==================== block 1
<file path="config.mk">
export PLATFORM = sky130hd
export DESIGN_NAME = mem_access_unit
export DESIGN_NICKNAME = d
export VERILOG_FILES = /design/src/rtl/dm_types_pkg.sv /design/src/rtl/load_extend.sv /design/src/rtl/mem_access_unit.sv
export SDC_FILE = /design/constraint.sdc
export NUM_CORES = 1
export LEC_CHECK = 0
export ABC_AREA = 1
export ABC_CLOCK_PERIOD_IN_PS = 2500
export CORE_UTILIZATION = 49
export DETAILED_ROUTE_END_ITERATION = 12
export MAX_ROUTING_LAYER = met4
export PLACE_DENSITY = 0.89
export SLEW_MARGIN = 40
export SYNTH_ARGS = -nofsm -noshare
export SYNTH_HDL_FRONTEND = slang
export SYNTH_SLANG_ARGS = --single-unit
</file>
<file path="constraint.sdc">
create_clock -name clk -period 2.5 [get_ports clk]
set_input_delay 0.375 -clock clk [delete_from_list [all_inputs] [get_ports clk]]
set_output_delay 0.375 -clock clk [all_outputs]
set_load 0.005 [all_outputs]
</file>
<file path="src/rtl/dm_types_pkg.sv">
// Shared data-memory types: access width codes, unit FSM states and lane helpers.
package dm_types_pkg;

    typedef enum logic [2:0] {
        DT_WORD  = 3'd0,
        DT_HALF  = 3'd1,
        DT_HALFU = 3'd2,
        DT_BYTE  = 3'd3,
        DT_BYTEU = 3'd4
    } dt_e;

    typedef enum logic [1:0] {
        ST_IDLE = 2'd0,
        ST_BUSY = 2'd1,
        ST_DONE = 2'd2
    } state_e;

    // Raw type field to enum; undefined codes behave as a full word.
    function automatic dt_e decode_dt(input logic [2:0] code);
        case (code)
            3'd1:    return DT_HALF;
            3'd2:    return DT_HALFU;
            3'd3:    return DT_BYTE;
            3'd4:    return DT_BYTEU;
            default: return DT_WORD;
        endcase
    endfunction

    function automatic logic is_misaligned(input dt_e dt, input logic [1:0] lo);
        case (dt)
            DT_WORD:           return lo != 2'b00;
            DT_HALF, DT_HALFU: return lo[0];
            default:           return 1'b0;
        endcase
    endfunction

    function automatic logic [3:0] lane_enable(input dt_e dt, input logic [1:0] lo);
        case (dt)
            DT_HALF, DT_HALFU: return lo[1] ? 4'b1100 : 4'b0011;
            DT_BYTE, DT_BYTEU: return 4'b0001 << lo;
            default:           return 4'b1111;
        endcase
    endfunction

    // Replicate store data across all lanes so the byte enables alone pick the target.
    function automatic logic [31:0] replicate(input dt_e dt, input logic [31:0] d);
        case (dt)
            DT_HALF, DT_HALFU: return {2{d[15:0]}};
            DT_BYTE, DT_BYTEU: return {4{d[7:0]}};
            default:           return d;
        endcase
    endfunction

endpackage

</file>
<file path="src/rtl/load_extend.sv">
// Selects the addressed lane of a read word and sign/zero-extends it to 32 bits.
module load_extend
    import dm_types_pkg::*;
(
    input  logic [31:0] rdata,
    input  logic [1:0]  addr_lo,
    input  dt_e         dtype,
    output logic [31:0] result
);

    logic [15:0] half_lane;
    logic [7:0]  byte_lane;

    // Lane selection from the low address bits.
    always_comb begin
        half_lane = addr_lo[1] ? rdata[31:16] : rdata[15:0];
        case (addr_lo)
            2'd0:    byte_lane = rdata[7:0];
            2'd1:    byte_lane = rdata[15:8];
            2'd2:    byte_lane = rdata[23:16];
            default: byte_lane = rdata[31:24];
        endcase
    end

    // Extension according to the access type.
    always_comb begin
        case (dtype)
            DT_HALF:  result = {{16{half_lane[15]}}, half_lane};
            DT_HALFU: result = {16'h0000, half_lane};
            DT_BYTE:  result = {{24{byte_lane[7]}}, byte_lane};
            DT_BYTEU: result = {24'h000000, byte_lane};
            default:  result = rdata;
        endcase
    end

endmodule

</file>
<file path="src/rtl/mem_access_unit.sv">
// EX/MEM consumer: runs one load/store on the req/ack data bus and stalls until it ends.
module mem_access_unit
    import dm_types_pkg::*;
#(
    parameter int unsigned MAX_WAIT = 255,
    parameter int unsigned WAIT_W   = 8
) (
    input  logic        clk,
    input  logic        reset,
    input  logic [31:0] iALUOut,
    input  logic [31:0] iRTData,
    input  logic        iDMWriteEnable,
    input  logic        iDMReadEnable,
    input  logic [2:0]  iDMDataType,
    output logic        oStall,
    output logic        oBusReq,
    output logic        oBusWe,
    output logic [31:0] oBusAddr,
    output logic [3:0]  oBusByteEn,
    output logic [31:0] oBusWData,
    input  logic        iBusAck,
    input  logic [31:0] iBusRData,
    output logic [31:0] oLoadData,
    output logic        oLoadValid,
    output logic        oAddrExc,
    output logic        oBusErr
);

    // Counter value seen in the last BUSY cycle allowed before the abort.
    localparam logic [WAIT_W-1:0] LastWait = WAIT_W'(MAX_WAIT - 1);

    state_e            state;
    dt_e               dt_q;
    logic [1:0]        addr_lo_q;
    logic [WAIT_W-1:0] wait_cnt;

    logic        access;
    dt_e         dt_in;
    logic        misaligned;
    logic [31:0] ext_data;

    // Decode of the incoming EX/MEM op.
    always_comb begin
        access     = iDMWriteEnable | iDMReadEnable;
        dt_in      = decode_dt(iDMDataType);
        misaligned = is_misaligned(dt_in, iALUOut[1:0]);
    end

    load_extend u_load_extend (
        .rdata   (iBusRData),
        .addr_lo (addr_lo_q),
        .dtype   (dt_q),
        .result  (ext_data)
    );

    // Stall covers the accepting IDLE cycle and every BUSY cycle; gated off during reset.
    always_comb begin
        oStall   = reset & (((state == ST_IDLE) & access & ~misaligned) | (state == ST_BUSY));
        oAddrExc = reset & (state == ST_IDLE) & access & misaligned;
    end

    // Access FSM with registered bus and result outputs.
    always_ff @(posedge clk or negedge reset) begin
        if (!reset) begin
            state      <= ST_IDLE;
            dt_q       <= DT_WORD;
            addr_lo_q  <= 2'b00;
            wait_cnt   <= '0;
            oBusReq    <= 1'b0;
            oBusWe     <= 1'b0;
            oBusAddr   <= 32'h0;
            oBusByteEn <= 4'h0;
            oBusWData  <= 32'h0;
            oLoadData  <= 32'h0;
            oLoadValid <= 1'b0;
            oBusErr    <= 1'b0;
        end else begin
            oLoadValid <= 1'b0;
            oBusErr    <= 1'b0;
            case (state)
                ST_IDLE: begin
                    if (access && !misaligned) begin
                        state      <= ST_BUSY;
                        oBusReq    <= 1'b1;
                        oBusWe     <= iDMWriteEnable;
                        oBusAddr   <= {iALUOut[31:2], 2'b00};
                        oBusByteEn <= lane_enable(dt_in, iALUOut[1:0]);
                        oBusWData  <= replicate(dt_in, iRTData);
                        dt_q       <= dt_in;
                        addr_lo_q  <= iALUOut[1:0];
                        wait_cnt   <= '0;
                    end
                end
                ST_BUSY: begin
                    wait_cnt <= wait_cnt + 1'b1;
                    // An ack in the final allowed cycle still wins over the timeout.
                    if (iBusAck) begin
                        state   <= ST_DONE;
                        oBusReq <= 1'b0;
                        if (!oBusWe) begin
                            oLoadData  <= ext_data;
                            oLoadValid <= 1'b1;
                        end
                    end else if (wait_cnt == LastWait) begin
                        state   <= ST_DONE;
                        oBusReq <= 1'b0;
                        oBusErr <= 1'b1;
                    end
                end
                ST_DONE: state <= ST_IDLE;
                default: state <= ST_IDLE;
            endcase
        end
    end

endmodule
</file>
==================== block 2
<file path="src/rtl/ysyx_23060203_wbu.sv">
// Write-back unit: retires one instruction at a time from the execute stage.
// ALU results are written straight back; loads go through a single memory
// read, then the selected byte/half/word is extended and written back.
module ysyx_23060203_wbu #(
    parameter int unsigned NR_REG = 16
) (
    input  logic        clk,
    input  logic        rstn,
    input  logic        in_valid,
    output logic        in_ready,
    input  logic [4:0]  in_rd,
    input  logic [31:0] in_result,
    input  logic        in_is_load,
    input  logic [2:0]  in_funct3,
    output logic        mem_req_valid,
    input  logic        mem_req_ready,
    output logic [31:0] mem_req_addr,
    input  logic        mem_resp_valid,
    input  logic [31:0] mem_resp_data,
    input  logic        mem_resp_err,
    output logic        rf_wen,
    output logic [4:0]  rf_waddr,
    output logic [31:0] rf_wdata,
    output logic        commit,
    output logic        err
);

    typedef enum logic [1:0] {
        S_IDLE,
        S_REQ,
        S_WAIT,
        S_WRITE
    } state_t;

    state_t      state;
    logic [4:0]  rd_q;
    logic [31:0] addr_q;
    logic [2:0]  funct3_q;
    logic [31:0] data_q;

    // Load width/sign legality together with natural alignment.
    function automatic logic load_legal(input logic [2:0] f3, input logic [1:0] a);
        logic ok;
        case (f3)
            3'b000, 3'b100: ok = 1'b1;
            3'b001, 3'b101: ok = ~a[0];
            3'b010:         ok = (a == 2'b00);
            default:        ok = 1'b0;
        endcase
        return ok;
    endfunction

    // Pick the addressed byte/half out of the read word and extend it.
    function automatic logic [31:0] extract(input logic [2:0]  f3,
                                            input logic [1:0]  a,
                                            input logic [31:0] word);
        logic [7:0]  b;
        logic [15:0] h;
        logic [31:0] r;
        b = word[{a, 3'b000} +: 8];
        h = word[{a[1], 4'b0000} +: 16];
        case (f3)
            3'b000:  r = {{24{b[7]}}, b};
            3'b100:  r = {24'b0, b};
            3'b001:  r = {{16{h[15]}}, h};
            3'b101:  r = {16'b0, h};
            default: r = word;
        endcase
        return r;
    endfunction

    // x0 is hardwired and registers beyond NR_REG do not exist.
    function automatic logic wen_ok(input logic [4:0] rd);
        return (rd != 5'd0) && (32'(rd) < NR_REG);
    endfunction

    // The cycle right after an err pulse is not offered to the EXU, so an
    // immediately repeated illegal load cannot stretch err to two cycles.
    assign in_ready     = (state == S_IDLE) && !err;
    assign mem_req_addr = {addr_q[31:2], 2'b00};
    assign rf_waddr     = rd_q;
    assign rf_wdata     = data_q;

    // Single FSM: all outputs are registered and set on the transition.
    always_ff @(posedge clk) begin
        if (!rstn) begin
            state         <= S_IDLE;
            rd_q          <= '0;
            addr_q        <= '0;
            funct3_q      <= '0;
            data_q        <= '0;
            mem_req_valid <= 1'b0;
            rf_wen        <= 1'b0;
            commit        <= 1'b0;
            err           <= 1'b0;
        end else begin
            rf_wen <= 1'b0;
            commit <= 1'b0;
            err    <= 1'b0;
            case (state)
                S_IDLE: begin
                    if (in_valid && in_ready) begin
                        rd_q     <= in_rd;
                        addr_q   <= in_result;
                        funct3_q <= in_funct3;
                        if (!in_is_load) begin
                            data_q <= in_result;
                            rf_wen <= wen_ok(in_rd);
                            commit <= 1'b1;
                            state  <= S_WRITE;
                        end else if (load_legal(in_funct3, in_result[1:0])) begin
                            mem_req_valid <= 1'b1;
                            state         <= S_REQ;
                        end else begin
                            err <= 1'b1;
                        end
                    end
                end
                S_REQ: begin
                    if (mem_req_ready) begin
                        mem_req_valid <= 1'b0;
                        state         <= S_WAIT;
                    end
                end
                S_WAIT: begin
                    if (mem_resp_valid) begin
                        if (mem_resp_err) begin
                            err   <= 1'b1;
                            state <= S_IDLE;
                        end else begin
                            data_q <= extract(funct3_q, addr_q[1:0], mem_resp_data);
                            rf_wen <= wen_ok(rd_q);
                            commit <= 1'b1;
                            state  <= S_WRITE;
                        end
                    end
                end
                S_WRITE: begin
                    state <= S_IDLE;
                end
                default: begin
                    state <= S_IDLE;
                end
            endcase
        end
    end

endmodule
</file>
<file path="config.mk">
export PLATFORM = sky130hd
export DESIGN_NAME = ysyx_23060203_wbu
export DESIGN_NICKNAME = d
export VERILOG_FILES = /design/src/rtl/ysyx_23060203_wbu.sv
export SDC_FILE = /design/constraint.sdc
export NUM_CORES = 1
export LEC_CHECK = 0
export ABC_CLOCK_PERIOD_IN_PS = 4600
export CAP_MARGIN = 40
export CORE_ASPECT_RATIO = 0.6
export CORE_UTILIZATION = 48
export DETAILED_ROUTE_END_ITERATION = 16
export PLACE_DENSITY = 0.95
export SLEW_MARGIN = 20
export SYNTH_ARGS = -nofsm -noshare
export SYNTH_HDL_FRONTEND = slang
export SYNTH_SLANG_ARGS = --single-unit
export TNS_END_PERCENT = 1
</file>
<file path="constraint.sdc">
create_clock -name clk -period 4.6 [get_ports clk]
set_input_delay 0.46 -clock clk [delete_from_list [all_inputs] [get_ports clk]]
set_output_delay 0.46 -clock clk [all_outputs]
set_load 0.05 [all_outputs]
</file>
==================== block 3
## config.mk

```make
export PLATFORM = sky130hd
export DESIGN_NAME = ppu_sprite_pixel_fsm
export DESIGN_NICKNAME = d
export VERILOG_FILES = /design/src/rtl/ppu_sprite_pixel_fsm.sv
export SDC_FILE = /design/constraint.sdc
export NUM_CORES = 1
export LEC_CHECK = 0
export ABC_AREA = 1
export CAP_MARGIN = 20
export CORE_UTILIZATION = 39
export DETAILED_ROUTE_END_ITERATION = 16
export GPL_ROUTABILITY_DRIVEN = 0
export GPL_TIMING_DRIVEN = 0
export MAX_ROUTING_LAYER = met4
export PLACE_DENSITY = 0.75
export SYNTH_ARGS = -nofsm -noshare
export SYNTH_HDL_FRONTEND = slang
export SYNTH_SLANG_ARGS = --single-unit
```

## constraint.sdc

```tcl
create_clock -name clk -period 3.2 [get_ports clk]
set_input_delay 0.64 -clock clk [delete_from_list [all_inputs] [get_ports clk]]
set_output_delay 0.64 -clock clk [all_outputs]
set_load 0.1 [all_outputs]
```

## src/rtl/ppu_sprite_pixel_fsm.sv

```systemverilog
// ppu_sprite_pixel_fsm
//   Fetches pattern-table bit planes for two sprite slots on a start pulse,
//   then resolves the sprite pixel for curr_col every cycle (1-cycle latency).
// Ports:
//   clk, rst                 clock, synchronous active-high reset
//   curr_row, curr_col       raster position (9 bits each)
//   sprite_{0,1}_*           slot on_tile/tile_num/row/col/attr
//   sprite_colors            16 palette bytes, entry k at [8k+7:8k]
//   vram_read_addr/data      pattern fetch port, data 1 cycle after address
//   pix_start, pix_busy      fetch handshake
//   pix_valid/color/behind_bg/is_sprite0   resolved sprite pixel
module ppu_sprite_pixel_fsm #(
  parameter int              ADDR_W  = 16,
  parameter logic [ADDR_W-1:0] PT_BASE = '0
) (
  input  logic              clk,
  input  logic              rst,
  input  logic [8:0]        curr_row,
  input  logic [8:0]        curr_col,
  input  logic              sprite_0_on_tile,
  input  logic [7:0]        sprite_0_tile_num,
  input  logic [7:0]        sprite_0_row,
  input  logic [7:0]        sprite_0_col,
  input  logic [7:0]        sprite_0_attr,
  input  logic              sprite_1_on_tile,
  input  logic [7:0]        sprite_1_tile_num,
  input  logic [7:0]        sprite_1_row,
  input  logic [7:0]        sprite_1_col,
  input  logic [7:0]        sprite_1_attr,
  input  logic [127:0]      sprite_colors,
  output logic [ADDR_W-1:0] vram_read_addr,
  input  logic [7:0]        vram_read_data,
  input  logic              pix_start,
  output logic              pix_busy,
  output logic              pix_valid,
  output logic [7:0]        pix_color,
  output logic              pix_behind_bg,
  output logic              pix_is_sprite0
);

  localparam int NUM_SLOTS = 2;

  typedef enum logic [2:0] {IDLE, F0L, F0H, F1L, F1H, CAP} state_t;
  state_t state, state_nxt;

  // slot inputs repacked so per-slot logic can live in a generate loop
  logic [NUM_SLOTS-1:0]            s_on;
  logic [NUM_SLOTS-1:0][7:0]       s_tile, s_row, s_col, s_attr;
  assign s_on   = {sprite_1_on_tile,  sprite_0_on_tile};
  assign s_tile = {sprite_1_tile_num, sprite_0_tile_num};
  assign s_row  = {sprite_1_row,      sprite_0_row};
  assign s_col  = {sprite_1_col,      sprite_0_col};
  assign s_attr = {sprite_1_attr,     sprite_0_attr};

  logic unused_attr_bits;
  assign unused_attr_bits = ^{sprite_0_attr[4:2], sprite_1_attr[4:2]};

  // state latched at pix_start
  logic [NUM_SLOTS-1:0]              lt_on;
  logic [NUM_SLOTS-1:0][7:0]         lt_col;
  logic [NUM_SLOTS-1:0][7:0]         lt_attr;
  logic [NUM_SLOTS-1:0][ADDR_W-1:0]  lt_addr;   // low-plane address
  logic [NUM_SLOTS-1:0][7:0]         lo_pl, hi_pl;

  logic [NUM_SLOTS-1:0][ADDR_W-1:0]  start_addr;
  logic [NUM_SLOTS-1:0]              hit;
  logic [NUM_SLOTS-1:0][1:0]         pv;

  for (genvar s = 0; s < NUM_SLOTS; s++) begin : g_slot
    logic [2:0] dy_raw, dy;
    logic [8:0] dx;
    logic [2:0] b;
    logic       in_rng;

    // only the low 3 bits of the row difference select the tile line
    assign dy_raw        = 3'(curr_row - {1'b0, s_row[s]});
    assign dy            = s_attr[s][7] ? ~dy_raw : dy_raw;   // 7-dy
    assign start_addr[s] = PT_BASE + ADDR_W'({s_tile[s], 4'b0000}) + ADDR_W'(dy);

    // 9-bit compare: sprites near the right edge run past 255 without wrapping
    assign dx     = curr_col - {1'b0, lt_col[s]};
    assign in_rng = (curr_col >= {1'b0, lt_col[s]}) && (dx < 9'd8);
    assign b      = lt_attr[s][6] ? dx[2:0] : ~dx[2:0];
    assign pv[s]  = {hi_pl[s][b], lo_pl[s][b]};
    assign hit[s] = in_rng && (pv[s] != 2'b00);
  end

  // ---------------- FSM ----------------
  always_ff @(posedge clk) begin
    if (rst) state <= IDLE;
    else     state <= state_nxt;
  end

  always_comb begin
    state_nxt      = state;
    vram_read_addr = '0;
    case (state)
      IDLE: if (pix_start) state_nxt = F0L;
      F0L: begin state_nxt = F0H; vram_read_addr = lt_addr[0]; end
      F0H: begin state_nxt = F1L; vram_read_addr = lt_addr[0] + ADDR_W'(8); end
      F1L: begin state_nxt = F1H; vram_read_addr = lt_addr[1]; end
      F1H: begin state_nxt = CAP; vram_read_addr = lt_addr[1] + ADDR_W'(8); end
      CAP:     state_nxt = IDLE;
      default: state_nxt = IDLE;
    endcase
  end

  assign pix_busy = (state != IDLE);

  // ---------------- latches and plane capture ----------------
  // Data for the address driven in state X arrives in the state after X,
  // so each plane is written while the following state is current.
  always_ff @(posedge clk) begin
    if (rst) begin
      lt_on   <= '0;
      lt_col  <= '0;
      lt_attr <= '0;
      lt_addr <= '0;
      lo_pl   <= '0;
      hi_pl   <= '0;
    end else begin
      if (state == IDLE && pix_start) begin
        lt_on   <= s_on;
        lt_col  <= s_col;
        lt_attr <= s_attr;
        lt_addr <= start_addr;
      end
      case (state)
        F0H: lo_pl[0] <= lt_on[0] ? vram_read_data : 8'h00;
        F1L: hi_pl[0] <= lt_on[0] ? vram_read_data : 8'h00;
        F1H: lo_pl[1] <= lt_on[1] ? vram_read_data : 8'h00;
        CAP: hi_pl[1] <= lt_on[1] ? vram_read_data : 8'h00;
        default: ;
      endcase
    end
  end

  // ---------------- pixel resolve ----------------
  logic       win_sel;     // 0 = slot 0, 1 = slot 1
  logic [3:0] pal_idx;
  logic [7:0] win_color;
  logic       show;

  always_comb begin
    win_sel   = ~hit[0];
    pal_idx   = {lt_attr[win_sel][1:0], pv[win_sel]};
    win_color = sprite_colors[{pal_idx, 3'b000} +: 8];
    // suppress while a fetch is starting or running so half-loaded planes never show
    show      = (state == IDLE) && !pix_start && (|hit);
  end

  always_ff @(posedge clk) begin
    if (rst || !show) begin
      pix_valid      <= 1'b0;
      pix_color      <= 8'h00;
      pix_behind_bg  <= 1'b0;
      pix_is_sprite0 <= 1'b0;
    end else begin
      pix_valid      <= 1'b1;
      pix_color      <= win_color;
      pix_behind_bg  <= lt_attr[win_sel][5];
      pix_is_sprite0 <= ~win_sel;
    end
  end

endmodule
```

==================== block 4
## config.mk

```make
export PLATFORM = sky130hd
export DESIGN_NAME = case4_result_reader_flat
export DESIGN_NICKNAME = d
export VERILOG_FILES = /design/src/rtl/case4_result_reader_if.sv /design/src/rtl/case4_result_reader.sv /design/src/flat_wrapper.sv
export SDC_FILE = /design/constraint.sdc
export NUM_CORES = 1
export LEC_CHECK = 0
export ABC_AREA = 1
export CAP_MARGIN = 20
export CORE_MARGIN = 4
export CORE_UTILIZATION = 50
export CTS_BUF_LIST = sky130_fd_sc_hd__clkbuf_8
export DETAILED_ROUTE_END_ITERATION = 7
export PLACE_DENSITY_LB_ADDON = 0.15
export SYNTH_ARGS = -nofsm -noshare
export SYNTH_HDL_FRONTEND = slang
export SYNTH_SLANG_ARGS = --single-unit
```

## constraint.sdc

```tcl
create_clock -name clk -period 2.8 [get_ports clk]
set_clock_uncertainty 0.2 [all_clocks]
set_input_delay 0.56 -clock clk [delete_from_list [all_inputs] [get_ports clk]]
set_output_delay 0.56 -clock clk [all_outputs]
set_load 0.05 [all_outputs]
```

## src/rtl/case4_result_reader_if.sv

```systemverilog
// Result stream from case4_result_reader to its consumer.
// Each beat carries a word, its (j, a) indices and a last flag.
interface case4_result_reader_if #(
  parameter int DATA_W  = 16,
  parameter int J_WIDTH = 3,
  parameter int A_WIDTH = 3
);
  logic              out_valid;
  logic              out_ready;
  logic [DATA_W-1:0] out_data;
  logic [J_WIDTH-1:0] out_j;
  logic [A_WIDTH-1:0] out_a;
  logic              out_last;

  modport master (
    output out_valid,
    output out_data,
    output out_j,
    output out_a,
    output out_last,
    input  out_ready
  );

  modport slave (
    input  out_valid,
    input  out_data,
    input  out_j,
    input  out_a,
    input  out_last,
    output out_ready
  );
endinterface

```

## src/rtl/case4_result_reader.sv

```systemverilog
// Reads the J x A case4 result matrix from a sync RAM
// and streams it out over valid/ready with (j, a, last) tags.
module case4_result_reader #(
  parameter int J      = 4,
  parameter int A      = 4,
  parameter int DATA_W = 16,
  localparam int J_WIDTH = $clog2(J) + 1,
  localparam int A_WIDTH = $clog2(A) + 1,
  localparam int ADDR_W  = $clog2(J * A)
) (
  input  logic              clk,
  input  logic              rst_n,
  input  logic              start,
  output logic              busy,
  output logic              done,
  output logic              mem_rd_en,
  output logic [ADDR_W-1:0] mem_rd_addr,
  input  logic [DATA_W-1:0] mem_rd_data,
  case4_result_reader_if.master strm
);

  typedef enum logic [1:0] {
    IDLE,
    FETCH,
    DRAIN,
    FIN
  } state_t;

  typedef struct packed {
    logic [DATA_W-1:0]  data;
    logic [J_WIDTH-1:0] j;
    logic [A_WIDTH-1:0] a;
    logic               last;
  } beat_t;

  state_t state_q;
  state_t state_d;

  logic [J_WIDTH-1:0] j_q;
  logic [A_WIDTH-1:0] a_q;
  logic [ADDR_W-1:0]  addr_q;

  logic               fl_q;
  logic [J_WIDTH-1:0] fl_j_q;
  logic [A_WIDTH-1:0] fl_a_q;
  logic               fl_last_q;

  beat_t      fifo_q [2];
  logic       wr_q;
  logic       rd_q;
  logic [1:0] cnt_q;

  beat_t head;
  logic  pop;
  logic  push;
  logic  is_last;
  logic  can_issue;

  assign head    = fifo_q[rd_q];
  assign pop     = (cnt_q != 2'd0) && strm.out_ready;
  assign push    = fl_q;
  assign is_last = (j_q == J_WIDTH'(J - 1)) &&
                   (a_q == A_WIDTH'(A - 1));

  // Queued plus in-flight words must stay within the 2-entry FIFO.
  assign can_issue = ({1'b0, cnt_q} + {2'b0, fl_q}) <
                     (3'd2 + {2'b0, pop});

  always_ff @(posedge clk or negedge rst_n) begin
    if (!rst_n) state_q <= IDLE;
    else        state_q <= state_d;
  end

  always_comb begin
    state_d = state_q;
    unique case (state_q)
      IDLE:  if (start) state_d = FETCH;
      FETCH: if (mem_rd_en && is_last) state_d = DRAIN;
      DRAIN: if (pop && head.last) state_d = FIN;
      FIN:   state_d = IDLE;
      default: state_d = IDLE;
    endcase
  end

  always_comb begin
    busy      = 1'b0;
    done      = 1'b0;
    mem_rd_en = 1'b0;
    unique case (state_q)
      FETCH: begin
        busy      = 1'b1;
        mem_rd_en = can_issue;
      end
      DRAIN: busy = 1'b1;
      FIN:   done = 1'b1;
      default: ;
    endcase
  end

  always_ff @(posedge clk or negedge rst_n) begin
    if (!rst_n) begin
      j_q    <= '0;
      a_q    <= '0;
      addr_q <= '0;
    end else if (state_q == IDLE && start) begin
      j_q    <= '0;
      a_q    <= '0;
      addr_q <= '0;
    end else if (mem_rd_en && !is_last) begin
      addr_q <= addr_q + 1'b1;
      if (a_q == A_WIDTH'(A - 1)) begin
        a_q <= '0;
        j_q <= j_q + 1'b1;
      end else begin
        a_q <= a_q + 1'b1;
      end
    end
  end

  always_ff @(posedge clk or negedge rst_n) begin
    if (!rst_n) begin
      fl_q      <= 1'b0;
      fl_j_q    <= '0;
      fl_a_q    <= '0;
      fl_last_q <= 1'b0;
    end else begin
      fl_q <= mem_rd_en;
      if (mem_rd_en) begin
        fl_j_q    <= j_q;
        fl_a_q    <= a_q;
        fl_last_q <= is_last;
      end
    end
  end

  always_ff @(posedge clk or negedge rst_n) begin
    if (!rst_n) begin
      fifo_q[0] <= '0;
      fifo_q[1] <= '0;
      wr_q      <= 1'b0;
      rd_q      <= 1'b0;
      cnt_q     <= 2'd0;
    end else begin
      if (push) begin
        fifo_q[wr_q] <= '{data: mem_rd_data,
                          j:    fl_j_q,
                          a:    fl_a_q,
                          last: fl_last_q};
        wr_q <= ~wr_q;
      end
      if (pop) rd_q <= ~rd_q;
      if (push && !pop)      cnt_q <= cnt_q + 2'd1;
      else if (pop && !push) cnt_q <= cnt_q - 2'd1;
    end
  end

  assign mem_rd_addr    = addr_q;
  assign strm.out_valid = (cnt_q != 2'd0);
  assign strm.out_data  = head.data;
  assign strm.out_j     = head.j;
  assign strm.out_a     = head.a;
  assign strm.out_last  = head.last;

endmodule

```

## src/flat_wrapper.sv

```systemverilog
// flat-port wrapper written by rule: the top's interface ports become plain ports
module case4_result_reader_flat 
#(
  parameter int J      = 4,
  parameter int A      = 4,
  parameter int DATA_W = 16,
  localparam int J_WIDTH = $clog2(J) + 1,
  localparam int A_WIDTH = $clog2(A) + 1,
  localparam int ADDR_W  = $clog2(J * A)
)
  (clk, rst_n, start, busy, done, mem_rd_en, mem_rd_addr, mem_rd_data, strm_out_valid, strm_out_data, strm_out_j, strm_out_a, strm_out_last, strm_out_ready);
  case4_result_reader_if #(.DATA_W(DATA_W), .J_WIDTH(3), .A_WIDTH(3)) strm_i ();
  input  logic clk;
  input  logic rst_n;
  input  logic start;
  output logic busy;
  output logic done;
  output logic mem_rd_en;
  output logic [ADDR_W-1:0] mem_rd_addr;
  input  logic [DATA_W-1:0] mem_rd_data;
  output wire logic [$bits(strm_i.out_valid)-1:0] strm_out_valid;
  output wire logic [$bits(strm_i.out_data)-1:0] strm_out_data;
  output wire logic [$bits(strm_i.out_j)-1:0] strm_out_j;
  output wire logic [$bits(strm_i.out_a)-1:0] strm_out_a;
  output wire logic [$bits(strm_i.out_last)-1:0] strm_out_last;
  input wire logic [$bits(strm_i.out_ready)-1:0] strm_out_ready;
  assign strm_out_valid = strm_i.out_valid;
  assign strm_out_data = strm_i.out_data;
  assign strm_out_j = strm_i.out_j;
  assign strm_out_a = strm_i.out_a;
  assign strm_out_last = strm_i.out_last;
  assign strm_i.out_ready = strm_out_ready;
  case4_result_reader #(.J(J), .A(A), .DATA_W(DATA_W)) u_core (.clk(clk), .rst_n(rst_n), .start(start), .busy(busy), .done(done), .mem_rd_en(mem_rd_en), .mem_rd_addr(mem_rd_addr), .mem_rd_data(mem_rd_data), .strm(strm_i));
endmodule
```


==> layout pictures side by side <==
Sizing map.
Plate I
The bar under the picture is 20 um long.
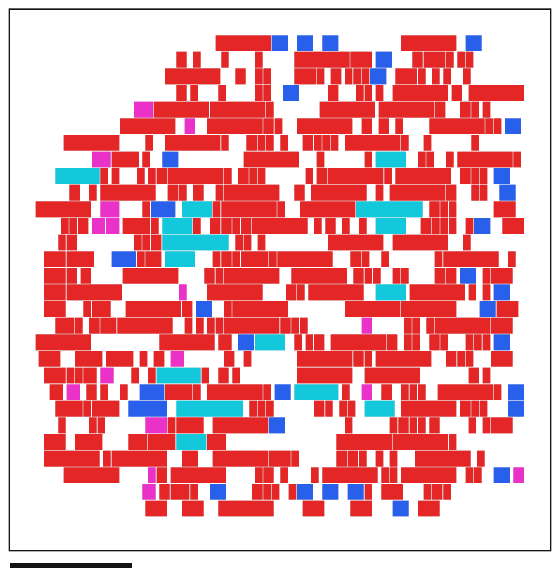
Plate II
The bar under the picture is 20 um long.
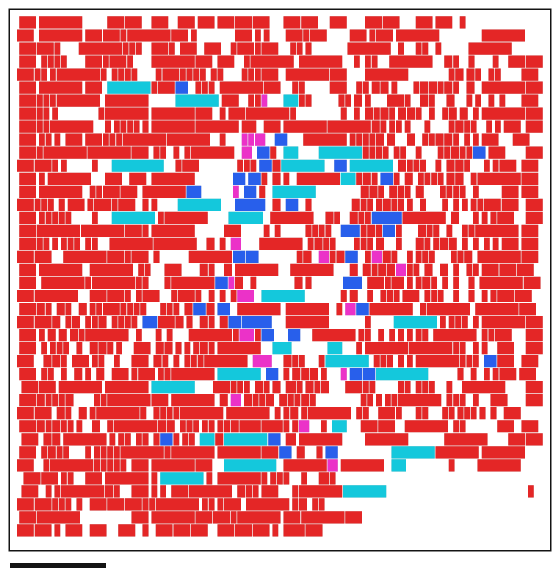
Plate III
The bar under the picture is 50 um long.
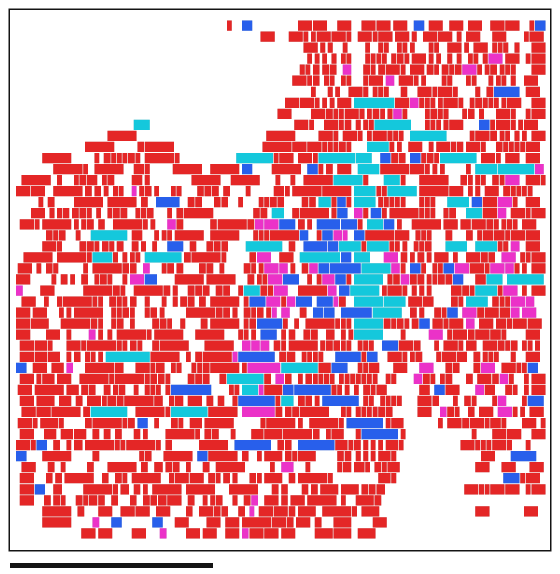
Plate IV
The bar under the picture is 20 um long.
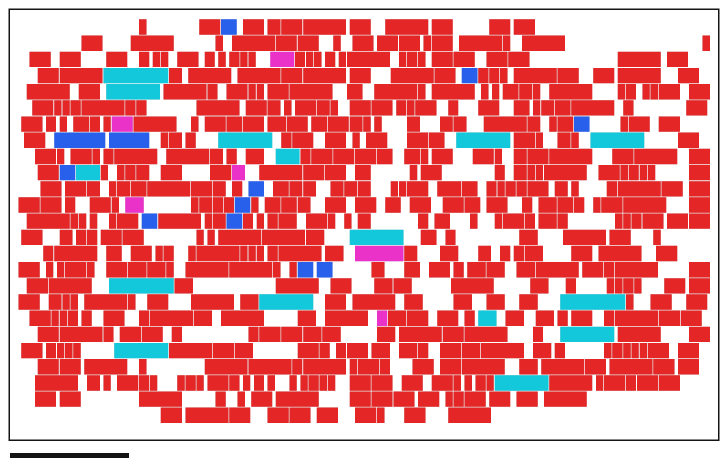
Plate III is block 3.
Plate II is block 1.
Plate I is block 4.
Plate IV is block 2.
Of these, fewest cells: Plate I

Key to Plate IV:
- _2 cells: magenta (cells 6)
- _3 and _4 cells: blue (cells 12)
- _0 and _1 cells: red (cells 558)
- _6 and larger: cyan (cells 15)

### The clock network, block 4

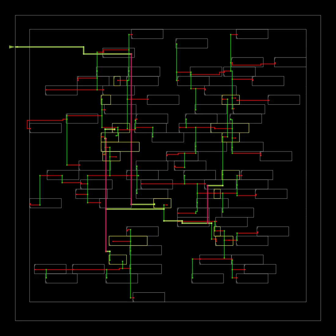
CTS Buf Count: 9
flop count: 70
Clock Buffer Count: 9
clk latency late pin: 0.33 ns

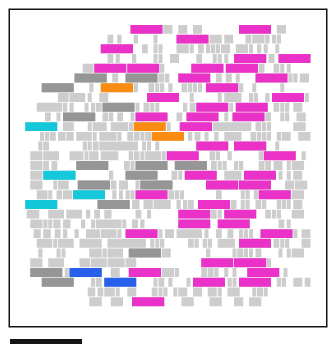
*Where the registers sit, block 4*
The bar under the picture is 20 um long.
- `u_core.mem_rd_addr`: cyan (placed flops 4; where middle left)
- `u_core.fifo_q`: magenta (placed flops 46)
- `u_core.fl_a_q`: orange (placed flops 3)
- `u_core.cnt_q`: blue (placed flops 2)
- not coloured: 15
FF+latch area: 1750 um2
sequential fraction of total cell area: 0.438

==> changes_impl.md, block 4 <==
### Physical design

- Tapcells: 77
- Clk sinks: 70
- Arr. time, crit path: 1.92 ns
- Top cell excl fill/tap: nand2_1
- Synth Net Count: 409
- Pin count of the biggest net entering global routing: 47
- WL met3: 273 um
- Critical path type: flip-flop to primary output
- Met1 WL: 2920 um
- Critical Path Start: u_core.state_q[0]
- Mux area share: 0
- Ports: 51
- Post-DP HPWL: 4120 um
- Clock network area share: 0.0591
- Worst setup path endpoint: busy
- Port Buf Inserts: 50
- AO/OA Area Share: 0.108
- Least-Margin Pin Slew: 0.816 ns
- Nets: 461
- Hold_ws: 0.121 ns
- M1 GR Usage: 0.246
- GR Util All Layers: 0.182
- Antenna-violating nets left: 0
- Main logic family: simple AND/OR/NAND/NOR gates
- Non-Filler Instances: 511
- Number of non-clock buffers: 55
- Placed cell areas: 3770 um2
- Final worst slack: 0.123 ns
- N_diodes: 0
- Area share, top type: 0.542
- Fillers: 557
- Post-synthesis sequential area ratio: 0.542
- CP required: 2.04 ns
- Max-Cap Viols: 0
- Yosys cell count: 377
- Combinational Area: 1260 um2
- Status: finished, final reports clean
- Max Fclk: 0.374 GHz
- Initial antenna violation count: 0
- Mean Syn Cell Area: 8.57 um2
==> block 4: synth_stat cells <==
cell type  number
nand2_1       143
dfrtp_1        70
o21ai_0        44
inv_1          41
o21ai_1        14
ha_1           12
clkbuf_1        9
nand3_1         6
buf_2           5
xor2_1          4
nand2_2         3
nand2_4         3
nor2_1          3
o21ai_2         3
or2_2           3
a21oi_1         2
inv_2           2
nand4_1         2
nand3_2         1
nand3_4         1
nor2_8          1
o211ai_1        1
o21a_1          1
o31ai_1         1
or2_1           1
xnor2_1         1
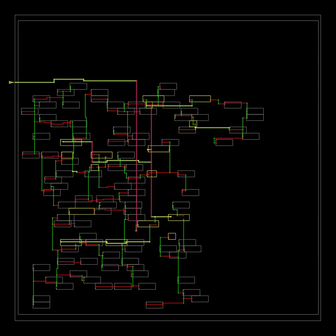
*The clock network, block 3*
clk sinks: 94
CTS Buf Count: 9
Clock Buffer Count: 10
flop count: 94

==> changes_impl.md, block 3 <==
### Physical design

- Worst R2R Setup Slack: 0.16 ns
- Post-route clock period utilization: 0.973
- # resized after CTS: 120
- Final worst slack: 0.0851 ns
- Total of warnings raised by yosys: 0
- Tool warnings: 49
- FFs w/ async S/R, synth: 0
- Distinct lib cells: 35
- Post-place setup slack: -1.17 ns
- Max-Cap Viols: 0
- Met2 capacity usage during global routing: 0.468
- M1 GR Usage: 0.306
- Sequential fraction of total cell area: 0.178
- Slew Limit Fails: 0
- Setup crit end kind: flip-flop
- Vias in the first global route: 7620
- Crit-path slowest cell: fa_2
- Die Area: 17700 um2
- Cell area after layout: 10600 um2
- Row count: 47
- FP Core Util: 0.401
- Status: finished, final reports clean
- Max Root-Sink Buffers: 2
- Area leader, netlist: dfxtp_1
- Vias: 8000
- Syn Inst Count: 1103
- Critical Path Start: curr_col[0]
- Met2 WL: 12200 um
- FF-to-FF path depth: 25
- Yosys cell count: 1103
- Dominant kind of cell: combinational gates
- Arr. time, crit path: 3.36 ns
- Mean Syn Cell Area: 6.07 um2
- Crit path largest cell delay: 0.55 ns
- CTS Hold Bufs: 0
- R2r endpoint: pix_color[7]
- GR peak layer: met2
- Max reg flops: 22
- Non-Filler Instances: 1601
- Area Growth Syn to Fin: 58.3%
- Adder share: 0.0456
- Crit-path max FO: 5
[block 3: layout by cell type (no fill, tap or decap), types with 14 or more instances in the layout]
master | netlist | routed
nand2_1 | 289 | 260
inv_1 | 213 | 207
clkdlybuf4s50_1 | 0 | 204
nand3_1 | 120 | 97
dfxtp_1 | 94 | 94
a21oi_1 | 89 | 89
o21ai_0 | 80 | 77
nor2_1 | 50 | 47
nand2_2 | 10 | 28
buf_4 | 10 | 26
clkbuf_1 | 30 | 25
nand3_2 | 2 | 22
nand3b_1 | 17 | 17
clkbuf_16 | 0 | 14
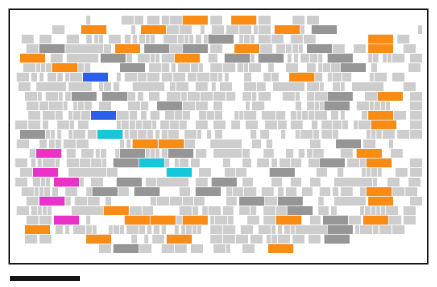
*Where the registers sit, block 2*
The bar under the picture is 20 um long.
- `funct3_q`: cyan (placed flops 3)
- `rf_waddr`: magenta (placed flops 5)
- `addr_q`: orange (placed flops 32; where all over the die)
- `state`: blue (placed flops 2)
- not coloured: 36
FF+latch area: 1560 um2
final core utilization: 0.708

==> changes_impl.md, block 2 <==
### Physical design

- Root Buffer: clkbuf_16
- Area Growth Syn to Fin: 42.0%
- Syn Inst Count: 486
- Comb area share: 0.349
- Placed cell areas: 5250 um2
- Clk latency late pin: 0.35 ns
- Congestion Overflow GR: 0
- N_diodes: 0
- 1st-iter DRT viols: 283
- # resized after CTS: 0
- Hold Path Class: flip-flop to flip-flop
- Final setup fails: 0
- Sequential fraction of total cell area: 0.279
- Ys flop type: dfxtp_1
- Slew margin rel.: 0.427
- Nets: 665
- Mux area share: 0.0365
- Wirelength per Cell: 18.6 um
- Adder share: 0
- Yosys cell count: 486
- Top cells by area: dfxtp_1, nand2_1, buf_4, a21oi_1, a221oi_1
- Setup TNS: 0 ns
- Status: finished, final reports clean
- Final tally of hold violations: 0
[block 2: worst paths after layout]
kind	startpoint	end	slack, ns
worst min-delay path	addr_q[2]	addr_q[2]	0.45
worst max-delay path	addr_q[1]	rf_wdata[15]	1.95
worst min register to register	addr_q[2]	addr_q[2]	0.45
worst max register to register	addr_q[1]	rf_wdata[15]	1.95
[block 2: layer usage]
layer / global-route usage / vias to the layer above / wire length, um
li1: - / 1909 / -
met1: 0.396 / 1955 / 5650
met2: 0.481 / 222 / 5850
met3: 0.108 / 20 / 1270
met4: 0.0830 / 0 / 190
met5: 0 / - / 0
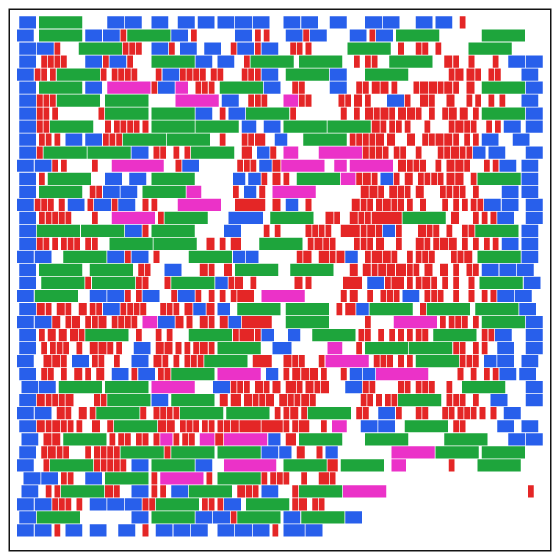
*Cell classes on the final placement, block 1*
- remaining buffers and delay cells: blue (cells 235)
- combinational and other logic: red (cells 691)
- clock drivers and dummy loads: magenta (cells 32)
- sequential cells: green (cells 117)
row count: 40
core area: 12000 um2
sequential fraction of total cell area: 0.329

==> changes_impl.md, block 1 <==
### Physical design

- Worst R2R Setup Slack: 0.54 ns
- Max Fclk: 0.422 GHz
- Status: finished, final reports clean
- Clock slew at reported path FFs: 0.06 ns
- Number of non-clock buffers: 235
- Slew margin rel.: 0.550
- Drt total wl: 18400 um
- Tmin final: 2.37 ns
- Ys flop type: dfrtp_1
- Gpl congestion: 0.967
- FFs w/ async S/R, synth: 1.00
- Total of warnings raised by yosys: 0
- WL met3: 1770 um
- WP depth: 8
- Most common cell in the netlist: nand2_1
- Dominant kind of cell: registers
- N_diodes: 0
- CTS Hold Bufs: 0
- Critical Path Start: iDMDataType[0]
- Tool warnings: 27
- Critical path type: input pin to primary output
- Die Area: 12700 um2
- Synthesis area per yosys: 6010 um2
- Clock network area share: 0.0693
- GR Util All Layers: 0.310
- Post-synth tally of flip-flops with integrated enable: 0
- NonClk Buf Share: 0.258
- Antenna-violating nets left: 0
- First-pass GRT wire length: 29600 um
- Distinct lib cells: 28
- FF+latch area: 2930 um2
- Non-clk invs: 40
- Top cell excl fill/tap: nand2_1
- Buf+Inv Stages, Crit Path: 3
- Mux area share: 0
- Port Buf Inserts: 207
-- block 1: per-stage QoR --
step,utilization,instance area [um2],setup WS [ns],cells
2_1_floorplan,-,6020,0.865,848
3_3_place_gp,0.691,8270,-0.0716,1190
3_5_place_dp,0.691,8270,-0.128,1190
4_1_cts,0.743,8890,0.0414,1222
5_1_grt,0.744,8900,0.0319,1222
6_report,0.744,8900,0.130,1222
-- block 1: routing by layer --
layer	vias to the layer above	GRT usage
met5	-	-
met4	0	0.125
met3	46	0.0766
met2	370	0.512
met1	3004	0.364
li1	3062	-

==================== block 5
## src/rtl/md_pkg.sv

```systemverilog
// Shared encodings for the iterative multiply/divide unit:
// operation codes, FSM states and the default datapath width.
package md_pkg;

  localparam int MD_WIDTH = 32;

  typedef enum logic [2:0] {
    MD_MULT  = 3'd0,
    MD_MULTU = 3'd1,
    MD_DIV   = 3'd2,
    MD_DIVU  = 3'd3,
    MD_MTHI  = 3'd4,
    MD_MTLO  = 3'd5,
    MD_NOP6  = 3'd6,
    MD_NOP7  = 3'd7
  } md_op_e;

  typedef enum logic [1:0] {
    S_IDLE = 2'd0,
    S_CALC = 2'd1,
    S_FIX  = 2'd2
  } md_state_e;

endpackage

```

## src/rtl/md_iter_core.sv

```systemverilog
// Shared shift-add / restoring shift-subtract magnitude datapath.
// One WIDTH+1 adder serves both modes; {hi,lo} hold {prod} or {rem,quot}.
module md_iter_core #(
  parameter int WIDTH = 32
) (
  input  logic             clk,
  input  logic             resetn,
  input  logic             i_load,
  input  logic             i_step,
  input  logic             i_div,
  input  logic [WIDTH-1:0] i_a,
  input  logic [WIDTH-1:0] i_b,
  output logic [WIDTH-1:0] o_hi,
  output logic [WIDTH-1:0] o_lo
);

  logic [WIDTH-1:0] r_hi;
  logic [WIDTH-1:0] r_lo;
  logic [WIDTH-1:0] r_b;
  logic [WIDTH:0]   w_x;
  logic [WIDTH:0]   w_y;
  logic [WIDTH:0]   w_sum;
  logic             w_borrow;

  // Operand select for the shared adder; divide subtracts via ~y + 1.
  always_comb begin
    w_x = {1'b0, r_hi};
    w_y = '0;
    if (i_div) begin
      w_x = {r_hi, r_lo[WIDTH-1]};
      w_y = ~{1'b0, r_b};
    end else if (r_lo[0]) begin
      w_y = {1'b0, r_b};
    end
    w_sum    = w_x + w_y + {{WIDTH{1'b0}}, i_div};
    w_borrow = w_sum[WIDTH];
  end

  // One iteration per step: shift-add right or shift-subtract left.
  always_ff @(posedge clk or negedge resetn) begin
    if (!resetn) begin
      r_hi <= '0;
      r_lo <= '0;
      r_b  <= '0;
    end else if (i_load) begin
      r_hi <= '0;
      r_lo <= i_a;
      r_b  <= i_b;
    end else if (i_step) begin
      if (i_div) begin
        r_hi <= w_borrow ? w_x[WIDTH-1:0] : w_sum[WIDTH-1:0];
        r_lo <= {r_lo[WIDTH-2:0], ~w_borrow};
      end else begin
        {r_hi, r_lo} <= {w_sum, r_lo[WIDTH-1:1]};
      end
    end
  end

  assign o_hi = r_hi;
  assign o_lo = r_lo;

endmodule

```

## src/rtl/mul_div_unit.sv

```systemverilog
// Iterative MULT/DIV unit with HI/LO registers for the 5-stage core.
// FSM: IDLE -> CALC (ITER cycles) -> FIX (sign fixup, HI/LO write).
module mul_div_unit
  import md_pkg::*;
#(
  parameter int WIDTH = MD_WIDTH,
  parameter int ITER  = WIDTH
) (
  input  logic             clk,
  input  logic             resetn,
  input  logic             start,
  input  logic [2:0]       op,
  input  logic [WIDTH-1:0] src_a,
  input  logic [WIDTH-1:0] src_b,
  input  logic             flush,
  output logic             busy,
  output logic [WIDTH-1:0] hi,
  output logic [WIDTH-1:0] lo,
  output logic             done
);

  localparam int CW = $clog2(ITER + 1);

  md_state_e        r_state;
  logic [CW-1:0]    r_cnt;
  logic             r_div;
  logic             r_neg_q;
  logic             r_neg_r;

  logic             w_signed;
  logic             w_a_neg;
  logic             w_b_neg;
  logic [WIDTH-1:0] w_a_mag;
  logic [WIDTH-1:0] w_b_mag;
  logic             w_accept;
  logic             w_load;
  logic [WIDTH-1:0] w_mhi;
  logic [WIDTH-1:0] w_mlo;
  logic [2*WIDTH-1:0] w_prod;
  logic [WIDTH-1:0] w_quot;
  logic [WIDTH-1:0] w_rem;

  // Magnitudes and sign flags of the incoming operands.
  always_comb begin
    w_signed = (op == MD_MULT) || (op == MD_DIV);
    w_a_neg  = w_signed & src_a[WIDTH-1];
    w_b_neg  = w_signed & src_b[WIDTH-1];
    w_a_mag  = w_a_neg ? (~src_a + 1'b1) : src_a;
    w_b_mag  = w_b_neg ? (~src_b + 1'b1) : src_b;
    w_accept = start & ~flush & (r_state == S_IDLE);
    w_load   = w_accept & ~op[2];
  end

  md_iter_core #(.WIDTH(WIDTH)) u_core (
    .clk    (clk),
    .resetn (resetn),
    .i_load (w_load),
    .i_step (r_state == S_CALC),
    .i_div  (r_div),
    .i_a    (w_a_mag),
    .i_b    (w_b_mag),
    .o_hi   (w_mhi),
    .o_lo   (w_mlo)
  );

  // Sign correction of the magnitude results.
  always_comb begin
    w_prod = {w_mhi, w_mlo};
    if (r_neg_q) w_prod = ~w_prod + 1'b1;
    w_quot = r_neg_q ? (~w_mlo + 1'b1) : w_mlo;
    w_rem  = r_neg_r ? (~w_mhi + 1'b1) : w_mhi;
  end

  // Control FSM with registered busy/done and the HI/LO registers.
  always_ff @(posedge clk or negedge resetn) begin
    if (!resetn) begin
      r_state <= S_IDLE;
      r_cnt   <= '0;
      r_div   <= 1'b0;
      r_neg_q <= 1'b0;
      r_neg_r <= 1'b0;
      busy    <= 1'b0;
      done    <= 1'b0;
      hi      <= '0;
      lo      <= '0;
    end else begin
      done <= 1'b0;
      unique case (r_state)
        S_IDLE: begin
          if (w_accept) begin
            case (op)
              MD_MULT, MD_MULTU, MD_DIV, MD_DIVU: begin
                r_state <= S_CALC;
                r_cnt   <= '0;
                r_div   <= op[1];
                r_neg_q <= w_a_neg ^ w_b_neg;
                r_neg_r <= w_a_neg;
                busy    <= 1'b1;
              end
              MD_MTHI: hi <= src_a;
              MD_MTLO: lo <= src_a;
              default: ;
            endcase
          end
        end
        S_CALC: begin
          if (flush) begin
            r_state <= S_IDLE;
            busy    <= 1'b0;
          end else if (r_cnt == CW'(ITER - 1)) begin
            r_state <= S_FIX;
          end else begin
            r_cnt <= r_cnt + 1'b1;
          end
        end
        S_FIX: begin
          r_state <= S_IDLE;
          busy    <= 1'b0;
          if (!flush) begin
            done <= 1'b1;
            if (r_div) begin
              lo <= w_quot;
              hi <= w_rem;
            end else begin
              {hi, lo} <= w_prod;
            end
          end
        end
        default: begin
          r_state <= S_IDLE;
          busy    <= 1'b0;
        end
      endcase
    end
  end

endmodule

```

## config.mk

```make
export PLATFORM = sky130hd
export DESIGN_NAME = mul_div_unit
export DESIGN_NICKNAME = d
export VERILOG_FILES = /design/src/rtl/md_pkg.sv /design/src/rtl/md_iter_core.sv /design/src/rtl/mul_div_unit.sv
export SDC_FILE = /design/constraint.sdc
export NUM_CORES = 1
export LEC_CHECK = 0
export ABC_AREA = 1
export CAP_MARGIN = 0
export CELL_PAD_IN_SITES_DETAIL_PLACEMENT = 0
export CELL_PAD_IN_SITES_GLOBAL_PLACEMENT = 1
export CORE_MARGIN = 3
export CORE_UTILIZATION = 41
export DETAILED_ROUTE_END_ITERATION = 10
export PLACE_DENSITY = 0.78
export SLEW_MARGIN = 20
export SYNTH_ARGS = -nofsm -noshare
export SYNTH_HDL_FRONTEND = slang
export SYNTH_SLANG_ARGS = --single-unit
```

## constraint.sdc

```tcl
create_clock -name clk -period 4.2 [get_ports clk]
set_clock_uncertainty 0.1 [all_clocks]
set_input_delay 0.63 -clock clk [delete_from_list [all_inputs] [get_ports clk]]
set_output_delay 0.63 -clock clk [all_outputs]
set_load 0.03 [all_outputs]
```

==================== block 6
**config.mk**
```make
export PLATFORM = sky130hd
export DESIGN_NAME = seq_divider_flat
export DESIGN_NICKNAME = d
export VERILOG_FILES = /design/src/rtl/seq_divider_if.sv /design/src/rtl/seq_divider.sv /design/src/flat_wrapper.sv
export SDC_FILE = /design/constraint.sdc
export NUM_CORES = 1
export LEC_CHECK = 0
export CAP_MARGIN = 20
export CORE_MARGIN = 4
export CORE_UTILIZATION = 58
export DETAILED_ROUTE_END_ITERATION = 12
export GPL_TIMING_DRIVEN = 0
export PLACE_DENSITY = 0.85
export SLEW_MARGIN = 15
export SYNTH_ARGS = -nofsm -noshare
export SYNTH_HDL_FRONTEND = slang
export SYNTH_SLANG_ARGS = --single-unit
```
**constraint.sdc**
```tcl
create_clock -name clock -period 4.6 [get_ports clock]
set_input_delay 0.92 -clock clock [delete_from_list [all_inputs] [get_ports clock]]
set_output_delay 0.92 -clock clock [all_outputs]
set_load 0.01 [all_outputs]
```
**src/rtl/seq_divider_if.sv**
```systemverilog
// Start/ready/done handshake and operand/result bundle for seq_divider.
interface seq_divider_if #(
  parameter int WIDTH = 16
);
  logic             start;
  logic [WIDTH-1:0] dividend;
  logic [WIDTH-1:0] divisor;
  logic             ready;
  logic             busy;
  logic             done;
  logic [WIDTH-1:0] quotient;
  logic [WIDTH-1:0] remainder;
  logic             div_by_zero;

  modport master (
    output start, dividend, divisor,
    input  ready, busy, done, quotient, remainder, div_by_zero
  );

  modport slave (
    input  start, dividend, divisor,
    output ready, busy, done, quotient, remainder, div_by_zero
  );
endinterface

```
**src/rtl/seq_divider.sv**
```systemverilog
// Fixed-latency restoring shift-subtract divider, WIDTH steps per operation.
// Define DIV_SIGNED_EN for two's-complement operands (magnitudes run through the unsigned core).
module seq_divider #(
  parameter int WIDTH = 16
) (
  input logic       clock,
  input logic       reset_n,
  seq_divider_if.slave bus
);
  localparam int CW = $clog2(WIDTH + 1);

  typedef enum logic [1:0] {IDLE, RUN, FIN} state_t;

  state_t           state_q;
  logic [CW-1:0]    cnt_q;
  logic [WIDTH-1:0] rem_q;
  logic [WIDTH-1:0] work_q;
  logic [WIDTH-1:0] div_q;
  logic [WIDTH-1:0] quotient_q;
  logic [WIDTH-1:0] remainder_q;
  logic             dbz_q;

  logic [WIDTH:0]   remShift_d;
  logic             geq_d;
  logic [WIDTH-1:0] remNext_d;
  logic [WIDTH-1:0] workNext_d;
  logic [WIDTH-1:0] magA_d;
  logic [WIDTH-1:0] magB_d;
  logic [WIDTH-1:0] qFinal_d;
  logic [WIDTH-1:0] rFinal_d;

`ifdef DIV_SIGNED_EN
  logic negQ_q;
  logic negR_q;
`endif

  // work_q starts as the dividend and fills with quotient bits from the LSB as it shifts.
  always_comb begin
    remShift_d = {rem_q, work_q[WIDTH-1]};
    geq_d      = remShift_d >= {1'b0, div_q};
    remNext_d  = geq_d ? (remShift_d[WIDTH-1:0] - div_q) : remShift_d[WIDTH-1:0];
    workNext_d = {work_q[WIDTH-2:0], geq_d};
`ifdef DIV_SIGNED_EN
    magA_d   = bus.dividend[WIDTH-1] ? (~bus.dividend + 1'b1) : bus.dividend;
    magB_d   = bus.divisor[WIDTH-1]  ? (~bus.divisor + 1'b1)  : bus.divisor;
    qFinal_d = negQ_q ? (~workNext_d + 1'b1) : workNext_d;
    rFinal_d = negR_q ? (~remNext_d + 1'b1)  : remNext_d;
`else
    magA_d   = bus.dividend;
    magB_d   = bus.divisor;
    qFinal_d = workNext_d;
    rFinal_d = remNext_d;
`endif
  end

  always_ff @(posedge clock) begin
    if (!reset_n) begin
      state_q     <= IDLE;
      cnt_q       <= '0;
      rem_q       <= '0;
      work_q      <= '0;
      div_q       <= '0;
      quotient_q  <= '0;
      remainder_q <= '0;
      dbz_q       <= 1'b0;
`ifdef DIV_SIGNED_EN
      negQ_q      <= 1'b0;
      negR_q      <= 1'b0;
`endif
    end else begin
      case (state_q)
        IDLE: begin
          if (bus.start) begin
            dbz_q <= 1'b0;
            if (bus.divisor == '0) begin
              quotient_q  <= '1;
              remainder_q <= bus.dividend;
              dbz_q       <= 1'b1;
              state_q     <= FIN;
            end else begin
              work_q  <= magA_d;
              div_q   <= magB_d;
              rem_q   <= '0;
              cnt_q   <= '0;
`ifdef DIV_SIGNED_EN
              negQ_q  <= bus.dividend[WIDTH-1] ^ bus.divisor[WIDTH-1];
              negR_q  <= bus.dividend[WIDTH-1];
`endif
              state_q <= RUN;
            end
          end
        end
        RUN: begin
          rem_q  <= remNext_d;
          work_q <= workNext_d;
          cnt_q  <= cnt_q + CW'(1);
          if (cnt_q == CW'(WIDTH - 1)) begin
            quotient_q  <= qFinal_d;
            remainder_q <= rFinal_d;
            state_q     <= FIN;
          end
        end
        FIN:     state_q <= IDLE;
        default: state_q <= IDLE;
      endcase
    end
  end

  assign bus.ready       = (state_q == IDLE);
  assign bus.busy        = (state_q == RUN);
  assign bus.done        = (state_q == FIN);
  assign bus.quotient    = quotient_q;
  assign bus.remainder   = remainder_q;
  assign bus.div_by_zero = dbz_q;
endmodule

```
**src/flat_wrapper.sv**
```systemverilog
// flat-port wrapper written by rule: the top's interface ports become plain ports
module seq_divider_flat 
#(
  parameter int WIDTH = 16
)
  (clock, reset_n, bus_start, bus_dividend, bus_divisor, bus_ready, bus_busy, bus_done, bus_quotient, bus_remainder, bus_div_by_zero);
  seq_divider_if #(.WIDTH(WIDTH)) bus_i ();
  input logic clock;
  input logic reset_n;
  input wire logic [$bits(bus_i.start)-1:0] bus_start;
  input wire logic [$bits(bus_i.dividend)-1:0] bus_dividend;
  input wire logic [$bits(bus_i.divisor)-1:0] bus_divisor;
  output wire logic [$bits(bus_i.ready)-1:0] bus_ready;
  output wire logic [$bits(bus_i.busy)-1:0] bus_busy;
  output wire logic [$bits(bus_i.done)-1:0] bus_done;
  output wire logic [$bits(bus_i.quotient)-1:0] bus_quotient;
  output wire logic [$bits(bus_i.remainder)-1:0] bus_remainder;
  output wire logic [$bits(bus_i.div_by_zero)-1:0] bus_div_by_zero;
  assign bus_i.start = bus_start;
  assign bus_i.dividend = bus_dividend;
  assign bus_i.divisor = bus_divisor;
  assign bus_ready = bus_i.ready;
  assign bus_busy = bus_i.busy;
  assign bus_done = bus_i.done;
  assign bus_quotient = bus_i.quotient;
  assign bus_remainder = bus_i.remainder;
  assign bus_div_by_zero = bus_i.div_by_zero;
  seq_divider #(.WIDTH(WIDTH)) u_core (.clock(clock), .reset_n(reset_n), .bus(bus_i));
endmodule
```
==================== block 7
<file path="src/rtl/muldiv_ctrl_pkg.sv">
// Shared definitions for the EX-stage multiply/divide controller:
// ALU control codes it reacts to, FSM state encodings and op-class decode.
package muldiv_ctrl_pkg;

    // ALU control codes (the HI/LO related subset of the decode encoding)
    localparam logic [4:0] ALU_SIGNED_MULT   = 5'd16;
    localparam logic [4:0] ALU_UNSIGNED_MULT = 5'd17;
    localparam logic [4:0] ALU_SIGNED_DIV    = 5'd18;
    localparam logic [4:0] ALU_UNSIGNED_DIV  = 5'd19;
    localparam logic [4:0] ALU_MTHI          = 5'd20;
    localparam logic [4:0] ALU_MTLO          = 5'd21;

    // Number of restoring-divide iterations (one quotient bit each)
    localparam int MD_DIV_ITERS = 32;

    typedef enum logic [1:0] {
        MD_IDLE = 2'd0,
        MD_MUL  = 2'd1,
        MD_DIV  = 2'd2,
        MD_DONE = 2'd3
    } md_state_e;

    typedef enum logic [1:0] {
        CLS_NONE = 2'd0,
        CLS_MUL  = 2'd1,
        CLS_DIV  = 2'd2,
        CLS_MT   = 2'd3
    } md_class_e;

    function automatic md_class_e decode_class(input logic [4:0] code);
        md_class_e cls;
        case (code)
            ALU_SIGNED_MULT, ALU_UNSIGNED_MULT: cls = CLS_MUL;
            ALU_SIGNED_DIV,  ALU_UNSIGNED_DIV:  cls = CLS_DIV;
            ALU_MTHI,        ALU_MTLO:          cls = CLS_MT;
            default:                            cls = CLS_NONE;
        endcase
        return cls;
    endfunction

    function automatic logic is_signed_op(input logic [4:0] code);
        return (code == ALU_SIGNED_MULT) || (code == ALU_SIGNED_DIV);
    endfunction

endpackage

</file>
<file path="src/rtl/muldiv_ctrl_div.sv">
// Iterative radix-2 restoring divider: loads operand magnitudes on start,
// then produces one quotient bit per step. Sign fix-up and the
// divide-by-zero result are applied combinationally on the outputs.
module div_iter
    import muldiv_ctrl_pkg::*;
(
    input  logic        clk,
    input  logic        rst,
    input  logic        start,
    input  logic        step,
    input  logic [31:0] a_i,
    input  logic [31:0] b_i,
    input  logic        signed_i,
    output logic [31:0] quo_o,
    output logic [31:0] rem_o
);

    logic [31:0] quo_q, quo_d;
    logic [31:0] rem_q, rem_d;
    logic [31:0] b_mag_q, b_mag_d;
    logic [31:0] a_raw_q, a_raw_d;
    logic        neg_quo_q, neg_quo_d;
    logic        neg_rem_q, neg_rem_d;
    logic        dz_q, dz_d;

    logic [32:0] shifted;
    logic [33:0] diff;
    logic        unused_bits;

    // Partial remainder shifted left with the next dividend bit, and trial subtract
    assign shifted     = {rem_q, quo_q[31]};
    assign diff        = {1'b0, shifted} - {2'b00, b_mag_q};
    assign unused_bits = shifted[32] ^ diff[32];

    // Load on start, otherwise one restoring iteration per step
    always_comb begin
        quo_d     = quo_q;
        rem_d     = rem_q;
        b_mag_d   = b_mag_q;
        a_raw_d   = a_raw_q;
        neg_quo_d = neg_quo_q;
        neg_rem_d = neg_rem_q;
        dz_d      = dz_q;
        if (start) begin
            quo_d     = (signed_i && a_i[31]) ? -a_i : a_i;
            rem_d     = '0;
            b_mag_d   = (signed_i && b_i[31]) ? -b_i : b_i;
            a_raw_d   = a_i;
            neg_quo_d = signed_i && (a_i[31] ^ b_i[31]);
            neg_rem_d = signed_i && a_i[31];
            dz_d      = (b_i == 32'd0);
        end else if (step) begin
            if (diff[33]) begin
                rem_d = shifted[31:0];
                quo_d = {quo_q[30:0], 1'b0};
            end else begin
                rem_d = diff[31:0];
                quo_d = {quo_q[30:0], 1'b1};
            end
        end
    end

    // Divider state registers
    always_ff @(posedge clk or posedge rst) begin
        if (rst) begin
            quo_q     <= '0;
            rem_q     <= '0;
            b_mag_q   <= '0;
            a_raw_q   <= '0;
            neg_quo_q <= 1'b0;
            neg_rem_q <= 1'b0;
            dz_q      <= 1'b0;
        end else begin
            quo_q     <= quo_d;
            rem_q     <= rem_d;
            b_mag_q   <= b_mag_d;
            a_raw_q   <= a_raw_d;
            neg_quo_q <= neg_quo_d;
            neg_rem_q <= neg_rem_d;
            dz_q      <= dz_d;
        end
    end

    // Divide by zero yields all-ones quotient and the raw dividend as remainder
    assign quo_o = dz_q ? 32'hFFFF_FFFF : (neg_quo_q ? -quo_q : quo_q);
    assign rem_o = dz_q ? a_raw_q       : (neg_rem_q ? -rem_q : rem_q);

endmodule

</file>
<file path="src/rtl/muldiv_ctrl.sv">
// EX-stage multiply/divide controller. Owns HI/LO, sequences a pipelined
// multiplier (MUL_LAT stall cycles) and the 32-iteration divider, and stalls
// the pipeline until the result commits at the end of the DONE cycle.
// Handshake: an op is taken when valid_E is high, flush_E is low and the FSM
// is IDLE; stall_E then holds EX until the DONE cycle, where it drops and the
// instruction leaves EX while HI/LO are written on that cycle's closing edge.
module muldiv_ctrl
    import muldiv_ctrl_pkg::*;
#(
    parameter int MUL_LAT = 2
) (
    input  logic        clk,
    input  logic        rst,
    input  logic        valid_E,
    input  logic [4:0]  alu_ctr_E,
    input  logic [31:0] src_a_E,
    input  logic [31:0] src_b_E,
    input  logic        flush_E,
    output logic        stall_E,
    output logic        busy_o,
    output logic [31:0] hi_o,
    output logic [31:0] lo_o
);

    localparam logic [4:0] MUL_LAST = 5'(MUL_LAT - 1);
    localparam logic [4:0] DIV_LAST = 5'(MD_DIV_ITERS - 1);

    md_state_e   state_q, state_d;
    logic [4:0]  cnt_q, cnt_d;
    logic [31:0] hi_q, hi_d;
    logic [31:0] lo_q, lo_d;
    logic        busy_q, busy_d;
    logic [31:0] op_a_q, op_a_d;
    logic [31:0] op_b_q, op_b_d;
    logic        op_signed_q, op_signed_d;
    logic        op_div_q, op_div_d;

    md_class_e   cls;
    logic        idle;
    logic        accept;
    logic        mt_wr;
    logic        div_start;
    logic        div_step;
    logic [31:0] div_quo;
    logic [31:0] div_rem;
    logic [63:0] mul_a_ext, mul_b_ext, product, mul_res;

    assign cls    = decode_class(alu_ctr_E);
    assign idle   = (state_q == MD_IDLE);
    assign accept = idle && valid_E && !flush_E && (cls == CLS_MUL || cls == CLS_DIV);
    assign mt_wr  = idle && valid_E && !flush_E && (cls == CLS_MT);

    // Stall covers the accept cycle and every MUL/DIV cycle; a flush or reset kills it
    assign stall_E = !rst && !flush_E &&
                     (accept || state_q == MD_MUL || state_q == MD_DIV);

    // Multiplier on latched operands, extended according to signedness
    assign mul_a_ext = op_signed_q ? {{32{op_a_q[31]}}, op_a_q} : {32'd0, op_a_q};
    assign mul_b_ext = op_signed_q ? {{32{op_b_q[31]}}, op_b_q} : {32'd0, op_b_q};
    assign product   = mul_a_ext * mul_b_ext;

    generate
        if (MUL_LAT > 1) begin : g_mul_pipe
            logic [63:0] pipe_q [MUL_LAT-1];
            logic [63:0] pipe_d [MUL_LAT-1];

            // Product shift pipeline feeding the DONE-cycle commit
            always_comb begin
                pipe_d[0] = product;
                for (int i = 1; i < MUL_LAT - 1; i++) begin
                    pipe_d[i] = pipe_q[i-1];
                end
            end

            // Product pipeline registers
            always_ff @(posedge clk or posedge rst) begin
                if (rst) begin
                    for (int i = 0; i < MUL_LAT - 1; i++) begin
                        pipe_q[i] <= '0;
                    end
                end else begin
                    for (int i = 0; i < MUL_LAT - 1; i++) begin
                        pipe_q[i] <= pipe_d[i];
                    end
                end
            end

            assign mul_res = pipe_q[MUL_LAT-2];
        end else begin : g_mul_comb
            assign mul_res = product;
        end
    endgenerate

    div_iter u_div (
        .clk      (clk),
        .rst      (rst),
        .start    (div_start),
        .step     (div_step),
        .a_i      (src_a_E),
        .b_i      (src_b_E),
        .signed_i (is_signed_op(alu_ctr_E)),
        .quo_o    (div_quo),
        .rem_o    (div_rem)
    );

    // Next-state, counter, operand latch and HI/LO write logic
    always_comb begin
        state_d     = state_q;
        cnt_d       = cnt_q;
        hi_d        = hi_q;
        lo_d        = lo_q;
        op_a_d      = op_a_q;
        op_b_d      = op_b_q;
        op_signed_d = op_signed_q;
        op_div_d    = op_div_q;
        div_start   = 1'b0;
        div_step    = 1'b0;
        case (state_q)
            MD_IDLE: begin
                cnt_d = '0;
                if (accept) begin
                    op_a_d      = src_a_E;
                    op_b_d      = src_b_E;
                    op_signed_d = is_signed_op(alu_ctr_E);
                    op_div_d    = (cls == CLS_DIV);
                    if (cls == CLS_DIV) begin
                        state_d   = MD_DIV;
                        div_start = 1'b1;
                    end else if (MUL_LAT == 1) begin
                        state_d = MD_DONE;
                    end else begin
                        state_d = MD_MUL;
                        cnt_d   = 5'd1;
                    end
                end else if (mt_wr) begin
                    if (alu_ctr_E == ALU_MTHI) begin
                        hi_d = src_a_E;
                    end else begin
                        lo_d = src_a_E;
                    end
                end
            end
            MD_MUL: begin
                cnt_d = cnt_q + 5'd1;
                if (cnt_q == MUL_LAST) begin
                    state_d = MD_DONE;
                end
            end
            MD_DIV: begin
                div_step = 1'b1;
                cnt_d    = cnt_q + 5'd1;
                if (cnt_q == DIV_LAST) begin
                    state_d = MD_DONE;
                end
            end
            MD_DONE: begin
                state_d = MD_IDLE;
                cnt_d   = '0;
                if (op_div_q) begin
                    hi_d = div_rem;
                    lo_d = div_quo;
                end else begin
                    hi_d = mul_res[63:32];
                    lo_d = mul_res[31:0];
                end
            end
            default: begin
                state_d = MD_IDLE;
                cnt_d   = '0;
            end
        endcase
        if (flush_E && state_q != MD_IDLE) begin
            state_d  = MD_IDLE;
            cnt_d    = '0;
            hi_d     = hi_q;
            lo_d     = lo_q;
            div_step = 1'b0;
        end
    end

    assign busy_d = (state_d != MD_IDLE);

    // Controller state registers
    always_ff @(posedge clk or posedge rst) begin
        if (rst) begin
            state_q     <= MD_IDLE;
            cnt_q       <= '0;
            hi_q        <= '0;
            lo_q        <= '0;
            busy_q      <= 1'b0;
            op_a_q      <= '0;
            op_b_q      <= '0;
            op_signed_q <= 1'b0;
            op_div_q    <= 1'b0;
        end else begin
            state_q     <= state_d;
            cnt_q       <= cnt_d;
            hi_q        <= hi_d;
            lo_q        <= lo_d;
            busy_q      <= busy_d;
            op_a_q      <= op_a_d;
            op_b_q      <= op_b_d;
            op_signed_q <= op_signed_d;
            op_div_q    <= op_div_d;
        end
    end

    assign busy_o = busy_q;
    assign hi_o   = hi_q;
    assign lo_o   = lo_q;

endmodule

</file>
<file path="config.mk">
export PLATFORM = sky130hd
export DESIGN_NAME = muldiv_ctrl
export DESIGN_NICKNAME = d
export VERILOG_FILES = /design/src/rtl/muldiv_ctrl_pkg.sv /design/src/rtl/muldiv_ctrl_div.sv /design/src/rtl/muldiv_ctrl.sv
export SDC_FILE = /design/constraint.sdc
export NUM_CORES = 2
export LEC_CHECK = 0
export CORE_ASPECT_RATIO = 1.5
export CORE_UTILIZATION = 65
export CTS_BUF_LIST = sky130_fd_sc_hd__clkbuf_4 sky130_fd_sc_hd__clkbuf_8
export DETAILED_ROUTE_END_ITERATION = 10
export PLACE_DENSITY = 0.83
export SETUP_SLACK_MARGIN = 0.1
export SKIP_LAST_GASP = 1
export SYNTH_ARGS = -nofsm -noshare
export SYNTH_HDL_FRONTEND = slang
export SYNTH_SLANG_ARGS = --single-unit
</file>
<file path="constraint.sdc">
create_clock -name clk -period 30.7 [get_ports clk]
set_input_delay 6.14 -clock clk [delete_from_list [all_inputs] [get_ports clk]]
set_output_delay 6.14 -clock clk [all_outputs]
set_load 0.005 [all_outputs]
</file>
==================== block 8
**src/rtl/score_controller_pkg.sv**
```systemverilog
// Shared encodings for the Pong score path: game states and winner codes.
package score_controller_pkg;

  typedef enum logic [1:0] {
    ST_IDLE       = 2'd0,
    ST_SERVE_WAIT = 2'd1,
    ST_PLAY       = 2'd2,
    ST_GAME_OVER  = 2'd3
  } state_t;

  localparam logic [1:0] WIN_NONE = 2'b00;
  localparam logic [1:0] WIN_P1   = 2'b01;
  localparam logic [1:0] WIN_P2   = 2'b10;

endpackage

```
**src/rtl/score_controller_frame_counter.sv**
```systemverilog
// 8-bit frame counter: increments on inc, synchronous clear has priority.
// at_limit is a combinational decode of the registered count (count == limit-1).
// No flow control; the counter advances on every cycle inc is high.
module frame_counter (
  input  logic       clk,
  input  logic       rst,
  input  logic       clr,
  input  logic       inc,
  input  logic [7:0] limit,
  output logic       at_limit
);

  logic [7:0] count;

  always_ff @(posedge clk) begin
    if (rst)      count <= 8'd0;
    else if (clr) count <= 8'd0;
    else if (inc) count <= count + 8'd1;
  end

  assign at_limit = (count == limit - 8'd1);

endmodule

```
**src/rtl/score_controller.sv**
```systemverilog
// Pong game sequencer: scores, serve hold, game over; SCORE_BLINK_EN blinks the winner's digit.
// All outputs registered; a point pulse is reflected one cycle later.
// No backpressure; pulses arriving in states that ignore them are dropped.
module score_controller
  import score_controller_pkg::*;
#(
  parameter int p_WIN_SCORE    = 9,
  parameter int p_SERVE_FRAMES = 60,
  parameter int p_BLINK_FRAMES = 30
) (
  input  logic       i_Clk,
  input  logic       i_Reset,
  input  logic       i_Frame_Tick,
  input  logic       i_Start,
  input  logic       i_Point_P1,
  input  logic       i_Point_P2,
  output logic [3:0] o_Score_P1,
  output logic [3:0] o_Score_P2,
  output logic       o_Serve_Hold,
  output logic       o_Serve_Dir,
  output logic       o_Game_Over,
  output logic [1:0] o_Winner,
  output logic       o_Show_P1,
  output logic       o_Show_P2
);

  if (p_WIN_SCORE < 1 || p_WIN_SCORE > 9) begin : g_bad_win
    $error("p_WIN_SCORE out of range 1..9");
  end
  if (p_SERVE_FRAMES < 1 || p_SERVE_FRAMES > 255) begin : g_bad_serve
    $error("p_SERVE_FRAMES out of range 1..255");
  end
  if (p_BLINK_FRAMES < 1 || p_BLINK_FRAMES > 255) begin : g_bad_blink
    $error("p_BLINK_FRAMES out of range 1..255");
  end

  localparam logic [3:0] WIN_SCORE   = 4'(p_WIN_SCORE);
  localparam logic [7:0] SERVE_LIMIT = 8'(p_SERVE_FRAMES);

  state_t     state, state_nxt;
  logic [3:0] score_p1, score_p1_nxt, score_p2, score_p2_nxt;
  logic       hold, hold_nxt, dir, dir_nxt, game_over, game_over_nxt;
  logic [1:0] winner, winner_nxt;

  // The serve counter only runs in SERVE_WAIT, so a tick on the entry cycle is never counted.
  logic serve_at_limit, serve_done, serve_clr;
  assign serve_done = (state == ST_SERVE_WAIT) && i_Frame_Tick && serve_at_limit;
  assign serve_clr  = (state != ST_SERVE_WAIT) || serve_done;

  frame_counter u_serve_cnt (
    .clk      (i_Clk),
    .rst      (i_Reset),
    .clr      (serve_clr),
    .inc      (i_Frame_Tick),
    .limit    (SERVE_LIMIT),
    .at_limit (serve_at_limit)
  );

  always_ff @(posedge i_Clk) begin
    if (i_Reset) begin
      state     <= ST_IDLE;
      score_p1  <= 4'd0;
      score_p2  <= 4'd0;
      hold      <= 1'b1;
      dir       <= 1'b0;
      game_over <= 1'b0;
      winner    <= WIN_NONE;
    end else begin
      state     <= state_nxt;
      score_p1  <= score_p1_nxt;
      score_p2  <= score_p2_nxt;
      hold      <= hold_nxt;
      dir       <= dir_nxt;
      game_over <= game_over_nxt;
      winner    <= winner_nxt;
    end
  end

  always_comb begin
    state_nxt     = state;
    score_p1_nxt  = score_p1;
    score_p2_nxt  = score_p2;
    hold_nxt      = hold;
    dir_nxt       = dir;
    game_over_nxt = game_over;
    winner_nxt    = winner;
    case (state)
      ST_IDLE: begin
        if (i_Start) begin
          state_nxt    = ST_SERVE_WAIT;
          score_p1_nxt = 4'd0;
          score_p2_nxt = 4'd0;
          dir_nxt      = 1'b0;
        end
      end
      ST_SERVE_WAIT: begin
        if (serve_done) begin
          state_nxt = ST_PLAY;
          hold_nxt  = 1'b0;
        end
      end
      ST_PLAY: begin
        // Simultaneous points cancel out and play continues.
        if (i_Point_P1 ^ i_Point_P2) begin
          hold_nxt = 1'b1;
          if (i_Point_P1) begin
            score_p1_nxt = score_p1 + 4'd1;
            if (score_p1 + 4'd1 == WIN_SCORE) begin
              state_nxt     = ST_GAME_OVER;
              game_over_nxt = 1'b1;
              winner_nxt    = WIN_P1;
            end else begin
              state_nxt = ST_SERVE_WAIT;
              dir_nxt   = 1'b1;
            end
          end else begin
            score_p2_nxt = score_p2 + 4'd1;
            if (score_p2 + 4'd1 == WIN_SCORE) begin
              state_nxt     = ST_GAME_OVER;
              game_over_nxt = 1'b1;
              winner_nxt    = WIN_P2;
            end else begin
              state_nxt = ST_SERVE_WAIT;
              dir_nxt   = 1'b0;
            end
          end
        end
      end
      ST_GAME_OVER: begin
        if (i_Start) begin
          state_nxt     = ST_SERVE_WAIT;
          score_p1_nxt  = 4'd0;
          score_p2_nxt  = 4'd0;
          dir_nxt       = 1'b0;
          game_over_nxt = 1'b0;
          winner_nxt    = WIN_NONE;
        end
      end
      default: state_nxt = ST_IDLE;
    endcase
  end

  assign o_Score_P1   = score_p1;
  assign o_Score_P2   = score_p2;
  assign o_Serve_Hold = hold;
  assign o_Serve_Dir  = dir;
  assign o_Game_Over  = game_over;
  assign o_Winner     = winner;

`ifdef SCORE_BLINK_EN
  localparam logic [7:0] BLINK_LIMIT = 8'(p_BLINK_FRAMES);

  logic blink_at_limit, blink_done, blink_clr, show_p1, show_p2;
  assign blink_done = (state == ST_GAME_OVER) && i_Frame_Tick && blink_at_limit;
  assign blink_clr  = (state != ST_GAME_OVER) || blink_done;

  frame_counter u_blink_cnt (
    .clk      (i_Clk),
    .rst      (i_Reset),
    .clr      (blink_clr),
    .inc      (i_Frame_Tick),
    .limit    (BLINK_LIMIT),
    .at_limit (blink_at_limit)
  );

  // Both digits are solid outside GAME_OVER, so the winner's digit always enters lit.
  always_ff @(posedge i_Clk) begin
    if (i_Reset || state != ST_GAME_OVER || i_Start) begin
      show_p1 <= 1'b1;
      show_p2 <= 1'b1;
    end else if (blink_done) begin
      if (winner == WIN_P1) show_p1 <= ~show_p1;
      if (winner == WIN_P2) show_p2 <= ~show_p2;
    end
  end

  assign o_Show_P1 = show_p1;
  assign o_Show_P2 = show_p2;
`else
  assign o_Show_P1 = 1'b1;
  assign o_Show_P2 = 1'b1;
`endif

endmodule

```
**config.mk**
```make
export PLATFORM = sky130hd
export DESIGN_NAME = score_controller
export DESIGN_NICKNAME = d
export VERILOG_FILES = /design/src/rtl/score_controller_pkg.sv /design/src/rtl/score_controller_frame_counter.sv /design/src/rtl/score_controller.sv
export SDC_FILE = /design/constraint.sdc
export NUM_CORES = 1
export LEC_CHECK = 0
export ABC_AREA = 1
export CAP_MARGIN = 20
export CORE_ASPECT_RATIO = 1.5
export CORE_MARGIN = 10
export CORE_UTILIZATION = 40
export DETAILED_ROUTE_END_ITERATION = 6
export PLACE_DENSITY_LB_ADDON = 0.3
export SLEW_MARGIN = 20
export SYNTH_ARGS = -nofsm -noshare
export SYNTH_HDL_FRONTEND = slang
export SYNTH_HIERARCHICAL = 1
export SYNTH_SLANG_ARGS = --single-unit
```
**constraint.sdc**
```tcl
create_clock -name i_Clk -period 3.9 [get_ports i_Clk]
set_input_delay 0.585 -clock i_Clk [delete_from_list [all_inputs] [get_ports i_Clk]]
set_output_delay 0.585 -clock i_Clk [all_outputs]
set_load 0.01 [all_outputs]
```
### Clock network drawn from the DEF, block 6

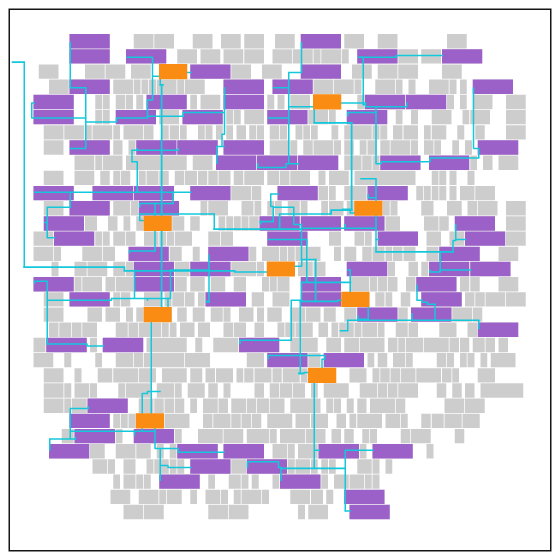
- clock wires: cyan (length 1000 um)
- flip-flops: purple (count 88)
- clock drivers: orange (count 9)
- routed clock nets: 10
clk latency late pin: 0.37 ns

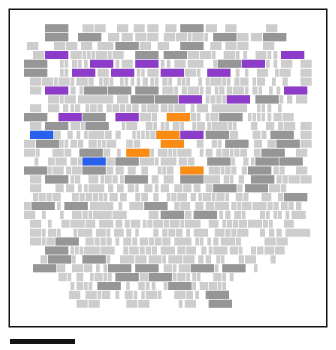
*Where the registers sit, block 6*
The bar under the picture is 20 um long.
- `u_core.work_q`: purple (placed flops 16)
- `u_core.cnt_q`: orange (placed flops 5; where centre)
- `u_core.state_q`: blue (placed flops 2)
- not coloured: 65
sequential fraction of total cell area: 0.315
FF+latch area: 1760 um2
final core utilization: 0.729

==> changes_impl.md, block 6 <==
### Physical design

- Syn Inst Count: 567
- Non-clk invs: 21
- Hold Path Class: flip-flop to flip-flop
- Post-synthesis sequential area ratio: 0.386
- Mean Syn Cell Area: 8.05 um2
- Critical Path Start: u_core.state_q[1]
- Max-Cap Viols: 0
- Cell mode on critical path: clkbuf_1
- Nets: 701
- Post-Synth Simple-Gate Area: 0.203
- Fillers: 578
- Area leader, netlist: dfxtp_1
- Worst setup path endpoint: bus_busy
- Top cells by count, synth: nand2_1, dfxtp_1, nor2_1
- RSZ-0062 raised after global routing: false
- Met2 capacity usage during global routing: 0.436
- MI comb cells: 417
- Area Growth Syn to Fin: 22.7%
- Top cells by area: dfxtp_1, nand2_1, o211a_1, ha_1, a21boi_0
- Setup TNS: 0 ns
- Status: finished, final reports clean
- Die H: 96.7 um
- Number of non-clock buffers: 110
- AO/OA Area Share: 0.265
- Hold_ws: 0.466 ns
- Met1 WL: 5440 um
- Critical path type: flip-flop to primary output
- Port Buf Inserts: 69
- Setup crit end kind: primary output
- Pin count of the biggest net entering global routing: 16
- Slew margin rel.: 0.576
- Clock slew at reported path FFs: 0.08 ns
- Hold path startpoint: u_core.div_q[1]
- Distinct lib cells: 48
- Max Fclk: 0.300 GHz
- Final setup fails: 0
- 1st-iter DRT viols: 398
- Clock network area share: 0.0389
- Final tally of hold violations: 0
- FF-to-FF path depth: 11
- Setup Buffers After CTS: 0
[block 6: worst min-delay path: stages, from the launching register on]
cell      delay, ns
dfxtp_1        0.32
nand2_1        0.05
a21boi_0       0.06
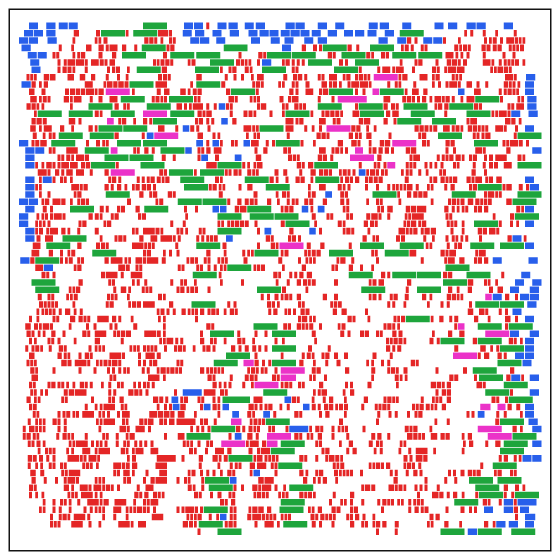
*Cell classes on the final placement, block 5*
- remaining buffers and delay cells: blue (cells 172)
- combinational and other logic: red (cells 2335)
- sequential cells: green (cells 173)
- clock drivers and dummy loads: magenta (cells 31)
final core utilization: 0.486
sequential fraction of total cell area: 0.241
cell area after layout: 18000 um2
core area: 37000 um2
row count: 70

==> changes_impl.md, block 5 <==
### Physical design

- Status: finished, final reports clean
- WL met3: 3000 um
- Post-place setup slack: 0.442 ns
- Main logic family: simple AND/OR/NAND/NOR gates
- #FFs+latches synth: 173
- R2r endpoint: u_core.o_hi[26]
- Synth Net Count: 2718
- Nets: 2809
- Area Growth Syn to Fin: 15.9%
- Area share, top type: 0.279
- Top cells excl fill/tap: nand2_1, nor2_1, inv_1, o21ai_0, nand3_1
- Max Root-Sink Buffers: 2
- Ports: 137
- Mux area share: 0
- Ys flop type: dfrtp_1
- CP top delay family: simple AND/OR/NAND/NOR gates
- XOR/XNOR Area Share: 0.0334
- Die H: 200 um
- Setup Buffers After CTS: 0
- Mean Syn Cell Area: 5.94 um2
- Worst R2R Setup Slack: 0.42 ns
- Drt drc: 0
- Setup TNS: 0 ns
- DR top layer: met4
- CP required: 4.46 ns
- Final worst slack: 0.418 ns
- Pin count of the biggest net entering global routing: 81
- FFs w/ async S/R, synth: 1.00
- Worst-path cell chain: inv_1 -> nor2_1 -> a21oi_1 -> inv_1 -> fa_1 -> inv_1 -> fa_1 -> nand2_1 -> nand3_1 -> nand3_1 -> nand2_1 -> nand2_1 -> nand2_2 -> nand2_2 -> nand2_2 -> nand2_1 -> nand2_1 -> buf_4 -> nand2_1 -> nand2_1 -> nand2_1 -> nand2_1 -> nand2_1
- Vias: 17441
- Least-Margin Pin Slew: 0.847 ns
- Clk sinks: 173
- Antenna-violating nets left: 0
- Worst setup path endpoint: u_core.o_hi[26]
- Die Area: 40100 um2
- Max-Cap Viols: 0
- 1st-iter DRT viols: 1445
- Die X: 200 um
- Clock slew at reported path FFs: 0.08 ns
- Critical path type: flip-flop to flip-flop
block 5: registers in the layout, summed over array words and instances, names as in the netlist:
name         count
hi              32
u_core.o_hi     32
r_cnt            6
r_neg_r          1
lo              32
done             1
busy             1
r_state          2
u_core.o_lo     32
r_div            1
r_neg_q          1
u_core.r_b      32
block 5: area by class of cell:
cell class	instances	area (um2)
Inverter	300	1130
Clock inverter	14	155
Sequential cell	173	4330
Fill cell	3991	19000
Tap cell	504	631
Clock buffer	17	425
Timing Repair Buffer	172	1670
Multi-Input combinational cell	2035	9610
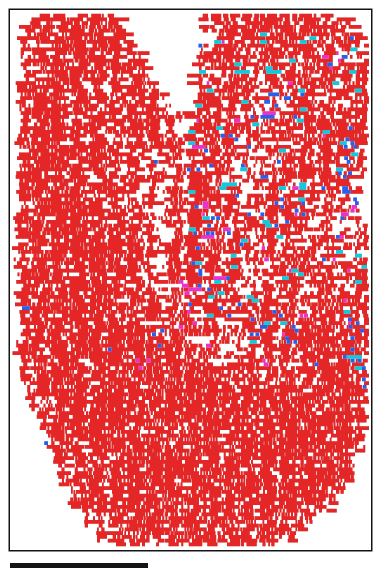
*Sizing map, block 7*
The bar under the picture is 100 um long.
- _0 and _1 cells: red (cells 6943)
- _3 and _4 cells: blue (cells 106)
- _6 and larger: cyan (cells 66)
- _2 cells: magenta (cells 47)
cell area after layout: 69200 um2
Area Growth Syn to Fin: 5.20%
number of non-clock buffers: 223
final worst slack: 15.79 ns

==> changes_impl.md, block 7 <==
### Physical design

- Non-clk invs: 1590
- CP required: 24.56 ns
- Synth Net Count: 9071
- Initial antenna violation count: 10
- Met2 WL: 97500 um
- Tmin final: 14.91 ns
- Row count: 142
- Cell Area, Synth: 65800 um2
- Clock network area share: 0.0160
- Startpoint Class: input pin
- # resized after CTS: 0
- FP Core Util: 0.658
- GR Util All Layers: 0.398
- Root Buffer: clkbuf_8
- CTS Buf Count: 49
- Max Root-Sink Buffers: 3
- Vias: 50264
- Worst R2R Setup Slack: 20.30 ns
- N_diodes: 13
- Ys flop type: dfrtp_1
- Status: finished, final reports clean
- Clock slew at reported path FFs: 0.07 ns
- Final core utilization: 0.692
- Main logic family: adder cells
- RSZ-0062 raised after global routing: false
- Met1 WL: 61800 um
- FFs w/ async S/R, synth: 1.00
- R2r endpoint: g_mul_pipe.pipe_q[62]
block 7: how the worst min path moves through the flow:
stage | slack [ns] | from | to
floorplan | 0.44 | u_div.a_raw_q[20] | u_div.a_raw_q[20]
finish | 0.47 | u_div.a_raw_q[20] | u_div.a_raw_q[20]
detailed placement | 0.46 | u_div.a_raw_q[20] | u_div.a_raw_q[20]
CTS | 0.47 | u_div.a_raw_q[20] | u_div.a_raw_q[20]
global route | 0.49 | u_div.a_raw_q[24] | u_div.a_raw_q[24]
global placement | 0.45 | u_div.a_raw_q[22] | u_div.a_raw_q[22]
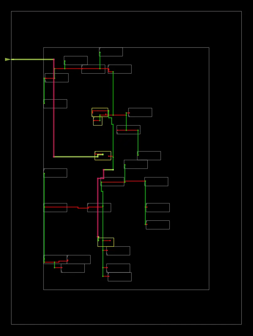
*The clock network, block 8*
Clock Buffer Count: 3
clk latency late pin: 0.27 ns
Max Clock Skew: 0.00637 ns
flop count: 23

==> changes_impl.md, block 8 <==
### Physical design

- Clock network area share: 0.0244
- Top cells by area: dfxtp_1, nand2_1, inv_1, ha_1, nor2_1
- Synthesis area per yosys: 1640 um2
- N_diodes: 0
- #FFs+latches synth: 23
- Share of cells above drive strength 1: 0.0792
- Die Area: 7120 um2
- Status: finished, final reports clean
- Comb area share: 0.552
- Die X: 72.3 um
- M1 GR Usage: 0.0944
- Worst R2R Setup Slack: 2.04 ns
- Hold EP: o_Game_Over
- Clock slew at reported path FFs: 0.08 ns
- Max-Cap Viols: 0
- DR pass1 iterations: 4
- Clk sinks: 23
- Top cell excl fill/tap: nand2_1
- Yosys cell count: 258
- Drt drc: 0
- R2r endpoint: state[1]
- Arr. time, crit path: 2.10 ns
- Critical path type: input pin to flip-flop
- Max Root-Sink Buffers: 2
- Vias: 1595
- Crit-path max FO: 6
- Placed cell areas: 1950 um2
- Row count: 28
- NonClk Buf Share: 0.0902
- Startpoint Class: input pin
- Setup Buffers After CTS: 0
- Cell Area, Synth: 1640 um2
- Vias per cell: 4.58
- Wirelength per Cell: 10.4 um
block 8: cells by family (layout without fill, tap and decap cells):
group,Yosys count,count (layout),synth area share
buffers and inverters,42,61,0.107
AND/OR/NAND/NOR,137,137,0.364
adder cells (fa/ha/maj),10,10,0.0763
other,2,28,0.00458
flip-flops,23,23,0.281
XOR/XNOR,9,9,0.0481
AND-OR/OR-AND,35,35,0.120
block 8: worst max-delay path: stages:
cell and delay, ns:
clkdlybuf4s50_1 0.54, inv_2 0.19, nand2_2 0.07, nand3_2 0.12, nand3_4 0.11, a21oi_2 0.22
o21ai_0 0.12, nor2_1 0.14


==> layout pictures side by side <==
The clock network.
panel A
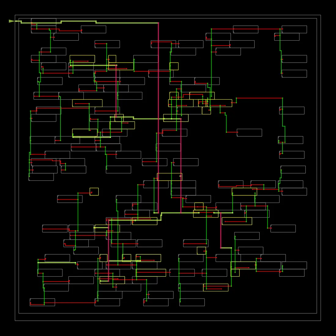
panel B
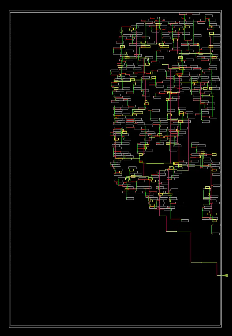
panel C
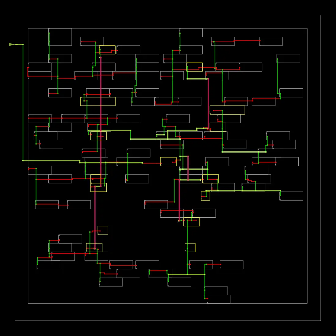
panel D
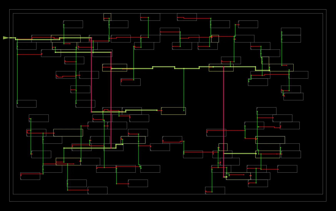
panel E
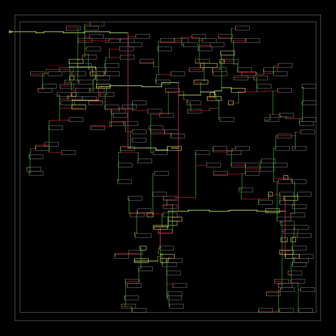
- block 2 = panel D
- block 6 = panel C
- block 5 = panel E
- block 1 = panel A
- block 7 = panel B
- most sequential cells: panel B


==> layout pictures side by side <==
Sizing map.
picture 1
The bar under the picture is 20 um long.
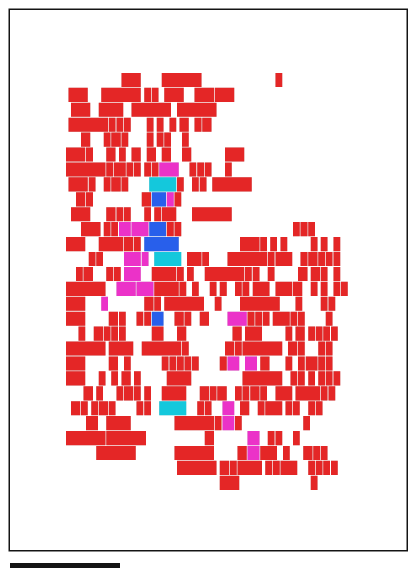
picture 2
The bar under the picture is 50 um long.
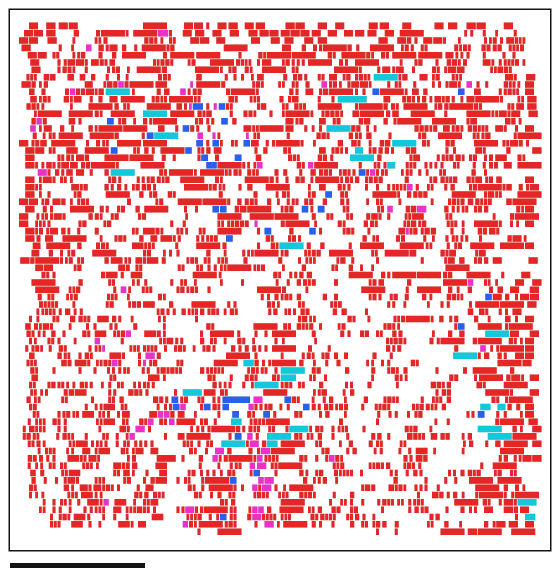
picture 3
The bar under the picture is 20 um long.
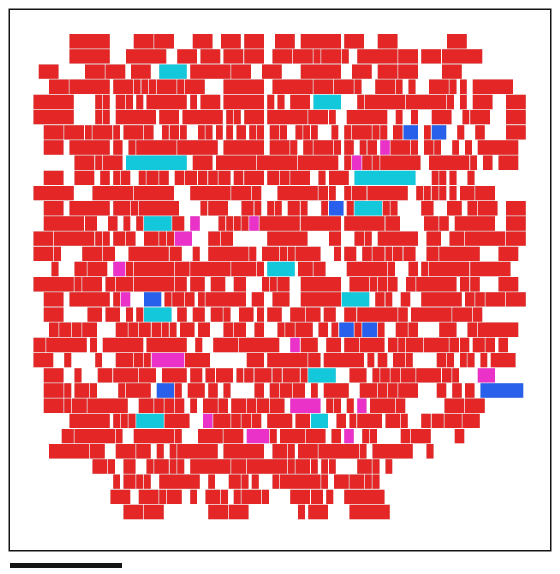
- largest die: picture 2
- block 6 = picture 3
- block 5 = picture 2
- block 8 = picture 1

